==================== block 1
### Close-up of the layout, block 1

Region (24, 9) to (54, 39) um. Cells in gray, sequential cells in the stronger gray; small squares are vias.
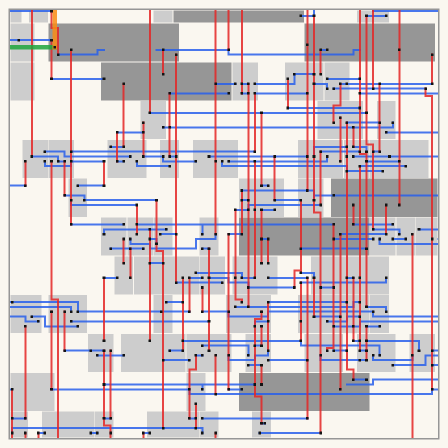

$ cat src/rtl/trunc_seq_pkg.sv
// Shared types and constants for the trunc_seq packet truncation controller.
// Optional build macro: TRUNC_SEQ_ROUND_EN (round-half-up before clearing LSBs).
package trunc_seq_pkg;

  localparam int DIN_DEF   = 16;
  localparam int NW_DEF    = 5;
  localparam int LEN_W_DEF = 8;

  typedef enum logic {
    IDLE = 1'b0,
    RUN  = 1'b1
  } state_t;

  // Bit offset of the nbits field inside cfg_data.
  function automatic int nbits_lsb();
    return 0;
  endfunction

  // Bit offset of the len field inside cfg_data; it sits directly above nbits.
  function automatic int len_lsb(input int nw);
    return nw;
  endfunction

endpackage

$ cat src/rtl/trunc_seq_mask.sv
// Combinational LSB clear for one data beat.
// With TRUNC_SEQ_ROUND_EN defined the beat is rounded half-up before the
// clear, saturating to all-ones (low bits cleared) on carry-out. Without the
// macro no adder exists and the beat is simply masked.
// nbits is expected to be already clipped to the range 0..DIN.
module trunc_seq_mask
  import trunc_seq_pkg::*;
#(
  parameter int DIN = DIN_DEF,
  parameter int NW  = NW_DEF
) (
  input  logic [DIN-1:0] data,
  input  logic [NW-1:0]  nbits,
  output logic [DIN-1:0] masked
);

  // nbits == DIN shifts every one out, so the keep mask becomes zero.
  logic [DIN-1:0] keep;
  assign keep = {DIN{1'b1}} << nbits;

`ifdef TRUNC_SEQ_ROUND_EN
  localparam logic [NW-1:0] DIN_NW = NW'(DIN);

  logic [DIN:0] half;
  logic [DIN:0] sum;

  // Add half an LSB of the kept part, then clear; full-width clear skips rounding.
  always_comb begin
    half = '0;
    if (nbits != '0 && nbits < DIN_NW) begin
      half = {{DIN{1'b0}}, 1'b1} << (nbits - 1'b1);
    end
    sum = {1'b0, data} + half;
    if (sum[DIN]) begin
      masked = keep;
    end else begin
      masked = sum[DIN-1:0] & keep;
    end
  end
`else
  assign masked = data & keep;
`endif

endmodule

$ cat src/rtl/trunc_seq.sv
// Packet-level controller for the LSB truncation datapath.
// Accepts {len, nbits} on the cfg stream, then passes exactly len+1 beats
// from din to dout with the low nbits (clipped to DIN) cleared.
// Optional build macro: TRUNC_SEQ_ROUND_EN (selects rounding in trunc_seq_mask).
//
// state | meaning
// ------+-------------------------------------------------------------
// IDLE  | waiting for a cfg beat; din is not consumed
// RUN   | moving beats; cnt counts down to the last beat of the packet
module trunc_seq
  import trunc_seq_pkg::*;
#(
  parameter int DIN   = DIN_DEF,
  parameter int NW    = NW_DEF,
  parameter int LEN_W = LEN_W_DEF
) (
  input  logic                clk,
  input  logic                rst,
  input  logic                cfg_valid,
  output logic                cfg_ready,
  input  logic [LEN_W+NW-1:0] cfg_data,
  input  logic                din_valid,
  output logic                din_ready,
  input  logic [DIN-1:0]      din_data,
  output logic                dout_valid,
  input  logic                dout_ready,
  output logic [DIN-1:0]      dout_data,
  output logic                busy
);

  localparam int NBITS_LSB = nbits_lsb();
  localparam int LEN_LSB   = len_lsb(NW);
  localparam logic [NW-1:0] DIN_NW = NW'(DIN);

  state_t           state;
  logic [LEN_W-1:0] cnt;
  logic [NW-1:0]    nbits_reg;

  logic [NW-1:0]    cfg_nbits;
  logic [LEN_W-1:0] cfg_len;
  logic [NW-1:0]    nbits_clip;
  logic             cfg_fire;
  logic             din_fire;
  logic [DIN-1:0]   masked;

  assign cfg_nbits  = cfg_data[NBITS_LSB +: NW];
  assign cfg_len    = cfg_data[LEN_LSB +: LEN_W];
  assign nbits_clip = (cfg_nbits > DIN_NW) ? DIN_NW : cfg_nbits;

  // Handshake qualifiers; din may only advance when the output slot is free
  // or being emptied this same cycle, which keeps full throughput.
  assign cfg_ready = (state == IDLE);
  assign din_ready = (state == RUN) && (!dout_valid || dout_ready);
  assign cfg_fire  = cfg_valid && cfg_ready;
  assign din_fire  = din_valid && din_ready;
  assign busy      = (state == RUN) || dout_valid;

  // Packet sequencer: latch config in IDLE, count beats down in RUN.
  always_ff @(posedge clk or negedge rst) begin
    if (!rst) begin
      state     <= IDLE;
      cnt       <= '0;
      nbits_reg <= '0;
    end else begin
      case (state)
        IDLE: begin
          if (cfg_fire) begin
            nbits_reg <= nbits_clip;
            cnt       <= cfg_len;
            state     <= RUN;
          end
        end
        RUN: begin
          if (din_fire) begin
            if (cnt == '0) begin
              state <= IDLE;
            end else begin
              cnt <= cnt - 1'b1;
            end
          end
        end
        default: state <= IDLE;
      endcase
    end
  end

  trunc_seq_mask #(
    .DIN (DIN),
    .NW  (NW)
  ) u_mask (
    .data   (din_data),
    .nbits  (nbits_reg),
    .masked (masked)
  );

  // Output register: load on din handshake, empty on dout handshake.
  // The held beat was masked at load time, so a new cfg cannot alter it.
  always_ff @(posedge clk or negedge rst) begin
    if (!rst) begin
      dout_valid <= 1'b0;
      dout_data  <= '0;
    end else if (din_fire) begin
      dout_valid <= 1'b1;
      dout_data  <= masked;
    end else if (dout_valid && dout_ready) begin
      dout_valid <= 1'b0;
    end
  end

endmodule

$ cat config.mk
export PLATFORM = sky130hd
export DESIGN_NAME = trunc_seq
export DESIGN_NICKNAME = d
export VERILOG_FILES = /design/src/rtl/trunc_seq_pkg.sv /design/src/rtl/trunc_seq_mask.sv /design/src/rtl/trunc_seq.sv
export SDC_FILE = /design/constraint.sdc
export NUM_CORES = 1
export LEC_CHECK = 0
export ABC_AREA = 0
export CAP_MARGIN = 40
export CORE_AREA = 2 2 75 77
export CTS_CLUSTER_DIAMETER = 40
export DETAILED_ROUTE_END_ITERATION = 10
export DIE_AREA = 0 0 77 79
export PLACE_DENSITY = 0.55
export SLEW_MARGIN = 10
export SYNTH_ARGS = -nofsm -noshare
export SYNTH_HDL_FRONTEND = slang
export SYNTH_SLANG_ARGS = --single-unit
$ cat constraint.sdc
create_clock -name clk -period 5.39 [get_ports clk]
set_clock_uncertainty 0.2 [all_clocks]
set_input_delay 1.078 -clock clk [delete_from_list [all_inputs] [get_ports clk]]
set_output_delay 1.078 -clock clk [all_outputs]
set_load 0.05 [all_outputs]
==================== block 2
`config.mk`:
```
export PLATFORM = sky130hd
export DESIGN_NAME = seg7_scan_driver_flat
export DESIGN_NICKNAME = d
export VERILOG_FILES = /design/src/rtl/seg7_scan_driver_if.sv /design/src/rtl/seg7_scan_driver.sv /design/src/flat_wrapper.sv
export SDC_FILE = /design/constraint.sdc
export NUM_CORES = 1
export LEC_CHECK = 0
export CAP_MARGIN = 20
export CELL_PAD_IN_SITES_DETAIL_PLACEMENT = 1
export CELL_PAD_IN_SITES_GLOBAL_PLACEMENT = 1
export CORE_UTILIZATION = 41
export DETAILED_ROUTE_END_ITERATION = 8
export HOLD_SLACK_MARGIN = 0.1
export PLACE_DENSITY_LB_ADDON = 0.08
export SYNTH_ARGS = -nofsm -noshare
export SYNTH_HDL_FRONTEND = slang
export SYNTH_SLANG_ARGS = --single-unit
export TNS_END_PERCENT = 20
```
`constraint.sdc`:
```
create_clock -name CLK100MHZ -period 2.26 [get_ports CLK100MHZ]
set_clock_uncertainty 0.1 [all_clocks]
set_input_delay 0.452 -clock CLK100MHZ [delete_from_list [all_inputs] [get_ports CLK100MHZ]]
set_output_delay 0.452 -clock CLK100MHZ [all_outputs]
set_load 0.02 [all_outputs]
```
`src/rtl/seg7_scan_driver_if.sv`:
```
// rtl/seg7_scan_driver_if.sv - game-core to seven-segment scanner signal bundle
// Optional BRIGHTNESS_PWM_EN adds the brightness_in member.
interface seg7_scan_driver_if #(
    parameter int NUM_DIGITS = 8
);
    logic                    enable;
    logic                    load;
    logic [4*NUM_DIGITS-1:0] digits_in;
    logic [NUM_DIGITS-1:0]   dp_in;
    logic [NUM_DIGITS-1:0]   blank_in;
`ifdef BRIGHTNESS_PWM_EN
    logic [3:0]              brightness_in;
`endif
    logic [NUM_DIGITS-1:0]   Anodes;
    logic [7:0]              Cathodes;
    logic [3:0]              digit_idx;
    logic                    frame_tick;

    modport master (
`ifdef BRIGHTNESS_PWM_EN
        output brightness_in,
`endif
        output enable, load, digits_in, dp_in, blank_in,
        input  Anodes, Cathodes, digit_idx, frame_tick
    );

    modport slave (
`ifdef BRIGHTNESS_PWM_EN
        input  brightness_in,
`endif
        input  enable, load, digits_in, dp_in, blank_in,
        output Anodes, Cathodes, digit_idx, frame_tick
    );
endinterface

```
`src/rtl/seg7_scan_driver.sv`:
```
// rtl/seg7_scan_driver.sv - double-buffered, dead-timed multiplexed seven-segment scanner
// Optional BRIGHTNESS_PWM_EN gates each lit slot with a 16-phase brightness PWM.
module seg7_scan_driver #(
    parameter int NUM_DIGITS     = 8,
    parameter int SCAN_DIV       = 100000,
    parameter int DEAD_CYCLES    = 1000,
    parameter bit ACTIVE_LOW_OUT = 1'b1
) (
    input  logic              CLK100MHZ,
    input  logic              reset_n,
    seg7_scan_driver_if.slave bus
);
    localparam int SW = (SCAN_DIV > 1) ? $clog2(SCAN_DIV) : 1;
    localparam int DW = (NUM_DIGITS > 1) ? $clog2(NUM_DIGITS) : 1;
    localparam logic [SW-1:0] LAST_SLOT  = SW'(SCAN_DIV - 1);
    localparam logic [SW-1:0] DEAD_END   = SW'(DEAD_CYCLES);
    localparam logic [3:0]    LAST_DIGIT = 4'(NUM_DIGITS - 1);

    logic [SW-1:0]         slot_cnt;
    logic [3:0]            digit_q;
    logic [3:0]            pend_digits [NUM_DIGITS];
    logic [3:0]            disp_digits [NUM_DIGITS];
    logic [NUM_DIGITS-1:0] pend_dp, pend_blank, disp_dp, disp_blank;
    logic [NUM_DIGITS-1:0] an_q;
    logic [7:0]            cat_q;

    logic                  frame_wrap, lit, pwm_ok;
    logic [DW-1:0]         cur;
    logic [NUM_DIGITS-1:0] onehot;
    logic [6:0]            seg;

    function automatic logic [6:0] hex7(input logic [3:0] h);
        case (h)
            4'h0: hex7 = 7'h3F;  4'h1: hex7 = 7'h06;  4'h2: hex7 = 7'h5B;  4'h3: hex7 = 7'h4F;
            4'h4: hex7 = 7'h66;  4'h5: hex7 = 7'h6D;  4'h6: hex7 = 7'h7D;  4'h7: hex7 = 7'h07;
            4'h8: hex7 = 7'h7F;  4'h9: hex7 = 7'h6F;  4'hA: hex7 = 7'h77;  4'hB: hex7 = 7'h7C;
            4'hC: hex7 = 7'h39;  4'hD: hex7 = 7'h5E;  4'hE: hex7 = 7'h79;  default: hex7 = 7'h71;
        endcase
    endfunction

    assign frame_wrap = bus.enable && (slot_cnt == LAST_SLOT) && (digit_q == LAST_DIGIT);
    assign cur        = digit_q[DW-1:0];

`ifdef BRIGHTNESS_PWM_EN
    logic [3:0]    bright_q;
    logic [SW+3:0] pwm_phase;
    assign pwm_phase = {4'b0, slot_cnt} - {4'b0, DEAD_END};
    assign pwm_ok    = pwm_phase[3:0] < bright_q;

    always_ff @(posedge CLK100MHZ or negedge reset_n) begin
        if (!reset_n)        bright_q <= 4'd0;
        else if (frame_wrap) bright_q <= bus.brightness_in;
    end
`else
    assign pwm_ok = 1'b1;
`endif

    always_comb begin
        lit    = bus.enable && (slot_cnt >= DEAD_END) && !disp_blank[cur] && pwm_ok;
        onehot = NUM_DIGITS'(1) << cur;
        seg    = hex7(disp_digits[cur]);
    end

    always_ff @(posedge CLK100MHZ or negedge reset_n) begin
        if (!reset_n) begin
            slot_cnt   <= '0;
            digit_q    <= 4'd0;
            pend_dp    <= '0;
            pend_blank <= '0;
            disp_dp    <= '0;
            disp_blank <= '0;
            an_q       <= '0;
            cat_q      <= 8'd0;
            for (int i = 0; i < NUM_DIGITS; i++) begin
                pend_digits[i] <= 4'd0;
                disp_digits[i] <= 4'd0;
            end
        end else begin
            if (bus.enable) begin
                if (slot_cnt == LAST_SLOT) begin
                    slot_cnt <= '0;
                    digit_q  <= (digit_q == LAST_DIGIT) ? 4'd0 : digit_q + 4'd1;
                end else begin
                    slot_cnt <= slot_cnt + 1'b1;
                end
            end
            if (bus.load) begin
                pend_dp    <= bus.dp_in;
                pend_blank <= bus.blank_in;
                for (int i = 0; i < NUM_DIGITS; i++)
                    pend_digits[i] <= bus.digits_in[4*i +: 4];
            end
            // A load coinciding with the wrap bypasses pending so it shows this frame.
            if (frame_wrap) begin
                disp_dp    <= bus.load ? bus.dp_in : pend_dp;
                disp_blank <= bus.load ? bus.blank_in : pend_blank;
                for (int i = 0; i < NUM_DIGITS; i++)
                    disp_digits[i] <= bus.load ? bus.digits_in[4*i +: 4] : pend_digits[i];
            end
            an_q  <= lit ? onehot : '0;
            cat_q <= lit ? {disp_dp[cur], seg} : 8'd0;
        end
    end

    assign bus.Anodes     = an_q ^ {NUM_DIGITS{ACTIVE_LOW_OUT}};
    assign bus.Cathodes   = cat_q ^ {8{ACTIVE_LOW_OUT}};
    assign bus.digit_idx  = digit_q;
    assign bus.frame_tick = frame_wrap;
endmodule
```
`src/flat_wrapper.sv`:
```
// flat-port wrapper written by rule: the top's interface ports become plain ports
module seg7_scan_driver_flat 
#(
    parameter int NUM_DIGITS     = 8,
    parameter int SCAN_DIV       = 100000,
    parameter int DEAD_CYCLES    = 1000,
    parameter bit ACTIVE_LOW_OUT = 1'b1
)
  (CLK100MHZ, reset_n, bus_enable, bus_load, bus_digits_in, bus_dp_in, bus_blank_in, bus_Anodes, bus_Cathodes, bus_digit_idx, bus_frame_tick);
  seg7_scan_driver_if #(.NUM_DIGITS(NUM_DIGITS)) bus_i ();
  input  logic CLK100MHZ;
  input  logic reset_n;
  input wire logic [$bits(bus_i.enable)-1:0] bus_enable;
  input wire logic [$bits(bus_i.load)-1:0] bus_load;
  input wire logic [$bits(bus_i.digits_in)-1:0] bus_digits_in;
  input wire logic [$bits(bus_i.dp_in)-1:0] bus_dp_in;
  input wire logic [$bits(bus_i.blank_in)-1:0] bus_blank_in;
  output wire logic [$bits(bus_i.Anodes)-1:0] bus_Anodes;
  output wire logic [$bits(bus_i.Cathodes)-1:0] bus_Cathodes;
  output wire logic [$bits(bus_i.digit_idx)-1:0] bus_digit_idx;
  output wire logic [$bits(bus_i.frame_tick)-1:0] bus_frame_tick;
  assign bus_i.enable = bus_enable;
  assign bus_i.load = bus_load;
  assign bus_i.digits_in = bus_digits_in;
  assign bus_i.dp_in = bus_dp_in;
  assign bus_i.blank_in = bus_blank_in;
  assign bus_Anodes = bus_i.Anodes;
  assign bus_Cathodes = bus_i.Cathodes;
  assign bus_digit_idx = bus_i.digit_idx;
  assign bus_frame_tick = bus_i.frame_tick;
  seg7_scan_driver #(.NUM_DIGITS(NUM_DIGITS), .SCAN_DIV(SCAN_DIV), .DEAD_CYCLES(DEAD_CYCLES), .ACTIVE_LOW_OUT(ACTIVE_LOW_OUT)) u_core (.CLK100MHZ(CLK100MHZ), .reset_n(reset_n), .bus(bus_i));
endmodule
```
==================== block 3
### src/rtl/bcd_counter_bank_if.sv
// Handshake bundle between the trigger path and the BCD counter bank.
// The producer drives pulses and selects; the bank returns display and status.
interface bcd_counter_bank_if #(
  parameter int DIGITS = 6
);
  logic                  inc_pulse;
  logic [DIGITS-1:0]     digit_sel;
  logic                  ref_pulse;
  logic                  clear;
  logic [4*DIGITS-1:0]   display_bcd;
  logic                  busy;
  logic                  overflow;

  modport master (
    output inc_pulse,
    output digit_sel,
    output ref_pulse,
    output clear,
    input  display_bcd,
    input  busy,
    input  overflow
  );

  modport slave (
    input  inc_pulse,
    input  digit_sel,
    input  ref_pulse,
    input  clear,
    output display_bcd,
    output busy,
    output overflow
  );
endinterface

### src/rtl/bcd_counter_bank.sv
// Decimal counter bank with one-digit-per-clock ripple carry.
// Display only latches settled values, never a half-propagated carry.
module bcd_counter_bank #(
  parameter int DIGITS = 6
) (
  input  logic clk,
  input  logic reset,
  bcd_counter_bank_if.slave bus
);
  localparam int IW = (DIGITS > 1) ? $clog2(DIGITS) : 1;
  localparam int W  = 4 * DIGITS;

  typedef enum logic {
    IDLE,
    ADD
  } state_t;

  state_t state;
  state_t state_nxt;

  logic [W-1:0]      cnt;
  logic [W-1:0]      cnt_upd;
  logic [W-1:0]      disp;
  logic [DIGITS-1:0] mask;
  logic [IW-1:0]     idx;
  logic              carry;
  logic              ref_pending;
  logic              ovf;

  logic [3:0] cur;
  logic [3:0] new_dig;
  logic       mbit;
  logic       cout;
  logic       last;
  logic [4:0] sum;

  always_ff @(posedge clk or posedge reset) begin
    if (reset) state <= IDLE;
    else       state <= state_nxt;
  end

  always_comb begin
    state_nxt = state;
    unique case (state)
      IDLE: begin
        if (!bus.clear && bus.inc_pulse)
          state_nxt = ADD;
      end
      ADD: begin
        if (bus.clear || last)
          state_nxt = IDLE;
      end
    endcase
  end

  // One digit slice of the adder, selected by idx
  always_comb begin
    cur  = 4'd0;
    mbit = 1'b0;
    for (int i = 0; i < DIGITS; i++) begin
      if (idx == IW'(i)) begin
        cur  = cnt[4*i +: 4];
        mbit = mask[i];
      end
    end
    sum = {1'b0, cur} + {4'd0, mbit} + {4'd0, carry};
    if (sum >= 5'd10) begin
      new_dig = 4'(sum - 5'd10);
      cout    = 1'b1;
    end else begin
      new_dig = sum[3:0];
      cout    = 1'b0;
    end
    cnt_upd = cnt;
    for (int i = 0; i < DIGITS; i++) begin
      if (idx == IW'(i))
        cnt_upd[4*i +: 4] = new_dig;
    end
    last = (idx == IW'(DIGITS - 1));
  end

  always_ff @(posedge clk or posedge reset) begin
    if (reset) begin
      cnt         <= '0;
      disp        <= '0;
      mask        <= '0;
      idx         <= '0;
      carry       <= 1'b0;
      ref_pending <= 1'b0;
      ovf         <= 1'b0;
    end else if (bus.clear) begin
      cnt         <= '0;
      idx         <= '0;
      carry       <= 1'b0;
      ref_pending <= 1'b0;
      ovf         <= 1'b0;
    end else if (state == IDLE) begin
      if (bus.inc_pulse) begin
        mask        <= bus.digit_sel;
        idx         <= '0;
        carry       <= 1'b0;
        ref_pending <= bus.ref_pulse;
      end else if (bus.ref_pulse) begin
        disp <= cnt;
      end
    end else begin
      cnt   <= cnt_upd;
      carry <= cout;
      idx   <= idx + IW'(1);
      if (last) begin
        idx         <= '0;
        ref_pending <= 1'b0;
        if (cout)
          ovf <= 1'b1;
        // Deferred refresh picks up the completed sum
        if (ref_pending || bus.ref_pulse)
          disp <= cnt_upd;
      end else if (bus.ref_pulse) begin
        ref_pending <= 1'b1;
      end
    end
  end

  assign bus.display_bcd = disp;
  assign bus.busy        = (state == ADD);
  assign bus.overflow    = ovf;
endmodule

### src/flat_wrapper.sv
// flat-port wrapper written by rule: the top's interface ports become plain ports
module bcd_counter_bank_flat 
#(
  parameter int DIGITS = 6
)
  (clk, reset, bus_inc_pulse, bus_digit_sel, bus_ref_pulse, bus_clear, bus_display_bcd, bus_busy, bus_overflow);
  bcd_counter_bank_if #(.DIGITS(DIGITS)) bus_i ();
  input  logic clk;
  input  logic reset;
  input wire logic [$bits(bus_i.inc_pulse)-1:0] bus_inc_pulse;
  input wire logic [$bits(bus_i.digit_sel)-1:0] bus_digit_sel;
  input wire logic [$bits(bus_i.ref_pulse)-1:0] bus_ref_pulse;
  input wire logic [$bits(bus_i.clear)-1:0] bus_clear;
  output wire logic [$bits(bus_i.display_bcd)-1:0] bus_display_bcd;
  output wire logic [$bits(bus_i.busy)-1:0] bus_busy;
  output wire logic [$bits(bus_i.overflow)-1:0] bus_overflow;
  assign bus_i.inc_pulse = bus_inc_pulse;
  assign bus_i.digit_sel = bus_digit_sel;
  assign bus_i.ref_pulse = bus_ref_pulse;
  assign bus_i.clear = bus_clear;
  assign bus_display_bcd = bus_i.display_bcd;
  assign bus_busy = bus_i.busy;
  assign bus_overflow = bus_i.overflow;
  bcd_counter_bank #(.DIGITS(DIGITS)) u_core (.clk(clk), .reset(reset), .bus(bus_i));
endmodule
### config.mk
export PLATFORM = sky130hd
export DESIGN_NAME = bcd_counter_bank_flat
export DESIGN_NICKNAME = d
export VERILOG_FILES = /design/src/rtl/bcd_counter_bank_if.sv /design/src/rtl/bcd_counter_bank.sv /design/src/flat_wrapper.sv
export SDC_FILE = /design/constraint.sdc
export NUM_CORES = 1
export LEC_CHECK = 0
export ABC_AREA = 1
export CAP_MARGIN = 0
export CORE_AREA = 2 2 81 83
export DETAILED_ROUTE_END_ITERATION = 10
export DIE_AREA = 0 0 83 85
export GPL_TIMING_DRIVEN = 0
export PLACE_DENSITY_LB_ADDON = 0.08
export SLEW_MARGIN = 20
export SYNTH_ARGS = -nofsm -noshare
export SYNTH_HDL_FRONTEND = slang
export SYNTH_SLANG_ARGS = --single-unit
### constraint.sdc
create_clock -name clk -period 2.9 [get_ports clk]
set_input_delay 0.58 -clock clk [delete_from_list [all_inputs] [get_ports clk]]
set_output_delay 0.58 -clock clk [all_outputs]
set_load 0.01 [all_outputs]

==> notes/layouts.md <==
Pictures saved along the way, in no particular order.

Wire density map.
Plate I
Drawn at 4 px/um. 17 x 17 tiles, from white (low) to dark blue (high), scaled to the fullest tile. Values are wire area over tile area, all layers added.
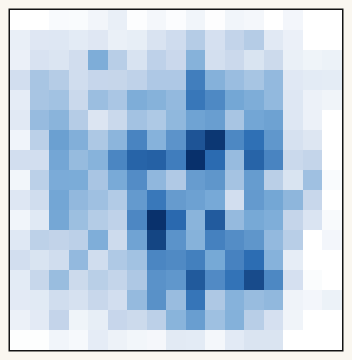
Plate II
Drawn at 3 px/um. 24 x 24 tiles, from white (low) to dark blue (high), scaled to the fullest tile. Values are wire area over tile area, all layers added.
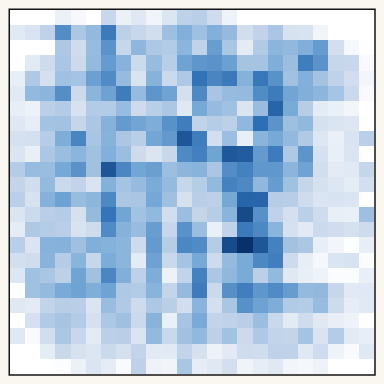
Plate III
Drawn at 4 px/um. 15 x 16 tiles, from white (low) to dark blue (high), scaled to the fullest tile. Values are wire area over tile area, all layers added.
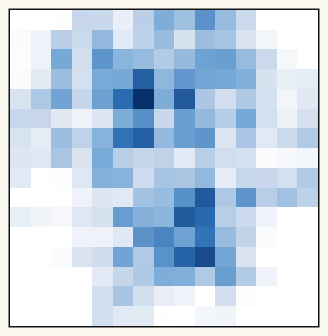
- block 2 = Plate II
- block 1 = Plate III
- block 3 = Plate I
Of these, largest die: Plate II
Of these, smallest die: Plate III

Key to Plate I:
densest ninth of the die: center
fullest tile: 0.57
tiles over half the peak: 23%
nearly empty tiles: 8.7%
mean over tiles: 0.18

### Clock network drawn from the DEF, block 1

Drawn at 4 px/um.
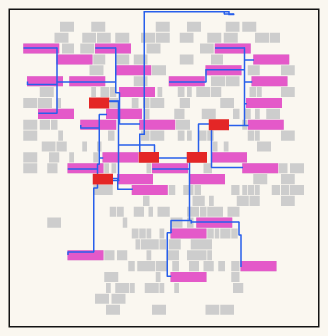
[red] cells driving clock nets | count: 5
[magenta] flip-flops | count: 31
[blue] clock wires | length: 439 um
routed clock nets: 6
Clock net power: 0.000181 W
clock latency on the worst-skew pair: 0.27 ns

## Picture notes: 'Close-up of the layout' of block 1
| color | layer |
|---|---|
| green | met3 |
| red | met2 |
| blue | met1 |
| orange | met4 |
sequential cells in the window: 6
cells with their middle in the window: 56
netlist names of flops here include: cnt (6)
most frequent: nand2_1 (7), o21ai_0 (7), dfrtp_1 (6)

==> out/summary.txt, block 1 <==
maximum clock frequency: 256 MHz
Buf/Inv on CP: 2
Switching Share: 45.1%
post-synthesis register bit count: 31
antenna violations before repair: 0
dominant logic cell type in the layout: clkdlybuf4s50_1
worst hold stages: 2
status: complete, no violations
global-route wire length before repair: 6.33 mm
Hold Path End: dout_data[7]
Synth Cell Area: 0.00152 mm^2
Reg power frac: 36.2%
Setup Crit Path Kind: in2out
Post-Route WL: 3.73 mm
clk root buf: clkbuf_8
final slew viol count: 0
GRT busiest layer: met2
Yosys chip area: 0.00152 mm^2
largest net degree at the start of global routing: 32
R2R cell count: 5
Clk network pwr share: 15.1%
number of flip-flops in the largest register: 16
==> block 1: worst max path at each step <==
stage                      to  slack, ns  depth (start not counted)
floorplan           din_ready       2.45                          2
finish              din_ready       1.48                          4
detailed placement  din_ready       1.49                          4
CTS                 din_ready       1.48                          4
global placement    din_ready       1.49                          4
global route        din_ready       1.42                          4
==> block 1: final cells by class <==
class,instances,area [um^2]
clock buffer,6,82.6
tap,72,90.1
clock inverter,1,5.00
fill,564,3130
inverter,5,18.8
timing repair buffer,55,546
multi-input combinational,110,692
sequential,31,776
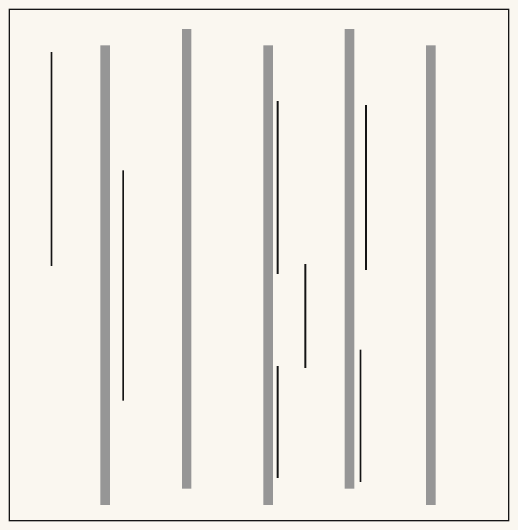
*Met4 routing, block 3*
Drawn at 6 px/um. Supply wires on this layer in gray.
main direction: vertical
wire length on this layer: 186 um
share of all routed wire: 2.3%
Post-Route WL: 8.02 mm
total number of vias: 2830

### Gate families picked out, block 3

Drawn at 6 px/um.
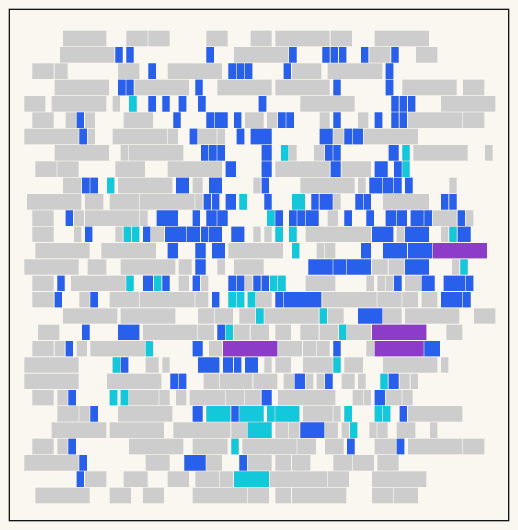
| color | family | cells | most used |
|---|---|---|---|
| purple | adder and majority cells | 4 | ha_4 |
| cyan | NOR gates | 43 | nor2_1 |
| blue | NAND gates | 166 | nand2_1 |
non-filler instance count after layout: 531
dominant logic cell type in the layout: nand2_1
combinational fraction of the cell area: 38.2%

==> out/summary.txt, block 3 <==
status: finished with violations
failing checks: negative setup slack
Main area contributors: dfrtp_1, nand2_1, nand3_1, nor2_1, inv_1
Fin Hold WS: 0.476 ns
Met2 Routed Length: 3.69 mm
Die Height: 85 um
top sig layer: met4
fin nets: 467
endpoints failing setup: 8
number of logic gates: 274
die width: 83 um
RSZ-0062 raised after global routing: true
Setup WS post-layout: -0.0459 ns
Core Region: 0.00620 mm^2
yosys simple share: 30.6%
post-cts sizing count: 38
post-synthesis register bit count: 61
Tapcells: 77
Yosys chip area: 0.00304 mm^2
P_sw: 0.000688 W
Congestion Overflow GR: 0
## block 3: worst paths after layout
kind | to | slack (ns) | cells after the start
min reg2reg | u_core.bus.display_bcd[2] | 0.48 | 2
min | u_core.bus.display_bcd[2] | 0.48 | 2
min in group asynchronous | u_core.bus.display_bcd[14] | 0.53 | 2
max reg2reg | u_core.bus.overflow | -0.05 | 23
max in group asynchronous | u_core.idx[2] | 1.84 | 3
max | u_core.bus.overflow | -0.05 | 23
### Close-up of the layout, block 2

Region (46, 21) to (76, 51) um. Cells in gray, sequential cells in the stronger gray; small squares are vias.
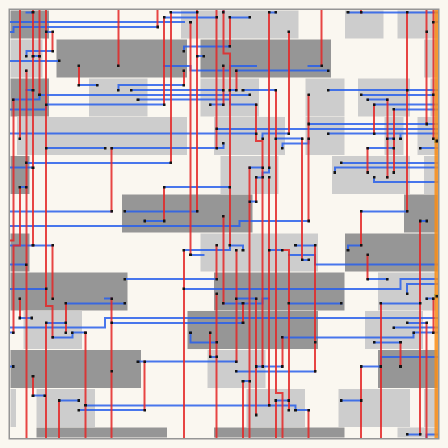
| color | layer |
|---|---|
| red | met2 |
| blue | met1 |
| green | met3 |
| orange | met4 |
cells with their middle in the window: 30
most frequent: mux2_2 (10), dfrtp_1 (8)
netlist names of flops here include: u_core.disp_digits (7), u_core.pend_digits (1)
sequential cells in the window: 8

### Track usage over the die, block 2

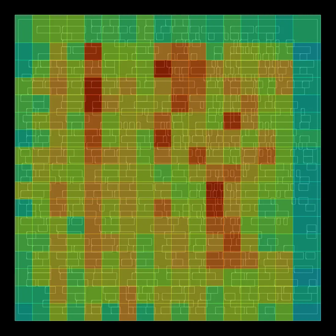
GRT busiest layer: met2
routing usage on met3: 4.61%
WL per Instance: 17.1 um

==> out/summary.txt, block 2 <==
Hold Path End: u_core.pend_blank[0]
top-level I/O count: 73
Setup crit end: bus_frame_tick
failing checks: negative setup slack
average cell area after synthesis: 13.7 um^2
VDD IR max: 0.000472 V
DRT Pass-1 Iters: 4
Initial DRC Count: 91
Tot Pwr: 0.00566 W
slew margin rel.: 74.5%
number of H-tree levels: 4
Yosys warning count: 0
total negative slack: -0.604 ns
R2R cell count: 6
non-filler instance count after layout: 736
Setup WS post-layout: -0.0670 ns
slew of the pin with the lowest slew margin: 0.375 ns
clock latency on the worst-skew pair: 0.42 ns
Non-clock buffering overhead: 15.1%
endpoints failing setup: 13
antenna violations before repair: 0
r2r setup slk: -0.05 ns
met1 Track Usage GR: 24.3%
Reg area: 0.00333 mm^2
max-cap violations: 0
syn_nets: 493
total number of vias: 3677
final RePlAce weighted congestion: 0.760
dpl cells: 697
MUX area fraction: 25.1%
Syn Inst Count: 427
Arrival @ worst endpoint: 1.77 ns
status: finished with violations
Sink Count: 133
crit-path max cell delay: 0.40 ns
maximum clock frequency: 430 MHz
die width: 121 um
Synth Cell Area: 0.00585 mm^2
fin nets: 609
# DRC: 0
Synth Seq Share: 56.9%
-- block 2: per-layer routing --
| metal | share of wire (%) | wire [um] | vias to the layer above |
|---|---|---|---|
| li1 | - | - | 1704 |
| met2 | 51 | 6380 | 55 |
| met3 | 2.9 | 360 | 18 |
| met5 | 0 | 0 | - |
| met4 | 1.6 | 206 | 0 |
| met1 | 45 | 5670 | 1900 |
-- block 2: power breakdown --
group	leakage, nW	switching (W)	internal [W]
clock network	0.278	0.000994	0.00165
logic	1.51	0.000202	0.000248
registers	1.72	0.0000555	0.00251

==================== block 4
### Wire density map, block 4

Drawn at 4 px/um. 15 x 15 tiles, from white (low) to dark blue (high), scaled to the fullest tile. Values are wire area over tile area, all layers added.
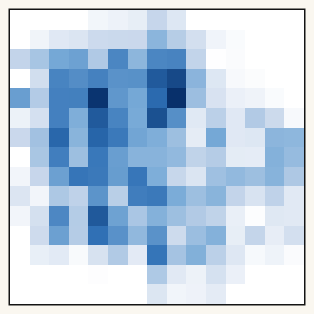

$ cat src/rtl/rom_burst_pkg.sv
// rom_burst_pkg: shared widths, ROM depth and FSM state encoding for the
// ROM burst reader and its output FIFO.
package rom_burst_pkg;

  localparam int ROM_ADDR_W  = 4;
  localparam int ROM_DATA_W  = 8;
  localparam int BURST_LEN_W = 5;
  localparam int ROM_DEPTH   = 16;

  typedef enum logic [1:0] {
    IDLE  = 2'd0,
    RUN   = 2'd1,
    DRAIN = 2'd2
  } state_t;

endpackage

$ cat src/rtl/rom_burst_reader_if.sv
// rom_burst_reader_if: valid/ready byte stream leaving the ROM burst reader.
//   m_valid  byte available (driven by master)
//   m_ready  consumer accepts byte on m_valid && m_ready (driven by slave)
//   m_data   stream byte (driven by master)
//   m_last   final byte of the burst (driven by master)
interface rom_burst_reader_if #(
  parameter int DATA_W = rom_burst_pkg::ROM_DATA_W
);

  logic              m_valid;
  logic              m_ready;
  logic [DATA_W-1:0] m_data;
  logic              m_last;

  modport master (
    output m_valid,
    output m_data,
    output m_last,
    input  m_ready
  );

  modport slave (
    input  m_valid,
    input  m_data,
    input  m_last,
    output m_ready
  );

endinterface

$ cat src/rtl/rom_out_fifo.sv
// rom_out_fifo: 2-entry synchronous FIFO of {last, data}.
//   clk, rst              clock, synchronous active-high reset
//   push, push_data/last  write an entry (caller guarantees not full)
//   pop                   remove head entry (caller guarantees not empty)
//   head_data/head_last   current head entry
//   count                 number of stored entries (0..2)
module rom_out_fifo #(
  parameter int DATA_W = 8
) (
  input  logic              clk,
  input  logic              rst,
  input  logic              push,
  input  logic [DATA_W-1:0] push_data,
  input  logic              push_last,
  input  logic              pop,
  output logic [DATA_W-1:0] head_data,
  output logic              head_last,
  output logic [1:0]        count
);

  logic [DATA_W-1:0] data_q [2];
  logic              last_q [2];
  logic              wr_q;
  logic              rd_q;

  always_ff @(posedge clk) begin
    if (rst) begin
      data_q[0] <= '0;
      data_q[1] <= '0;
      last_q[0] <= 1'b0;
      last_q[1] <= 1'b0;
      wr_q      <= 1'b0;
      rd_q      <= 1'b0;
      count     <= 2'd0;
    end else begin
      if (push) begin
        data_q[wr_q] <= push_data;
        last_q[wr_q] <= push_last;
        wr_q         <= ~wr_q;
      end
      if (pop) begin
        rd_q <= ~rd_q;
      end
      count <= count + 2'(push) - 2'(pop);
    end
  end

  assign head_data = data_q[rd_q];
  assign head_last = last_q[rd_q];

endmodule

$ cat src/rtl/rom_burst_reader.sv
// rom_burst_reader: issues a run of consecutive reads to a synchronous
// single-port ROM (one-cycle read latency) and presents the returned bytes
// as a back-pressured valid/ready stream with a last marker.
//   clk, rst     clock, synchronous active-high reset
//   start        command strobe, accepted only when idle
//   start_addr   first ROM address of the burst
//   length       byte count, values above ROM_DEPTH clamp to ROM_DEPTH
//   busy, done   burst in progress / one-cycle completion pulse
//   rom_en/addr  ROM read strobe and address; rom_data returns next cycle
//   m            stream master (m_valid, m_ready, m_data, m_last)
//   checksum     mod-256 sum of bytes popped this burst (CHECKSUM_EN only)
// Optional feature macro: CHECKSUM_EN.
module rom_burst_reader
  import rom_burst_pkg::*;
#(
  parameter int ADDR_W = ROM_ADDR_W,
  parameter int DATA_W = ROM_DATA_W,
  parameter int LEN_W  = BURST_LEN_W
) (
  input  logic              clk,
  input  logic              rst,
  input  logic              start,
  input  logic [ADDR_W-1:0] start_addr,
  input  logic [LEN_W-1:0]  length,
  output logic              busy,
  output logic              done,
  output logic              rom_en,
  output logic [ADDR_W-1:0] rom_addr,
  input  logic [DATA_W-1:0] rom_data,
  rom_burst_reader_if.master m
`ifdef CHECKSUM_EN
  ,
  output logic [DATA_W-1:0] checksum
`endif
);

  function automatic logic [LEN_W-1:0] clamp_len(input logic [LEN_W-1:0] len);
    if (len > LEN_W'(ROM_DEPTH)) begin
      return LEN_W'(ROM_DEPTH);
    end
    return len;
  endfunction

  state_t            state_q, state_d;
  logic [ADDR_W-1:0] ptr_q;
  logic [ADDR_W-1:0] last_addr_q;
  logic [LEN_W-1:0]  rem_q;
  logic              done_q;
  logic              vld_p1;
  logic              last_p1;
  logic [1:0]        fifo_count;
  logic [2:0]        occ;
  logic              pop;
  logic              issue;
  logic              drain_exit;
  logic              start_ok;
  logic [LEN_W-1:0]  len_clamped;

  assign len_clamped = clamp_len(length);
  assign start_ok    = (state_q == IDLE) && start;
  assign pop         = m.m_valid && m.m_ready;
  // Bytes already committed to the FIFO: stored plus the one in flight.
  assign occ         = 3'(fifo_count) + 3'(vld_p1);

  always_comb begin
    state_d    = state_q;
    issue      = 1'b0;
    drain_exit = 1'b0;
    unique case (state_q)
      IDLE: begin
        if (start && (len_clamped != '0)) begin
          state_d = RUN;
        end
      end
      RUN: begin
        // A byte popped this cycle frees a slot for the read issued now.
        issue = (rem_q != '0) && (occ < (3'd2 + 3'(pop)));
        if (issue && (rem_q == LEN_W'(1))) begin
          state_d = DRAIN;
        end
      end
      DRAIN: begin
        drain_exit = !vld_p1 && (fifo_count == 2'(pop));
        if (drain_exit) begin
          state_d = IDLE;
        end
      end
      default: state_d = IDLE;
    endcase
  end

  // Stage p0: read issue
  always_ff @(posedge clk) begin
    if (rst) begin
      state_q     <= IDLE;
      ptr_q       <= '0;
      last_addr_q <= '0;
      rem_q       <= '0;
      done_q      <= 1'b0;
      vld_p1      <= 1'b0;
      last_p1     <= 1'b0;
    end else begin
      state_q <= state_d;
      done_q  <= drain_exit || (start_ok && (len_clamped == '0));
      vld_p1  <= issue;
      if (start_ok) begin
        ptr_q <= start_addr;
        rem_q <= len_clamped;
      end
      if (issue) begin
        ptr_q       <= ptr_q + ADDR_W'(1);
        last_addr_q <= ptr_q;
        rem_q       <= rem_q - LEN_W'(1);
        last_p1     <= (rem_q == LEN_W'(1));
      end
    end
  end

  // Stage p1: ROM data returns and is captured into the output FIFO
  rom_out_fifo #(
    .DATA_W (DATA_W)
  ) u_fifo (
    .clk       (clk),
    .rst       (rst),
    .push      (vld_p1),
    .push_data (rom_data),
    .push_last (last_p1),
    .pop       (pop),
    .head_data (m.m_data),
    .head_last (m.m_last),
    .count     (fifo_count)
  );

  assign m.m_valid = (fifo_count != 2'd0);
  assign busy      = (state_q != IDLE);
  assign done      = done_q;
  assign rom_en    = issue;
  // Address is only meaningful with rom_en; otherwise show the last one issued.
  assign rom_addr  = issue ? ptr_q : last_addr_q;

`ifdef CHECKSUM_EN
  logic [DATA_W-1:0] sum_q;

  always_ff @(posedge clk) begin
    if (rst) begin
      sum_q <= '0;
    end else if (start_ok) begin
      sum_q <= '0;
    end else if (pop) begin
      sum_q <= sum_q + m.m_data;
    end
  end

  assign checksum = sum_q;
`endif

endmodule

$ cat src/flat_wrapper.sv
// flat-port wrapper written by rule: the top's interface ports become plain ports
module rom_burst_reader_flat import rom_burst_pkg::*;
#(
  parameter int ADDR_W = ROM_ADDR_W,
  parameter int DATA_W = ROM_DATA_W,
  parameter int LEN_W  = BURST_LEN_W
)
  (clk, rst, start, start_addr, length, busy, done, rom_en, rom_addr, rom_data, m_m_valid, m_m_data, m_m_last, m_m_ready);
  rom_burst_reader_if #(.DATA_W(DATA_W)) m_i ();
  input  logic clk;
  input  logic rst;
  input  logic start;
  input  logic [ADDR_W-1:0] start_addr;
  input  logic [LEN_W-1:0] length;
  output logic busy;
  output logic done;
  output logic rom_en;
  output logic [ADDR_W-1:0] rom_addr;
  input  logic [DATA_W-1:0] rom_data;
  output wire logic [$bits(m_i.m_valid)-1:0] m_m_valid;
  output wire logic [$bits(m_i.m_data)-1:0] m_m_data;
  output wire logic [$bits(m_i.m_last)-1:0] m_m_last;
  input wire logic [$bits(m_i.m_ready)-1:0] m_m_ready;
  assign m_m_valid = m_i.m_valid;
  assign m_m_data = m_i.m_data;
  assign m_m_last = m_i.m_last;
  assign m_i.m_ready = m_m_ready;
  rom_burst_reader #(.ADDR_W(ADDR_W), .DATA_W(DATA_W), .LEN_W(LEN_W)) u_core (.clk(clk), .rst(rst), .start(start), .start_addr(start_addr), .length(length), .busy(busy), .done(done), .rom_en(rom_en), .rom_addr(rom_addr), .rom_data(rom_data), .m(m_i));
endmodule
$ cat config.mk
export PLATFORM = sky130hd
export DESIGN_NAME = rom_burst_reader_flat
export DESIGN_NICKNAME = d
export VERILOG_FILES = /design/src/rtl/rom_burst_pkg.sv /design/src/rtl/rom_burst_reader_if.sv /design/src/rtl/rom_out_fifo.sv /design/src/rtl/rom_burst_reader.sv /design/src/flat_wrapper.sv
export SDC_FILE = /design/constraint.sdc
export NUM_CORES = 1
export LEC_CHECK = 0
export CORE_MARGIN = 4
export CORE_UTILIZATION = 45
export DETAILED_ROUTE_END_ITERATION = 16
export PLACE_DENSITY = 0.74
export REMOVE_ABC_BUFFERS = 1
export SLEW_MARGIN = 20
export SYNTH_ARGS = -nofsm -noshare
export SYNTH_HDL_FRONTEND = slang
export SYNTH_SLANG_ARGS = --single-unit
$ cat constraint.sdc
create_clock -name clk -period 1.76 [get_ports clk]
set_input_delay 0.264 -clock clk [delete_from_list [all_inputs] [get_ports clk]]
set_output_delay 0.264 -clock clk [all_outputs]
set_load 0.01 [all_outputs]
==================== block 5
==> config.mk <==
export PLATFORM = sky130hd
export DESIGN_NAME = maxfinder_sched
export DESIGN_NICKNAME = d
export VERILOG_FILES = /design/src/rtl/maxfinder_sched.sv
export SDC_FILE = /design/constraint.sdc
export NUM_CORES = 1
export LEC_CHECK = 0
export CAP_MARGIN = 20
export CORE_MARGIN = 2
export CORE_UTILIZATION = 35
export CTS_BUF_LIST = sky130_fd_sc_hd__clkbuf_4 sky130_fd_sc_hd__clkbuf_8 sky130_fd_sc_hd__clkbuf_16
export DETAILED_ROUTE_END_ITERATION = 8
export MAX_ROUTING_LAYER = met4
export PLACE_DENSITY = 0.81
export SLEW_MARGIN = 20
export SYNTH_ARGS = -nofsm -noshare
export SYNTH_HDL_FRONTEND = slang
export SYNTH_SLANG_ARGS = --single-unit
==> constraint.sdc <==
create_clock -name clk -period 1.9 [get_ports clk]
set_clock_uncertainty 0.2 [all_clocks]
set_input_delay 0.19 -clock clk [delete_from_list [all_inputs] [get_ports clk]]
set_output_delay 0.19 -clock clk [all_outputs]
set_load 0.01 [all_outputs]
==> src/rtl/maxfinder_sched.sv <==
// Round-robin scheduler sharing one maxfinder datapath among N_REQ requesters.
// Latches the winner's operands, waits for done (with timeout) and returns a tagged result.
module maxfinder_sched #(
  parameter int N_REQ   = 4,
  parameter int W       = 5,
  parameter int TIMEOUT = 64
) (
  input  logic                   clk,
  input  logic                   rst,
  input  logic [N_REQ-1:0]       req,
  input  logic [N_REQ*5*W-1:0]   req_data,
  output logic                   rsp_valid,
  output logic [2:0]             rsp_id,
  output logic [W-1:0]           rsp_data,
  output logic                   rsp_err,
  output logic                   busy,
  output logic                   mf_start,
  output logic [W-1:0]           mf_x1,
  output logic [W-1:0]           mf_x2,
  output logic [W-1:0]           mf_x3,
  output logic [W-1:0]           mf_x4,
  output logic [W-1:0]           mf_eps,
  input  logic                   mf_done,
  input  logic [W-1:0]           mf_result
);

  localparam int IW = (N_REQ > 1) ? $clog2(N_REQ) : 1;
  localparam int TW = $clog2(TIMEOUT);

  typedef enum logic [1:0] {IDLE, START, WAIT, RESP} state_t;

  state_t          state, state_nxt;
  logic [IW-1:0]   rr_ptr;
  logic [IW-1:0]   win_id;
  logic [IW-1:0]   grant_id;
  logic            grant_found;
  logic [IW:0]     sum;
  logic [TW-1:0]   timer;
  logic            timeout_hit;
  logic [5*W-1:0]  slots [N_REQ];

  for (genvar i = 0; i < N_REQ; i++) begin : g_slot
    assign slots[i] = req_data[i*5*W +: 5*W];
  end

  assign timeout_hit = (timer == TW'(TIMEOUT - 1));

  // Descending scan so the requester closest to rr_ptr is the last (winning) assignment.
  always_comb begin
    grant_found = 1'b0;
    grant_id    = '0;
    sum         = '0;
    for (int k = N_REQ - 1; k >= 0; k--) begin
      sum = {1'b0, rr_ptr} + (IW+1)'(k);
      if (sum >= (IW+1)'(N_REQ)) sum = sum - (IW+1)'(N_REQ);
      if (req[sum[IW-1:0]]) begin
        grant_found = 1'b1;
        grant_id    = sum[IW-1:0];
      end
    end
  end

  always_ff @(posedge clk) begin
    if (!rst) state <= IDLE;
    else      state <= state_nxt;
  end

  always_comb begin
    state_nxt = state;
    mf_start  = 1'b0;
    rsp_valid = 1'b0;
    rsp_id    = '0;
    busy      = (state != IDLE);
    case (state)
      IDLE:  if (grant_found) state_nxt = START;
      START: begin
        mf_start  = 1'b1;
        state_nxt = WAIT;
      end
      WAIT:  if (mf_done || timeout_hit) state_nxt = RESP;
      RESP: begin
        rsp_valid = 1'b1;
        rsp_id    = 3'(win_id);
        state_nxt = IDLE;
      end
      default: state_nxt = IDLE;
    endcase
  end

  // Operands are captured only on a grant, so they stay put from START until RESP.
  always_ff @(posedge clk) begin
    if (!rst) begin
      rr_ptr   <= '0;
      win_id   <= '0;
      timer    <= '0;
      rsp_data <= '0;
      rsp_err  <= 1'b0;
      mf_x1    <= '0;
      mf_x2    <= '0;
      mf_x3    <= '0;
      mf_x4    <= '0;
      mf_eps   <= '0;
    end else begin
      case (state)
        IDLE: if (grant_found) begin
          win_id <= grant_id;
          {mf_eps, mf_x4, mf_x3, mf_x2, mf_x1} <= slots[grant_id];
        end
        START: timer <= '0;
        WAIT: begin
          if (mf_done) begin
            rsp_data <= mf_result;
            rsp_err  <= 1'b0;
          end else if (timeout_hit) begin
            rsp_data <= '0;
            rsp_err  <= 1'b1;
          end else begin
            timer <= timer + 1'b1;
          end
        end
        RESP: rr_ptr <= (win_id == IW'(N_REQ - 1)) ? '0 : win_id + 1'b1;
        default: ;
      endcase
    end
  end

endmodule

### Gate families picked out, block 5

Drawn at 6 px/um.
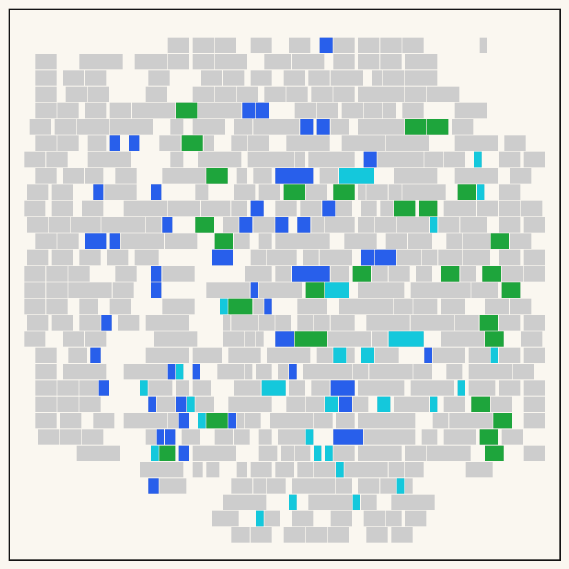
| color | family | cells | most used |
|---|---|---|---|
| cyan | NOR gates | 28 | nor2_1 |
| green | AND-OR and OR-AND gates | 28 | o31a_1 |
| blue | NAND gates | 46 | nand3_1 |
dominant logic cell type in the layout: clkdlybuf4s50_1
combinational fraction of the cell area: 40.9%
non-filler instance count after layout: 576

==> out/summary.txt, block 5 <==
status: finished with violations
failing checks: negative setup slack
Yosys chip area: 0.00268 mm^2
crit start category: register
Seq/total area: 16.8%
Setup WS post-layout: -0.0795 ns
WL per Instance: 18.4 um
antenna violations before repair: 0
crit path capture type: register
Crit Reg-Reg Endpoint: mf_x1[2]
global-route wire length before repair: 15.7 mm
main flop type: dfxtp_1
Initial DRC Count: 164
Tapcells: 99
endpoints failing hold: 0
Hold Path Class: reg2reg
share of flip-flops with an asynchronous set or reset: 0%
RSZ-0062 raised after global routing: true
Yosys warning count: 0
Leading cell kind: multi-input combinational cells
clock-cell share of area: 1.61%
endpoints failing setup: 24
largest driver fanout on the critical path: 6
Setup Crit Path Kind: reg2reg
post-cts sizing count: 61
Power Density: 889 mW/mm^2
Switching Share: 38.3%
FP Core Util: 36.6%
Final period util: 104%
number of H-tree levels: 2
DP HPWL: 7.35 mm
Synth Seq Share: 32.1%
Congestion Overflow GR: 0
P_comb: 0.00268 W
global-route usage over all layers: 23.8%
clock-pin slew on the worst setup and hold paths: 0.09 ns
filler cell count: 516
CP Data Required Time: 1.87 ns
DRT Pass-1 Iters: 4
Synth Cell Area: 0.00268 mm^2
worst r2r src: rr_ptr[1]
Pleak: 1.93 nW
CP Cell Sequence: mux2i_4 > nor2_4 > buf_12 > o31ai_4 > a21oi_1 > a221o_1
[block 5: metal layers]
metal / vias to the layer above / GRT usage, % / wire length [um]
met2: 138 / 41.4 / 5490
met1: 1523 / 26.8 / 4220
met4: 0 / 8.33 / 270
met3: 22 / 4.98 / 638
met5: - / - / 0
li1: 1530 / - / -
[block 5: cells by family after synthesis]
kind of cell               share of synthesized area (%)
AOI/OAI and AO/OA                                   28.5
and+or+nand+nor                                     17.7
DFF                                                 32.1
buffers and inverters                               5.78
muxes                                               12.0
adders and majority gates                           2.80
xor gates and xnor gates                           0.979
other                                              0.140
### Gate families picked out, block 4

Drawn at 8 px/um.
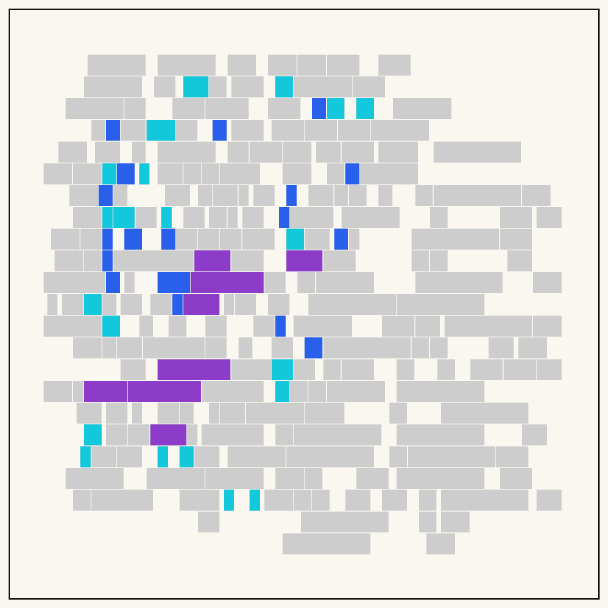
| color | family | cells | most used |
|---|---|---|---|
| cyan | NOR gates | 21 | nor2_1 |
| purple | adder and majority cells | 8 | ha_1 |
| blue | NAND gates | 18 | nand3_1 |
non-filler instance count after layout: 295
combinational fraction of the cell area: 34.0%
dominant logic cell type in the layout: buf_4

### Clock network drawn from the DEF, block 4

Drawn at 4 px/um.
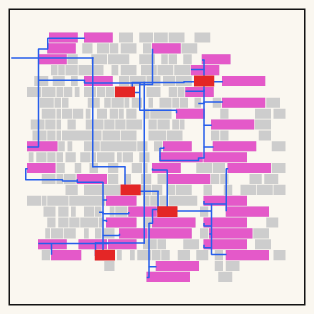
[blue] clock wires | length: 479 um
[red] cells driving clock nets | count: 5
[magenta] flip-flops | count: 41
flops lie: widely spread
clock latency on the worst-skew pair: 0.29 ns
Worst Clk Skew: 0.00776 ns
Clock net power: 0.000598 W
Clk network pwr share: 21.7%

About 'Wire density map' of block 4:
emptiest ninth of the die: north-east
fullest tile: 0.43
nearly empty tiles: 21%
tiles over half the peak: 22%
mean over tiles: 0.12
total number of vias: 1502
WL per Instance: 14.4 um
global-route usage over all layers: 17.4%
Post-Route WL: 4.25 mm

==> out/summary.txt, block 4 <==
status: finished with violations
failing checks: negative setup slack
number of H-tree levels: 2
count leader, synth: dfxtp_1
Buf/Inv on CP: 2
top sig layer: met4
Logic cell area: 935 um^2
routing usage on met3: 3.83%
number of flip-flops in the largest register: 16
FP Core Util: 47.3%
Setup WS post-layout: -0.425 ns
Non-clk bufs: 67
row cnt: 23
vias per inst: 5.09
yosys simple share: 19.1%
Placed Area: 0.00252 mm^2
dpl ws: -0.514 ns
P&R area growth vs syn: 42.5%
die width: 73.5 um
slowest stage cell, crit path: dfxtp_2
crit start category: register
largest driver fanout on the critical path: 4
Yosys chip area: 0.00193 mm^2
endpoints failing hold: 0
endpoints failing setup: 12
P_comb: 0.000981 W
xor+xnor area frac: 1.81%
Synth Cell Area: 0.00193 mm^2
dpl cells: 279
final RePlAce weighted congestion: 0.817
Core Region: 0.00409 mm^2
Cell Type Count: 38
Syn Inst Count: 176
maximum clock frequency: 458 MHz
number of enable flip-flop cells: 18
antenna violations before repair: 0
final slew viol count: 0
routing usage on met2: 31.8%
Comb power frac: 35.6%
CLK BUF: 5
## block 4: worst paths after layout
path	from	to	slack [ns]	cells past startpoint
setup reg to reg	u_core.u_fifo.count[0]	u_core.rem_q[3]	-0.26	9
hold reg to reg	u_core.last_p1	u_core.last_p1	0.50	2
setup / recovery	u_core.u_fifo.count[0]	rom_addr[1]	-0.43	7
hold / removal	u_core.last_p1	u_core.last_p1	0.50	2
## block 4: stage by stage
stage | power, W | hold slack, ns
global route | 0.00291 | 0.523
CTS | 0.00271 | 0.504
floorplan | 0.00162 | 0.333
global placement | 0.00205 | 0.453
finish | 0.00275 | 0.499
detailed placement | 0.00208 | 0.493

==> gallery <==
Close-up of the layout.
image #1
Region (31, 12) to (61, 42) um. Cells in gray, sequential cells in the stronger gray; small squares are vias.
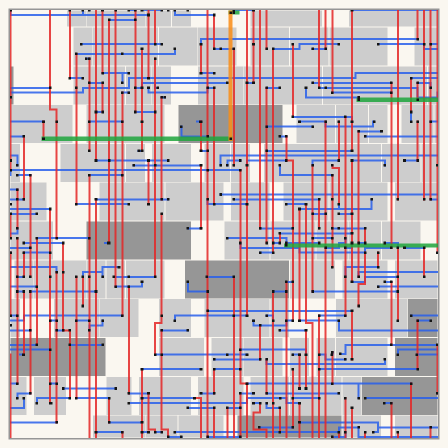
image #2
Region (22, 7) to (52, 37) um. Cells in gray, sequential cells in the stronger gray; small squares are vias.
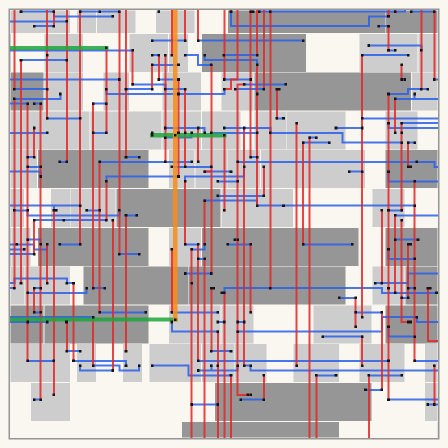
| from | picture |
|---|---|
| block 4 | image #2 |
| block 5 | image #1 |

Key to image #1:
| color | layer |
|---|---|
| blue | met1 |
| orange | met4 |
| green | met3 |
| red | met2 |
most frequent: buf_4 (12), dfxtp_1 (6)
sequential cells in the window: 6
cells with their middle in the window: 77
netlist names of flops here include: rsp_data (2)


==================== block 6
### Close-up of the layout, block 6

Region (124, 69) to (154, 99) um. Cells in gray, sequential cells in the stronger gray; small squares are vias.
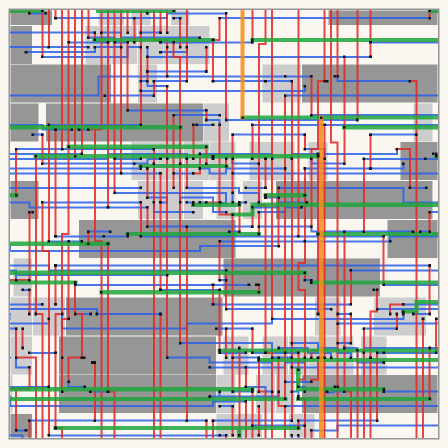

File: config.mk
export PLATFORM = sky130hd
export DESIGN_NAME = min_max_dist_engine
export DESIGN_NICKNAME = d
export VERILOG_FILES = /design/src/rtl/min_max_dist_engine_pkg.sv /design/src/rtl/min_max_dist_engine_abs_dist.sv /design/src/rtl/min_max_dist_engine.sv
export SDC_FILE = /design/constraint.sdc
export NUM_CORES = 1
export LEC_CHECK = 0
export ABC_AREA = 1
export CAP_MARGIN = 20
export CORE_MARGIN = 1.5
export CORE_UTILIZATION = 40
export CTS_CLUSTER_SIZE = 10
export DETAILED_ROUTE_END_ITERATION = 8
export SETUP_SLACK_MARGIN = 0.2
export SYNTH_ARGS = -nofsm -noshare
export SYNTH_HDL_FRONTEND = slang
export SYNTH_SLANG_ARGS = --single-unit
File: constraint.sdc
create_clock -name clk -period 14.4 [get_ports clk]
set_clock_uncertainty 0.05 [all_clocks]
set_input_delay 1.44 -clock clk [delete_from_list [all_inputs] [get_ports clk]]
set_output_delay 1.44 -clock clk [all_outputs]
set_load 0.05 [all_outputs]
File: src/rtl/min_max_dist_engine_pkg.sv
// Shared types and constants for the min/max pairwise distance engine.
package min_max_pkg;
    localparam int N_VALS      = 32;
    localparam int N_PAIRS     = 496;
    localparam int LOAD_CYCLES = 65;
    localparam int MIN_BYTE    = 66;
    localparam int MAX_BYTE    = 68;

    typedef enum logic [2:0] {IDLE, ARMED, LOAD, COMPARE, WRITE, DONE} state_t;
    typedef logic [4:0] idx_t;
endpackage

File: src/rtl/min_max_dist_engine_abs_dist.sv
// Combinational |a-b| of two signed 16-bit operands; the 17-bit difference
// keeps the full range so the magnitude fits 0..65535 without overflow.
module abs_dist (
    input  logic signed [15:0] i_a,
    input  logic signed [15:0] i_b,
    output logic        [15:0] o_dist
);
    logic signed [16:0] w_diff;
    logic        [16:0] w_mag;

    assign w_diff = {i_a[15], i_a} - {i_b[15], i_b};
    assign w_mag  = w_diff[16] ? 17'(-w_diff) : w_diff;
    assign o_dist = w_mag[15:0];
endmodule

File: src/rtl/min_max_dist_engine.sv
// Start/done responder: loads 32 signed words from byte memory, scans all
// unordered pairs for min/max absolute difference, writes results back.
module min_max_dist_engine
    import min_max_pkg::*;
#(
    parameter int ADDR_W   = 8,
    parameter int MIN_ADDR = MIN_BYTE,
    parameter int MAX_ADDR = MAX_BYTE
) (
    input  logic              clk,
    input  logic              rst_n,
    input  logic              start,
    output logic              done,
    output logic [ADDR_W-1:0] mem_addr,
    input  logic [7:0]        mem_rdata,
    output logic [7:0]        mem_wdata,
    output logic              mem_we,
    output logic [15:0]       min_dist,
    output logic [15:0]       max_dist,
    output logic [9:0]        min_pair,
    output logic [9:0]        max_pair
);
    state_t             r_state, w_next;
    logic [6:0]         r_cnt;
    idx_t               r_j, r_k;
    logic [15:0]        r_min, r_max;
    logic [9:0]         r_min_pair, r_max_pair;
    logic signed [15:0] r_rf [N_VALS];
    logic [15:0]        w_dist;
    logic [5:0]         w_cap;

    abs_dist u_abs_dist (
        .i_a    (r_rf[r_j]),
        .i_b    (r_rf[r_k]),
        .o_dist (w_dist)
    );

    always_comb begin
        w_next = r_state;
        case (r_state)
            IDLE:    if (start) w_next = ARMED;
            ARMED:   if (!start) w_next = LOAD;
            LOAD:    if (r_cnt == 7'(LOAD_CYCLES - 1)) w_next = COMPARE;
            COMPARE: if (r_j == 5'd30 && r_k == 5'd31) w_next = WRITE;
            WRITE:   if (r_cnt[1:0] == 2'd3) w_next = DONE;
            DONE:    if (start) w_next = IDLE;
            default: w_next = IDLE;
        endcase
    end

    always_comb begin
        mem_addr  = '0;
        mem_wdata = '0;
        mem_we    = 1'b0;
        if (r_state == LOAD && !r_cnt[6]) begin
            mem_addr = ADDR_W'(r_cnt[5:0]);
        end else if (r_state == WRITE) begin
            mem_we = 1'b1;
            case (r_cnt[1:0])
                2'd0:    begin mem_addr = ADDR_W'(MIN_ADDR);     mem_wdata = r_min[15:8]; end
                2'd1:    begin mem_addr = ADDR_W'(MIN_ADDR + 1); mem_wdata = r_min[7:0];  end
                2'd2:    begin mem_addr = ADDR_W'(MAX_ADDR);     mem_wdata = r_max[15:8]; end
                default: begin mem_addr = ADDR_W'(MAX_ADDR + 1); mem_wdata = r_max[7:0];  end
            endcase
        end
    end

    always_ff @(posedge clk or negedge rst_n) begin
        if (!rst_n) begin
            r_state    <= IDLE;
            r_cnt      <= '0;
            r_j        <= '0;
            r_k        <= 5'd1;
            r_min      <= 16'hFFFF;
            r_max      <= '0;
            r_min_pair <= '0;
            r_max_pair <= '0;
        end else begin
            r_state <= w_next;
            case (r_state)
                ARMED: begin
                    r_cnt <= '0;
                    r_j   <= '0;
                    r_k   <= 5'd1;
                    // Pairs start at the first scanned pair so an all-equal set reports {0,1}.
                    if (!start) begin
                        r_min      <= 16'hFFFF;
                        r_max      <= '0;
                        r_min_pair <= {5'd0, 5'd1};
                        r_max_pair <= {5'd0, 5'd1};
                    end
                end
                LOAD:    r_cnt <= (r_cnt == 7'(LOAD_CYCLES - 1)) ? 7'd0 : r_cnt + 7'd1;
                COMPARE: begin
                    if (r_k == 5'd31) begin
                        r_j <= r_j + 5'd1;
                        r_k <= r_j + 5'd2;
                    end else begin
                        r_k <= r_k + 5'd1;
                    end
                    if (w_dist < r_min) begin
                        r_min      <= w_dist;
                        r_min_pair <= {r_j, r_k};
                    end
                    if (w_dist > r_max) begin
                        r_max      <= w_dist;
                        r_max_pair <= {r_j, r_k};
                    end
                end
                WRITE:   r_cnt <= r_cnt + 7'd1;
                default: ;
            endcase
        end
    end

    // Read data lags the address by one cycle, so count N captures byte N-1.
    assign w_cap = r_cnt[5:0] - 6'd1;

    always_ff @(posedge clk) begin
        if (r_state == LOAD && r_cnt != 7'd0) begin
            if (!w_cap[0]) r_rf[w_cap[5:1]][15:8] <= mem_rdata;
            else           r_rf[w_cap[5:1]][7:0]  <= mem_rdata;
        end
    end

    assign done     = (r_state == DONE);
    assign min_dist = r_min;
    assign max_dist = r_max;
    assign min_pair = r_min_pair;
    assign max_pair = r_max_pair;
endmodule

==================== block 7
File: src/rtl/shift_deser_pkg.sv
// Shared definitions for the serial-to-parallel receiver: FSM states, direction codes, counter sizing.
// Latency: none (declarations only).
// Backpressure: n/a. The PAR state exists only when SHIFT_DESER_PARITY_EN is defined.
package shift_deser_pkg;

`ifdef SHIFT_DESER_PARITY_EN
   typedef enum logic [1:0] {
      IDLE = 2'd0,
      RECV = 2'd1,
      PAR  = 2'd2
   } state_t;
`else
   typedef enum logic [1:0] {
      IDLE = 2'd0,
      RECV = 2'd1
   } state_t;
`endif

   // Bit order codes, as seen on lrshift
   localparam logic DIR_LSB = 1'b0;
   localparam logic DIR_MSB = 1'b1;

   // Smallest r with 2**r >= value; used to size the bit counter
   function automatic int clog2(input int value);
      int r;
      r = 0;
      for (int i = 0; i < 32; i++) begin
         if ((1 << r) < value) r = r + 1;
      end
      return r;
   endfunction

endpackage

File: src/rtl/deser_shift_core.sv
// WIDTH-bit serial-in shift register with enable, clear and per-shift direction.
// Latency: one clock from en to updated q.
// Backpressure: none; shifts whenever en is high. clr together with en starts from an empty register.
module deser_shift_core
   import shift_deser_pkg::*;
#(
   parameter int WIDTH = 8
) (
   input  logic             clk,
   input  logic             reset,
   input  logic             en,
   input  logic             clr,
   input  logic             dir,
   input  logic             sin,
   output logic [WIDTH-1:0] q
);

   logic [WIDTH-1:0] base;
   logic [WIDTH-1:0] shifted;

   // Shift from the current contents, or from zero when the word is being restarted
   always_comb begin
      base = clr ? '0 : q;
      if (dir == DIR_MSB) shifted = {base[WIDTH-2:0], sin};
      else                shifted = {sin, base[WIDTH-1:1]};
   end

   // Register update: shift takes priority, a lone clear empties the register
   always_ff @(posedge clk or posedge reset) begin
      if (reset)    q <= '0;
      else if (en)  q <= shifted;
      else if (clr) q <= '0;
   end

endmodule

File: src/rtl/shift_deser.sv
// Serial-to-parallel receiver: assembles WIDTH-bit words (MSB- or LSB-first) from strobed bits; optional even parity via SHIFT_DESER_PARITY_EN.
// Latency: dout_valid rises the cycle after the edge that samples the last bit (data bit WIDTH, or the parity bit).
// Backpressure: valid/ready output; a word completing while an unconsumed word is held is dropped and sets sticky overrun.
module shift_deser
   import shift_deser_pkg::*;
#(
   parameter int WIDTH = 8
) (
   input  logic             clk,
   input  logic             reset,
   input  logic             S,
   input  logic             bit_en,
   input  logic             frame_start,
   input  logic             lrshift,
   input  logic             dout_ready,
   input  logic             clr_err,
   output logic [WIDTH-1:0] dout,
   output logic             dout_valid,
   output logic             busy,
   output logic             overrun,
   output logic             frame_err,
   output logic             parity_err
);

   localparam int CW = clog2(WIDTH + 1);

   state_t           state;
   state_t           state_nx;
   logic [CW-1:0]    cnt;
   logic [CW-1:0]    cnt_nx;
   logic             dir_q;
   logic             dir_nx;

   logic             shift_en;
   logic             shift_clr;
   logic             shift_dir;
   logic [WIDTH-1:0] core_q;

   logic             deliver;
   logic [WIDTH-1:0] word;
   logic             frame_err_set;
   logic             overrun_set;

`ifdef SHIFT_DESER_PARITY_EN
   logic             parity_err_set;
`else
   logic [WIDTH-1:0] last_word;

   // The final data bit is delivered on the edge that samples it, so the
   // completed word is formed here rather than taken from the register.
   always_comb begin
      if (dir_q == DIR_MSB) last_word = {core_q[WIDTH-2:0], S};
      else                  last_word = {S, core_q[WIDTH-1:1]};
   end
`endif

   deser_shift_core #(.WIDTH(WIDTH)) u_core (
      .clk   (clk),
      .reset (reset),
      .en    (shift_en),
      .clr   (shift_clr),
      .dir   (shift_dir),
      .sin   (S),
      .q     (core_q)
   );

   // FSM state register
   always_ff @(posedge clk or posedge reset) begin
      if (reset) state <= IDLE;
      else       state <= state_nx;
   end

   // Next state, shifter control, delivery request and error events
   always_comb begin
      state_nx      = state;
      cnt_nx        = cnt;
      dir_nx        = dir_q;
      shift_en      = 1'b0;
      shift_clr     = 1'b0;
      shift_dir     = dir_q;
      deliver       = 1'b0;
      word          = core_q;
      frame_err_set = 1'b0;
`ifdef SHIFT_DESER_PARITY_EN
      parity_err_set = 1'b0;
`endif
      if (bit_en) begin
         if (frame_start) begin
            // New word from any state; an unfinished one is abandoned and flagged
            shift_en      = 1'b1;
            shift_clr     = 1'b1;
            shift_dir     = lrshift;
            dir_nx        = lrshift;
            cnt_nx        = CW'(1);
            state_nx      = RECV;
            frame_err_set = (state != IDLE);
         end else begin
            case (state)
               RECV: begin
                  shift_en = 1'b1;
                  if (cnt == CW'(WIDTH - 1)) begin
`ifdef SHIFT_DESER_PARITY_EN
                     state_nx = PAR;
                     cnt_nx   = CW'(WIDTH);
`else
                     state_nx = IDLE;
                     cnt_nx   = '0;
                     deliver  = 1'b1;
                     word     = last_word;
`endif
                  end else begin
                     cnt_nx = cnt + CW'(1);
                  end
               end
`ifdef SHIFT_DESER_PARITY_EN
               PAR: begin
                  // Parity bit: not shifted in; even parity over data plus this bit
                  state_nx       = IDLE;
                  cnt_nx         = '0;
                  deliver        = 1'b1;
                  word           = core_q;
                  parity_err_set = ^{core_q, S};
               end
`endif
               default: begin
                  // Strobes outside a frame carry no data
               end
            endcase
         end
      end
   end

   // Bit counter and latched bit order
   always_ff @(posedge clk or posedge reset) begin
      if (reset) begin
         cnt   <= '0;
         dir_q <= DIR_LSB;
      end else begin
         cnt   <= cnt_nx;
         dir_q <= dir_nx;
      end
   end

   assign overrun_set = deliver && dout_valid && !dout_ready;

   // Output holding register: load when empty or being drained, otherwise hold
   always_ff @(posedge clk or posedge reset) begin
      if (reset) begin
         dout       <= '0;
         dout_valid <= 1'b0;
      end else if (deliver && (!dout_valid || dout_ready)) begin
         dout       <= word;
         dout_valid <= 1'b1;
      end else if (dout_valid && dout_ready) begin
         dout_valid <= 1'b0;
      end
   end

   // Sticky error flags; a new event wins over a simultaneous clear
   always_ff @(posedge clk or posedge reset) begin
      if (reset) begin
         overrun   <= 1'b0;
         frame_err <= 1'b0;
      end else begin
         overrun   <= overrun_set   | (overrun   & ~clr_err);
         frame_err <= frame_err_set | (frame_err & ~clr_err);
      end
   end

`ifdef SHIFT_DESER_PARITY_EN
   // Sticky parity flag
   always_ff @(posedge clk or posedge reset) begin
      if (reset) parity_err <= 1'b0;
      else       parity_err <= parity_err_set | (parity_err & ~clr_err);
   end
`else
   assign parity_err = 1'b0;
`endif

   assign busy = (state != IDLE);

endmodule

File: config.mk
export PLATFORM = sky130hd
export DESIGN_NAME = shift_deser
export DESIGN_NICKNAME = d
export VERILOG_FILES = /design/src/rtl/shift_deser_pkg.sv /design/src/rtl/deser_shift_core.sv /design/src/rtl/shift_deser.sv
export SDC_FILE = /design/constraint.sdc
export NUM_CORES = 1
export LEC_CHECK = 0
export ABC_AREA = 1
export CORE_ASPECT_RATIO = 0.9
export CORE_UTILIZATION = 54
export CTS_CLUSTER_SIZE = 30
export DETAILED_ROUTE_END_ITERATION = 10
export PLACE_DENSITY = 0.8
export SYNTH_ARGS = -nofsm -noshare
export SYNTH_HDL_FRONTEND = slang
export SYNTH_HIERARCHICAL = 1
export SYNTH_SLANG_ARGS = --single-unit
File: constraint.sdc
create_clock -name clk -period 3.85 [get_ports clk]
set_input_delay 0.5775 -clock clk [delete_from_list [all_inputs] [get_ports clk]]
set_output_delay 0.5775 -clock clk [all_outputs]
set_load 0.05 [all_outputs]

==> notes/layouts.md <==
Pictures saved along the way, in no particular order.

Wire density map.
shot_01.png
Drawn at 1.5 px/um. 28 x 28 tiles, from white (low) to dark blue (high), scaled to the fullest tile. Values are wire area over tile area, all layers added.
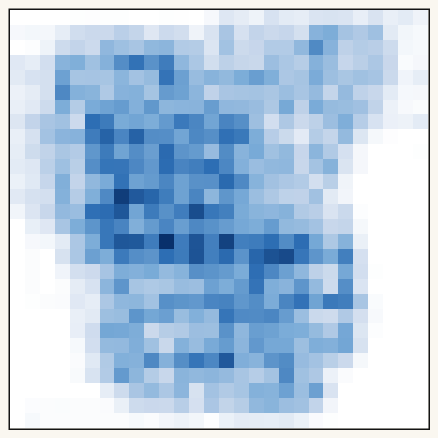
shot_02.png
Drawn at 6 px/um. 11 x 10 tiles, from white (low) to dark blue (high), scaled to the fullest tile. Values are wire area over tile area, all layers added.
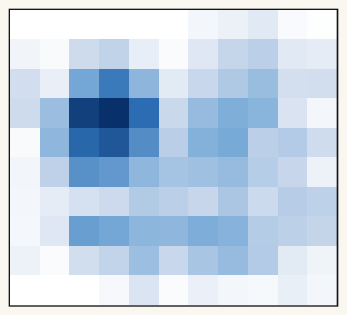
- largest die: shot_01.png
block 7 -> shot_02.png
block 6 -> shot_01.png

### Track usage over the die, block 7

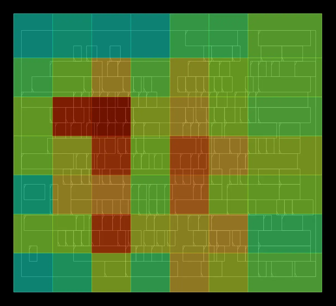
met1 Track Usage GR: 28.8%
WL per Instance: 11.9 um
global-route usage over all layers: 22.1%
Final Util: 67.5%
GRT busiest layer: met2

==> out/summary.txt, block 7 <==
Reg area: 626 um^2
Logic cell area: 567 um^2
Seq/total area: 41.0%
number of H-tree levels: 1
yosys simple share: 33.9%
clock-cell share of area: 1.80%
r2r setup slk: 2.39 ns
Post-synth top cells: nand2_1, nand3_1, dfrtp_1, inv_1, o21ai_0
CP Data Required Time: 3.27 ns
vias in the first global route: 1026
share of flip-flops with an asynchronous set or reset: 100%
DRT antenna net count: 0
slowest stage cell, crit path: clkdlybuf4s50_1
Core Region: 0.00226 mm^2
Longest Clk Path Bufs: 2
status: complete, no violations
crit path from: state[0]
global-route wire length before repair: 4.37 mm
R2R cell count: 7
number of logic gates: 124
Arrival @ worst endpoint: 1.59 ns
Placed Area: 0.00150 mm^2
Syn Inst Count: 178
Top non-seq family: simple AND/OR/NAND/NOR gates
cell area after layout: 0.00153 mm^2
Comb power frac: 31.8%
P_sw: 0.000267 W
# DRC: 0
Post-Route M1 WL: 1.21 mm
Clk network pwr share: 17.9%
Top-area cell share: 46.8%
setup bufs post-CTS: 0
RSZ-0062 raised after global routing: false
CTS tree: built
crit-path max cell delay: 0.83 ns
critical path depth: 1
slew of the pin with the lowest slew margin: 0.632 ns
syn_nets: 187
Setup crit end: busy
clock-pin slew on the worst setup and hold paths: 0.14 ns
final RePlAce weighted congestion: 0.930
## block 7: state kept, by name, indices dropped and copies added (netlist names)
signal and flops:
dout 8, u_core/q 8, cnt 4, dir_q 1
dout_valid 1, frame_err 1, overrun 1, state 1
## block 7: cells in the final DEF (no fill, tap or decap), drive strengths merged
master         count
clkinv             1
o22ai              2
nand4              1
nor2               7
ha                 1
dfrtp             25
inv               22
nand3             29
conb               1
a21oi              6
clkbuf             3
clkdlybuf4s50     19
nand2             66
o21ai             11
### Met4 routing, block 6

Drawn at 1.5 px/um. Supply wires on this layer in gray.
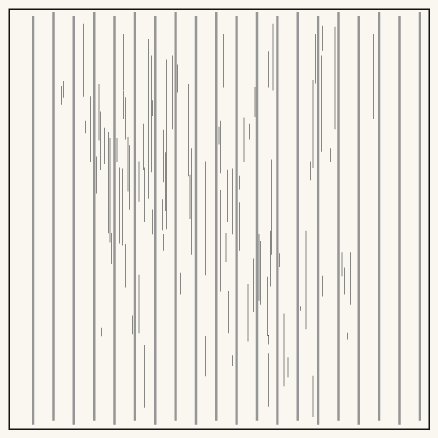
wire length on this layer: 3030 um
nets with wire on the layer: 62
Post-Route WL: 104 mm
total number of vias: 25900

### Gate families picked out, block 6

Drawn at 2 px/um.
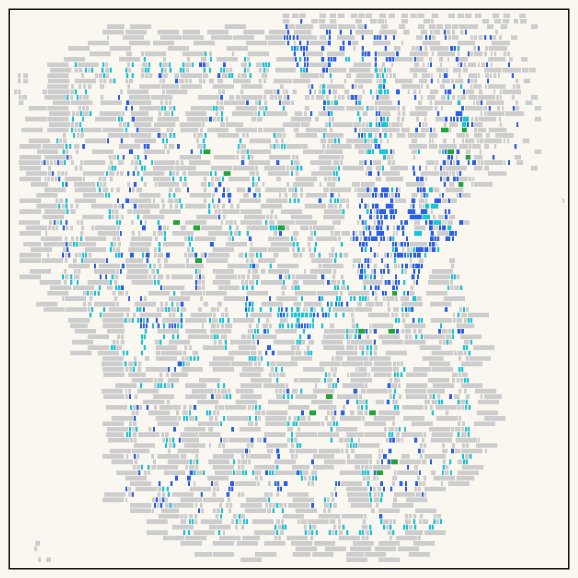
| color | family | cells | most used |
|---|---|---|---|
| blue | NAND gates | 539 | nand2_1 |
| cyan | NOR gates | 624 | nor2_1 |
| green | AND-OR and OR-AND gates | 19 | a32o_1 |
non-filler instance count after layout: 4216
dominant logic cell type in the layout: nor2_1
combinational fraction of the cell area: 34.3%

Notes on 'Close-up of the layout' of block 6 above:
| color | layer |
|---|---|
| green | met3 |
| orange | met4 |
| blue | met1 |
| red | met2 |
netlist names of flops here include: r_rf (10)
most frequent: o21ai_0 (12), nor2_1 (10), edfxtp_1 (10)
cells with their middle in the window: 43
sequential cells in the window: 10

==> out/summary.txt, block 6 <==
Tot Pwr: 0.00644 W
GRT busiest layer: met2
routing usage on met2: 41.9%
VDD IR max: 0.000133 V
yosys cell count: 3249
Hold-fix buffers, CTS: 0
Crit Reg-Reg Endpoint: max_dist[8]
final RePlAce weighted congestion: 0.885
CP delay by family, top: simple AND/OR/NAND/NOR gates
number of enable flip-flop cells: 512
vias in the first global route: 23900
failing checks: design-rule violations
maximum clock frequency: 119 MHz
Synth Cell Area: 0.0305 mm^2
Pleak: 12.0 nW
critical path depth: 30
dominant power group: combinational cells
Tapcells: 978
Hold Path Class: reg2reg
# DRC: 1
slew margin rel.: 21.5%
routed length on met3: 11.2 mm
Clk network pwr share: 25.0%
setup bufs post-CTS: 0
status: finished with violations
Final Util: 44.9%
block 6: layout by cell type, fill, tap and decap left out, types with 25 or more instances in the layout:
cell type,netlist,layout
nor2_1,589,588
o21ai_0,570,570
edfxtp_1,512,512
nand2_1,357,357
inv_1,179,175
o221ai_1,145,145
nand3_1,127,127
o22ai_1,100,100
a21oi_1,88,88
clkbuf_16,0,72
clkdlybuf4s50_1,0,70
ha_1,57,57
dfrtp_1,55,50
buf_4,2,43
nand4_1,25,25

==================== block 8
### Clock network drawn from the DEF, block 8

Drawn at 8 px/um.
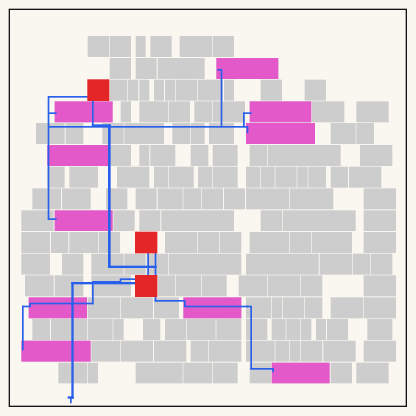

File: src/rtl/mano_ctrl_pkg.sv
// Shared constants for the Mano basic-computer control sequencer:
// counter width, opcode indices, per-opcode last timing state and IR bit positions.
package mano_ctrl_pkg;

    localparam int unsigned SC_W = 3;
    localparam int unsigned OP_W = 3;

    localparam int unsigned D_AND = 0;
    localparam int unsigned D_ADD = 1;
    localparam int unsigned D_LDA = 2;
    localparam int unsigned D_STA = 3;
    localparam int unsigned D_BUN = 4;
    localparam int unsigned D_BSA = 5;
    localparam int unsigned D_ISZ = 6;
    localparam int unsigned D_IO  = 7;

    localparam int unsigned T_LAST_AND = 5;
    localparam int unsigned T_LAST_STA = 4;
    localparam int unsigned T_LAST_BUN = 4;
    localparam int unsigned T_LAST_BSA = 5;
    localparam int unsigned T_LAST_ISZ = 6;
    localparam int unsigned T_LAST_REG = 3;

    localparam int unsigned IR_HLT = 0;
    localparam int unsigned IR_IOF = 6;
    localparam int unsigned IR_ION = 7;
    localparam int unsigned IR_I   = 15;

    // Timing state in which each opcode finishes and SC clears.
    function automatic logic [SC_W-1:0] last_t(input logic [OP_W-1:0] op);
        case (op)
            OP_W'(D_AND): last_t = SC_W'(T_LAST_AND);
            OP_W'(D_ADD): last_t = SC_W'(T_LAST_AND);
            OP_W'(D_LDA): last_t = SC_W'(T_LAST_AND);
            OP_W'(D_STA): last_t = SC_W'(T_LAST_STA);
            OP_W'(D_BUN): last_t = SC_W'(T_LAST_BUN);
            OP_W'(D_BSA): last_t = SC_W'(T_LAST_BSA);
            OP_W'(D_ISZ): last_t = SC_W'(T_LAST_ISZ);
            default:      last_t = SC_W'(T_LAST_REG);
        endcase
    endfunction

endpackage

File: src/rtl/mano_ctrl_sequencer_onehot_dec3.sv
// Pure 3-to-8 one-hot decoder; input 0 yields 8'h01.
module onehot_dec3 (
    input  logic [2:0] sel,
    output logic [7:0] onehot
);

    assign onehot = 8'(1) << sel;

endmodule

File: src/rtl/mano_ctrl_sequencer.sv
// Mano basic-computer control sequencer: SC, S, IEN, R, latched opcode/indirect bit,
// and the fetch / indirect / interrupt-cycle strobes for the address datapath.
module mano_ctrl_sequencer
    import mano_ctrl_pkg::*;
(
    input  logic        clk,
    input  logic        rst_n,
    input  logic        start,
    input  logic [15:0] ir_in,
    input  logic        fgi,
    input  logic        fgo,
    output logic [7:0]  t,
    output logic [7:0]  d,
    output logic        i_flag,
    output logic        running,
    output logic        ien,
    output logic        r_flag,
    output logic        ar_from_pc,
    output logic        ir_load,
    output logic        pc_inr,
    output logic        ar_from_ir,
    output logic        ar_from_mem,
    output logic        mem_rd,
    output logic        ar_clr,
    output logic        tr_from_pc,
    output logic        mem_wr_tr,
    output logic        pc_clr
);

    logic [SC_W-1:0] sc_q, sc_nxt;
    logic [OP_W-1:0] op_q, op_nxt;
    logic            s_q, s_nxt;
    logic            ien_q, ien_nxt;
    logic            r_q, r_nxt;
    logic            i_q, i_nxt;
    logic            sc_clr;
    logic            fetch, intr;
    logic [7:0]      t_raw, d_raw;
    logic            unused_ir;

    assign unused_ir = ^{ir_in[11:8], ir_in[5:1]};

    onehot_dec3 u_t_dec (.sel(sc_q), .onehot(t_raw));
    onehot_dec3 u_d_dec (.sel(op_q), .onehot(d_raw));

    assign fetch = s_q & ~r_q;
    assign intr  = s_q & r_q;

    assign t       = s_q ? t_raw : 8'h00;
    assign d       = s_q ? d_raw : 8'h00;
    assign i_flag  = i_q;
    assign running = s_q;
    assign ien     = ien_q;
    assign r_flag  = r_q;

    // Fetch and indirect-address strobes
    assign ar_from_pc  = fetch & t_raw[0];
    assign ir_load     = fetch & t_raw[1];
    assign pc_inr      = (fetch & t_raw[1]) | (intr & t_raw[2]);
    assign ar_from_ir  = fetch & t_raw[2];
    assign ar_from_mem = s_q & t_raw[3] & ~d_raw[D_IO] & i_q;
    assign mem_rd      = ir_load | ar_from_mem;

    // Interrupt-cycle strobes
    assign ar_clr      = intr & t_raw[0];
    assign tr_from_pc  = intr & t_raw[0];
    assign mem_wr_tr   = intr & t_raw[1];
    assign pc_clr      = intr & t_raw[1];

    always_ff @(posedge clk) begin
        if (!rst_n) begin
            sc_q  <= '0;
            op_q  <= '0;
            s_q   <= 1'b0;
            ien_q <= 1'b0;
            r_q   <= 1'b0;
            i_q   <= 1'b0;
        end else begin
            sc_q  <= sc_nxt;
            op_q  <= op_nxt;
            s_q   <= s_nxt;
            ien_q <= ien_nxt;
            r_q   <= r_nxt;
            i_q   <= i_nxt;
        end
    end

    always_comb begin
        sc_nxt  = sc_q;
        op_nxt  = op_q;
        s_nxt   = s_q;
        ien_nxt = ien_q;
        r_nxt   = r_q;
        i_nxt   = i_q;
        sc_clr  = 1'b0;

        if (!s_q) begin
            sc_nxt = '0;
            s_nxt  = start;
        end else begin
            // End of interrupt cycle, end of instruction, or a stray T7
            sc_clr = (intr && t_raw[2])
                  || (sc_q >= SC_W'(T_LAST_REG) && sc_q == last_t(op_q))
                  || (&sc_q);

            if (fetch && t_raw[2]) begin
                op_nxt = ir_in[14:12];
                i_nxt  = ir_in[IR_I];
            end

            if (t_raw[3] && d_raw[D_IO]) begin
                if (!i_q && ir_in[IR_HLT])
                    s_nxt = 1'b0;
                if (i_q && ir_in[IR_IOF])
                    ien_nxt = 1'b0;
                else if (i_q && ir_in[IR_ION])
                    ien_nxt = 1'b1;
            end

            if (intr && t_raw[2]) begin
                ien_nxt = 1'b0;
                r_nxt   = 1'b0;
            end

            // SC gating keeps a fresh ION from interrupting its own instruction
            if (ien_q && (fgi || fgo) && sc_q >= SC_W'(T_LAST_REG))
                r_nxt = 1'b1;

            sc_nxt = sc_clr ? '0 : sc_q + SC_W'(1);
        end
    end

endmodule
File: config.mk
export PLATFORM = sky130hd
export DESIGN_NAME = mano_ctrl_sequencer
export DESIGN_NICKNAME = d
export VERILOG_FILES = /design/src/rtl/mano_ctrl_pkg.sv /design/src/rtl/mano_ctrl_sequencer_onehot_dec3.sv /design/src/rtl/mano_ctrl_sequencer.sv
export SDC_FILE = /design/constraint.sdc
export NUM_CORES = 1
export LEC_CHECK = 0
export CORE_UTILIZATION = 35
export DETAILED_ROUTE_END_ITERATION = 16
export MAX_ROUTING_LAYER = met4
export PLACE_DENSITY = 0.82
export RECOVER_POWER = 100
export SETUP_SLACK_MARGIN = 0.02
export SYNTH_ARGS = -nofsm -noshare
export SYNTH_HDL_FRONTEND = slang
export SYNTH_SLANG_ARGS = --single-unit
File: constraint.sdc
create_clock -name clk -period 1.7 [get_ports clk]
set_clock_uncertainty 0.05 [all_clocks]
set_input_delay 0.34 -clock clk [delete_from_list [all_inputs] [get_ports clk]]
set_output_delay 0.34 -clock clk [all_outputs]
set_load 0.03 [all_outputs]
==================== block 9
--- src/rtl/alu_status_stage_if.sv ---
`default_nettype none
// ----------------------------------------------------------------------------
// alu_status_stage_if : valid/ready stream carrying an ALU result and flags.
// Rev 1.0
// ----------------------------------------------------------------------------
interface alu_status_stage_if #(
  parameter int WIDTH = 8
);
  logic             valid;
  logic             ready;
  logic [WIDTH-1:0] result;
  logic [3:0]       flags;
  logic             flags_we;

  modport master (output valid, result, flags, flags_we, input ready);
  modport slave  (input valid, result, flags, flags_we, output ready);
endinterface
`default_nettype wire

--- src/rtl/alu_status_stage.sv ---
`default_nettype none
// ----------------------------------------------------------------------------
// alu_status_stage : ALU result/flags FIFO, status commit and jump evaluation.
// Optional macro STATUS_OVF_COUNT_EN builds the saturating overflow counter.
// Rev 1.0
// ----------------------------------------------------------------------------
module alu_status_stage #(
  parameter int WIDTH = 8,
  parameter int DEPTH = 2
) (
  input  logic               clk,
  input  logic               rst,
  alu_status_stage_if.slave  in_if,
  alu_status_stage_if.master out_if,
  output logic [3:0]         status,
  input  logic [2:0]         cond_sel,
  output logic               jump_taken,
  output logic [7:0]         ovf_count
);
  localparam int PTR_W   = (DEPTH > 1) ? $clog2(DEPTH) : 1;
  localparam int CNT_W   = PTR_W + 1;
  localparam int ENTRY_W = WIDTH + 5;
  localparam logic [CNT_W-1:0] FULL = CNT_W'(DEPTH);

  logic [ENTRY_W-1:0] mem [DEPTH];
  logic [PTR_W-1:0]   wr_ptr;
  logic [PTR_W-1:0]   rd_ptr;
  logic [CNT_W-1:0]   count;
  logic               push;
  logic               pop;
  logic [WIDTH-1:0]   head_result;
  logic [3:0]         head_flags;
  logic               head_we;
  logic               z, n, c, v, lt;

  assign {head_result, head_flags, head_we} = mem[rd_ptr];

  assign in_if.ready  = (count < FULL);
  assign out_if.valid = (count != '0);
  assign push         = in_if.valid && in_if.ready;
  assign pop          = out_if.valid && out_if.ready;

  // Masked while empty so stale storage never shows (and reads zero after reset).
  assign out_if.result   = out_if.valid ? head_result : '0;
  assign out_if.flags    = out_if.valid ? head_flags  : 4'h0;
  assign out_if.flags_we = out_if.valid ? head_we     : 1'b0;

  always_ff @(posedge clk) begin
    if (push) begin
      mem[wr_ptr] <= {in_if.result, in_if.flags, in_if.flags_we};
    end
  end

  always_ff @(posedge clk) begin
    if (rst) begin
      wr_ptr <= '0;
      rd_ptr <= '0;
      count  <= '0;
    end else begin
      if (push) wr_ptr <= wr_ptr + PTR_W'(1);
      if (pop)  rd_ptr <= rd_ptr + PTR_W'(1);
      case ({push, pop})
        2'b10:   count <= count + CNT_W'(1);
        2'b01:   count <= count - CNT_W'(1);
        default: count <= count;
      endcase
    end
  end

  always_ff @(posedge clk) begin
    if (rst) begin
      status <= 4'h0;
    end else if (pop && head_we) begin
      status <= head_flags;
    end
  end

  assign {z, n, c, v} = status;
  assign lt = n ^ v;

  always_comb begin
    jump_taken = 1'b0;
    case (cond_sel)
      3'b000:  jump_taken = 1'b1;
      3'b001:  jump_taken = z;
      3'b010:  jump_taken = !z;
      3'b011:  jump_taken = !z && !lt;
      3'b100:  jump_taken = !lt;
      3'b101:  jump_taken = lt;
      3'b110:  jump_taken = z || lt;
      default: jump_taken = c;
    endcase
  end

`ifdef STATUS_OVF_COUNT_EN
  logic [7:0] ovf_cnt;

  always_ff @(posedge clk) begin
    if (rst) begin
      ovf_cnt <= 8'h00;
    end else if (pop && head_we && head_flags[0] && (ovf_cnt != 8'hFF)) begin
      ovf_cnt <= ovf_cnt + 8'd1;
    end
  end

  assign ovf_count = ovf_cnt;
`else
  assign ovf_count = 8'h00;
`endif

endmodule
`default_nettype wire
--- src/flat_wrapper.sv ---
// flat-port wrapper written by rule: the top's interface ports become plain ports
module alu_status_stage_flat 
#(
  parameter int WIDTH = 8,
  parameter int DEPTH = 2
)
  (clk, rst, status, cond_sel, jump_taken, ovf_count, in_if_valid, in_if_result, in_if_flags, in_if_flags_we, in_if_ready, out_if_valid, out_if_result, out_if_flags, out_if_flags_we, out_if_ready);
  alu_status_stage_if #(.WIDTH(WIDTH)) in_if_i ();
  alu_status_stage_if #(.WIDTH(WIDTH)) out_if_i ();
  input  logic clk;
  input  logic rst;
  output logic [3:0] status;
  input  logic [2:0] cond_sel;
  output logic jump_taken;
  output logic [7:0] ovf_count;
  input wire logic [$bits(in_if_i.valid)-1:0] in_if_valid;
  input wire logic [$bits(in_if_i.result)-1:0] in_if_result;
  input wire logic [$bits(in_if_i.flags)-1:0] in_if_flags;
  input wire logic [$bits(in_if_i.flags_we)-1:0] in_if_flags_we;
  output wire logic [$bits(in_if_i.ready)-1:0] in_if_ready;
  output wire logic [$bits(out_if_i.valid)-1:0] out_if_valid;
  output wire logic [$bits(out_if_i.result)-1:0] out_if_result;
  output wire logic [$bits(out_if_i.flags)-1:0] out_if_flags;
  output wire logic [$bits(out_if_i.flags_we)-1:0] out_if_flags_we;
  input wire logic [$bits(out_if_i.ready)-1:0] out_if_ready;
  assign in_if_i.valid = in_if_valid;
  assign in_if_i.result = in_if_result;
  assign in_if_i.flags = in_if_flags;
  assign in_if_i.flags_we = in_if_flags_we;
  assign in_if_ready = in_if_i.ready;
  assign out_if_valid = out_if_i.valid;
  assign out_if_result = out_if_i.result;
  assign out_if_flags = out_if_i.flags;
  assign out_if_flags_we = out_if_i.flags_we;
  assign out_if_i.ready = out_if_ready;
  alu_status_stage #(.WIDTH(WIDTH), .DEPTH(DEPTH)) u_core (.clk(clk), .rst(rst), .in_if(in_if_i), .out_if(out_if_i), .status(status), .cond_sel(cond_sel), .jump_taken(jump_taken), .ovf_count(ovf_count));
endmodule
--- config.mk ---
export PLATFORM = sky130hd
export DESIGN_NAME = alu_status_stage_flat
export DESIGN_NICKNAME = d
export VERILOG_FILES = /design/src/rtl/alu_status_stage_if.sv /design/src/rtl/alu_status_stage.sv /design/src/flat_wrapper.sv
export SDC_FILE = /design/constraint.sdc
export NUM_CORES = 1
export LEC_CHECK = 0
export CAP_MARGIN = 5
export CORE_ASPECT_RATIO = 1.2
export CORE_UTILIZATION = 45
export DETAILED_ROUTE_END_ITERATION = 6
export PLACE_DENSITY = 0.82
export SETUP_SLACK_MARGIN = 0.02
export SYNTH_ARGS = -nofsm -noshare
export SYNTH_HDL_FRONTEND = slang
export SYNTH_SLANG_ARGS = --single-unit
--- constraint.sdc ---
create_clock -name clk -period 2 [get_ports clk]
set_input_delay 0.5 -clock clk [delete_from_list [all_inputs] [get_ports clk]]
set_output_delay 0.5 -clock clk [all_outputs]
set_load 0.03 [all_outputs]

## Gallery

Track usage over the die.
picture 1
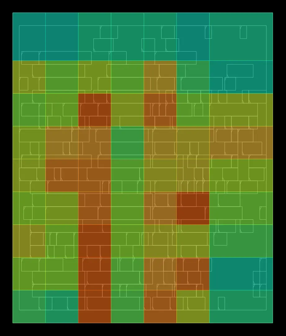
picture 2
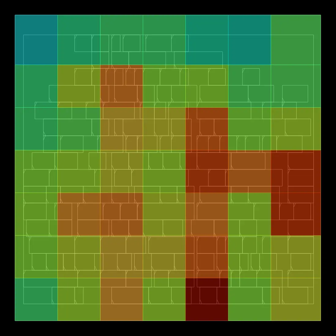
block 8: picture 2
block 9: picture 1
- highest track usage: picture 2

### Clock network drawn from the DEF, block 9

Drawn at 6 px/um.
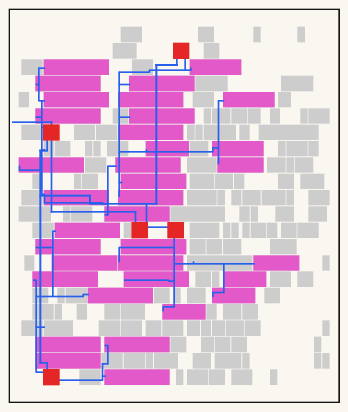
[blue] clock wires | length: 374 um
[red] cells driving clock nets | count: 5
[magenta] flip-flops | count: 35
routed clock nets: 6
clock latency on the worst-skew pair: 0.34 ns
Clk network pwr share: 16.2%
Worst Clk Skew: 0.00780 ns

==> out/summary.txt, block 9 <==
Met2 Routed Length: 1.60 mm
total negative slack: 0 ns
DRT antenna net count: 0
Flops: 35
Internal: 0.00198 W
worst hold stages: 2
yosys simple share: 7.67%
Main area contributors: edfxtp_1, dfxtp_1, mux2i_1, nor2_1, buf_4
Fin Hold WS: 0.533 ns
Arrival @ worst endpoint: 1.48 ns
dominant logic cell type in the layout: edfxtp_1
status: complete, no violations
routed length on met3: 203 um
fin nets: 196
FP Core Util: 48.3%
count leader, synth: edfxtp_1
Crit Reg-Reg Endpoint: u_core.count[1]
P_comb: 0.00164 W
Final Util: 68.9%
[block 9: sequential cells by signal, indices dropped and copies added, names as in the netlist, named ones only]
register	flops
u_core.count	2
u_core.mem	26
u_core.wr_ptr	1
u_core.status	4
u_core.rd_ptr	1
[block 9: logic make-up (layout without fill, tap and decap cells)]
logic type,after synthesis,in the layout
simple gates,26,26
flops,35,35
compound gates,15,15
xor+xnor,5,5
other cells,1,8
mux,14,14
fa+ha+maj,1,1
buf+inv,17,72
[block 9: what timing repair did]
action	CTS	global route
endpoints found under the setup margin	15	15
gates cloned	0	1
pin swaps	4	7
buffers inserted	5	3
resized	52	29
### Gate families picked out, block 8

Drawn at 12 px/um.
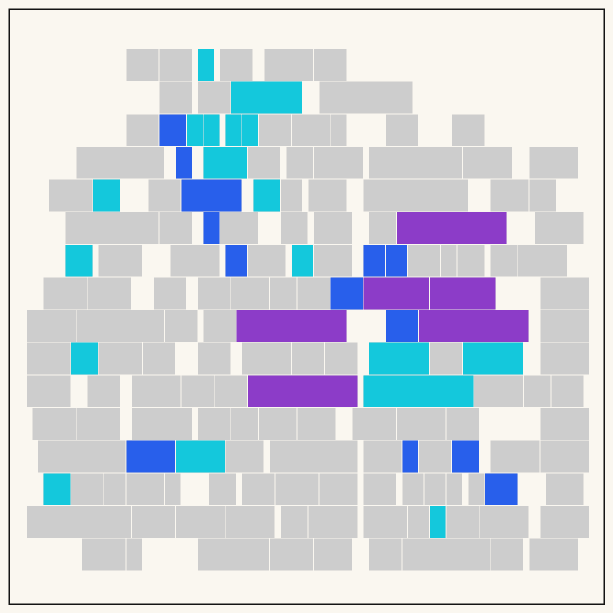
| color | family | cells |
|---|---|---|
| blue | NAND gates | 13 |
| purple | adder and majority cells | 6 |
| cyan | NOR gates | 18 |
dominant logic cell type in the layout: buf_4
combinational fraction of the cell area: 42.6%
non-filler instance count after layout: 190

### Close-up of the layout, block 8

Region (10, 0) to (40, 30) um. Cells in gray, sequential cells in the stronger gray; small squares are vias.
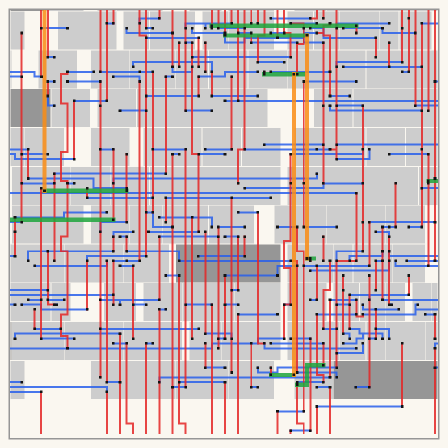
| color | layer |
|---|---|
| orange | met4 |
| green | met3 |
| red | met2 |
| blue | met1 |
cells with their middle in the window: 77
netlist names of flops here include: ien (1), r_flag (1)
most frequent: buf_4 (16), buf_6 (7), clkdlybuf4s50_1 (5)
sequential cells in the window: 2

## Picture notes: 'Clock network drawn from the DEF' of block 8
[red] cells driving clock nets | count: 3
[blue] clock wires | length: 176 um
[magenta] flip-flops | count: 10
routed clock nets: 4
Clock net power: 0.000225 W
clock latency on the worst-skew pair: 0.27 ns
Clk network pwr share: 36.6%

==> out/summary.txt, block 8 <==
vias per inst: 5.15
Setup WS post-layout: -0.137 ns
DRT Pass-1 Iters: 4
main flop type: dfxtp_1
share of flip-flops with an asynchronous set or reset: 0%
Synth Seq Share: 25.4%
worst hold stages: 2
DRT antenna net count: 0
failing checks: negative setup slack
endpoints failing setup: 15
Longest Clk Path Bufs: 2
r2r setup slk: 0.09 ns
Post-Route WL: 2.51 mm
max-cap violations: 0
top sig layer: met4
Reg power frac: 39.6%
crit-path max cell delay: 0.39 ns
final RePlAce weighted congestion: 0.835
endpoints failing hold: 0
routed length on met3: 75 um
vias in the first global route: 953
routing usage on met2: 37.0%
post-synthesis register bit count: 10
Tmin final: 1.84 ns
Die Height: 49.5 um
Congestion Overflow GR: 0
dpl cells: 176
Pleak: 0.724 nW
final slew viol count: 0
share of post-route cells with drive strength above 1: 52.8%
count leader, synth: dfxtp_1
Setup Crit Path Kind: reg2out
clock-pin slew on the worst setup and hold paths: 0.07 ns
yosys simple share: 35.4%
WL per Instance: 13.2 um
Main area contributors: dfxtp_1, ha_1, and3_1, nor2b_1, mux2i_1
status: finished with violations
maximum clock frequency: 544 MHz
clk root buf: clkbuf_4
# DRC: 0
block 8: worst min-delay path: stages, from the launching register on:
cell and delay, ns:
dfxtp_1 0.32, o2111ai_1 0.08, a21boi_1 0.07
block 8: final cells by class:
type / instances / area [um^2]
repair buffers: 67 / 609
fillers: 127 / 447
inverters: 6 / 25.0
flip-flops and latches: 10 / 211
well taps: 27 / 33.8
clock buffers: 4 / 36.3
multi-input cells: 76 / 679
block 8: path summary, 6_finish.rpt:
kind            from     end
max reg2reg  sc_q[0]  r_flag
min              ien  r_flag
max          sc_q[0]  mem_rd
min reg2reg      ien  r_flag


==> notes/layouts.md <==
Pictures saved along the way, in no particular order.

Wire density map.
panel A
Drawn at 6 px/um. 11 x 13 tiles, from white (low) to dark blue (high), scaled to the fullest tile. Values are wire area over tile area, all layers added.
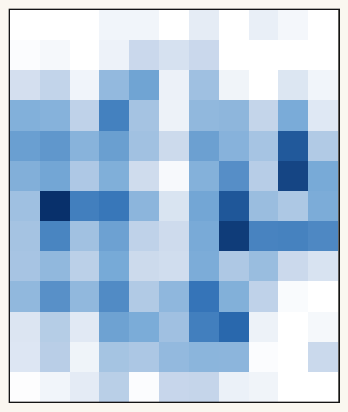
panel B
Drawn at 8 px/um. 10 x 10 tiles, from white (low) to dark blue (high), scaled to the fullest tile. Values are wire area over tile area, all layers added.
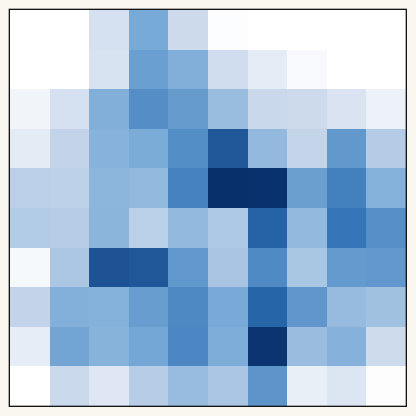
panel C
Drawn at 4 px/um. 18 x 18 tiles, from white (low) to dark blue (high), scaled to the fullest tile. Values are wire area over tile area, all layers added.
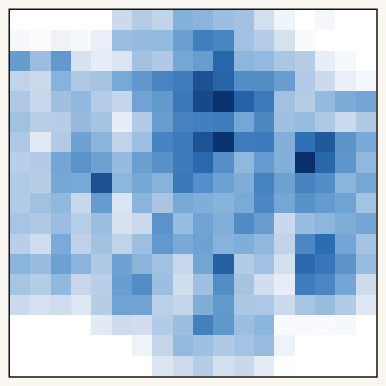
For block 5, see panel C.
For block 8, see panel B.
For block 9, see panel A.
The one with the largest die is panel C.
The one with the smallest die is panel B.


==> notes/layouts.md <==
Pictures saved along the way, in no particular order.

Gate families picked out.
(a)
Drawn at 8 px/um.
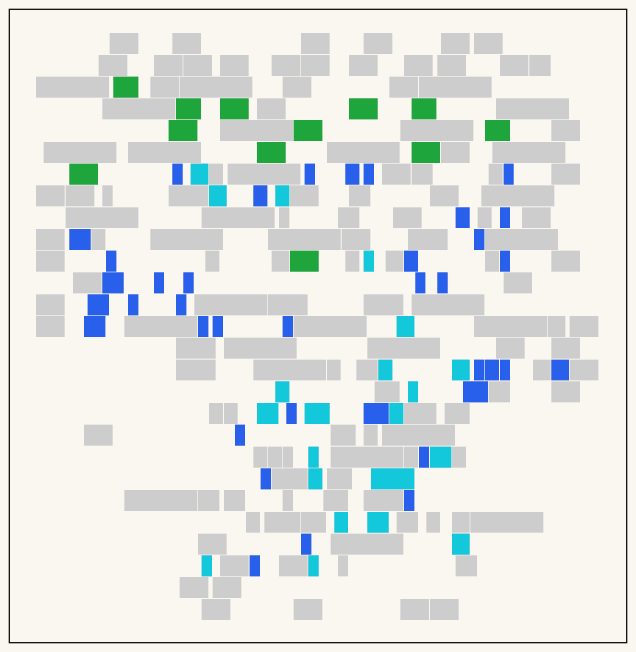
(b)
Drawn at 10 px/um.
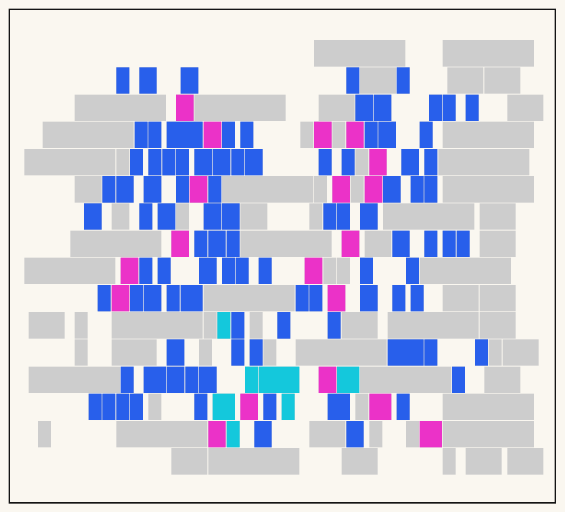
(c)
Drawn at 8 px/um.
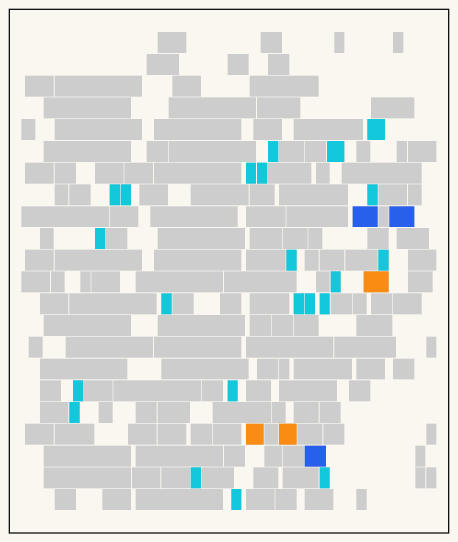
(d)
Drawn at 4 px/um.
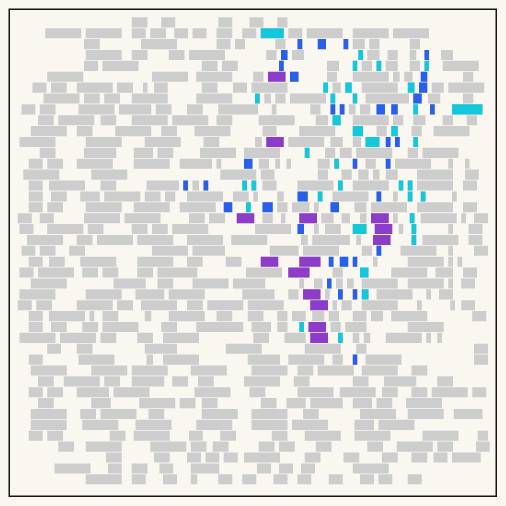
| picture | from |
|---|---|
| (c) | block 9 |
| (d) | block 2 |
| (b) | block 7 |
| (a) | block 1 |
The one with the most cells is (d).
The one with the largest die is (d).

Key to (b):
| color | family | cells | most used |
|---|---|---|---|
| magenta | inverting AOI/OAI gates | 19 | o21ai_0 |
| blue | NAND gates | 96 | nand2_1 |
| cyan | NOR gates | 7 | nor2_1 |

Power and IR drop assume default switching activity.
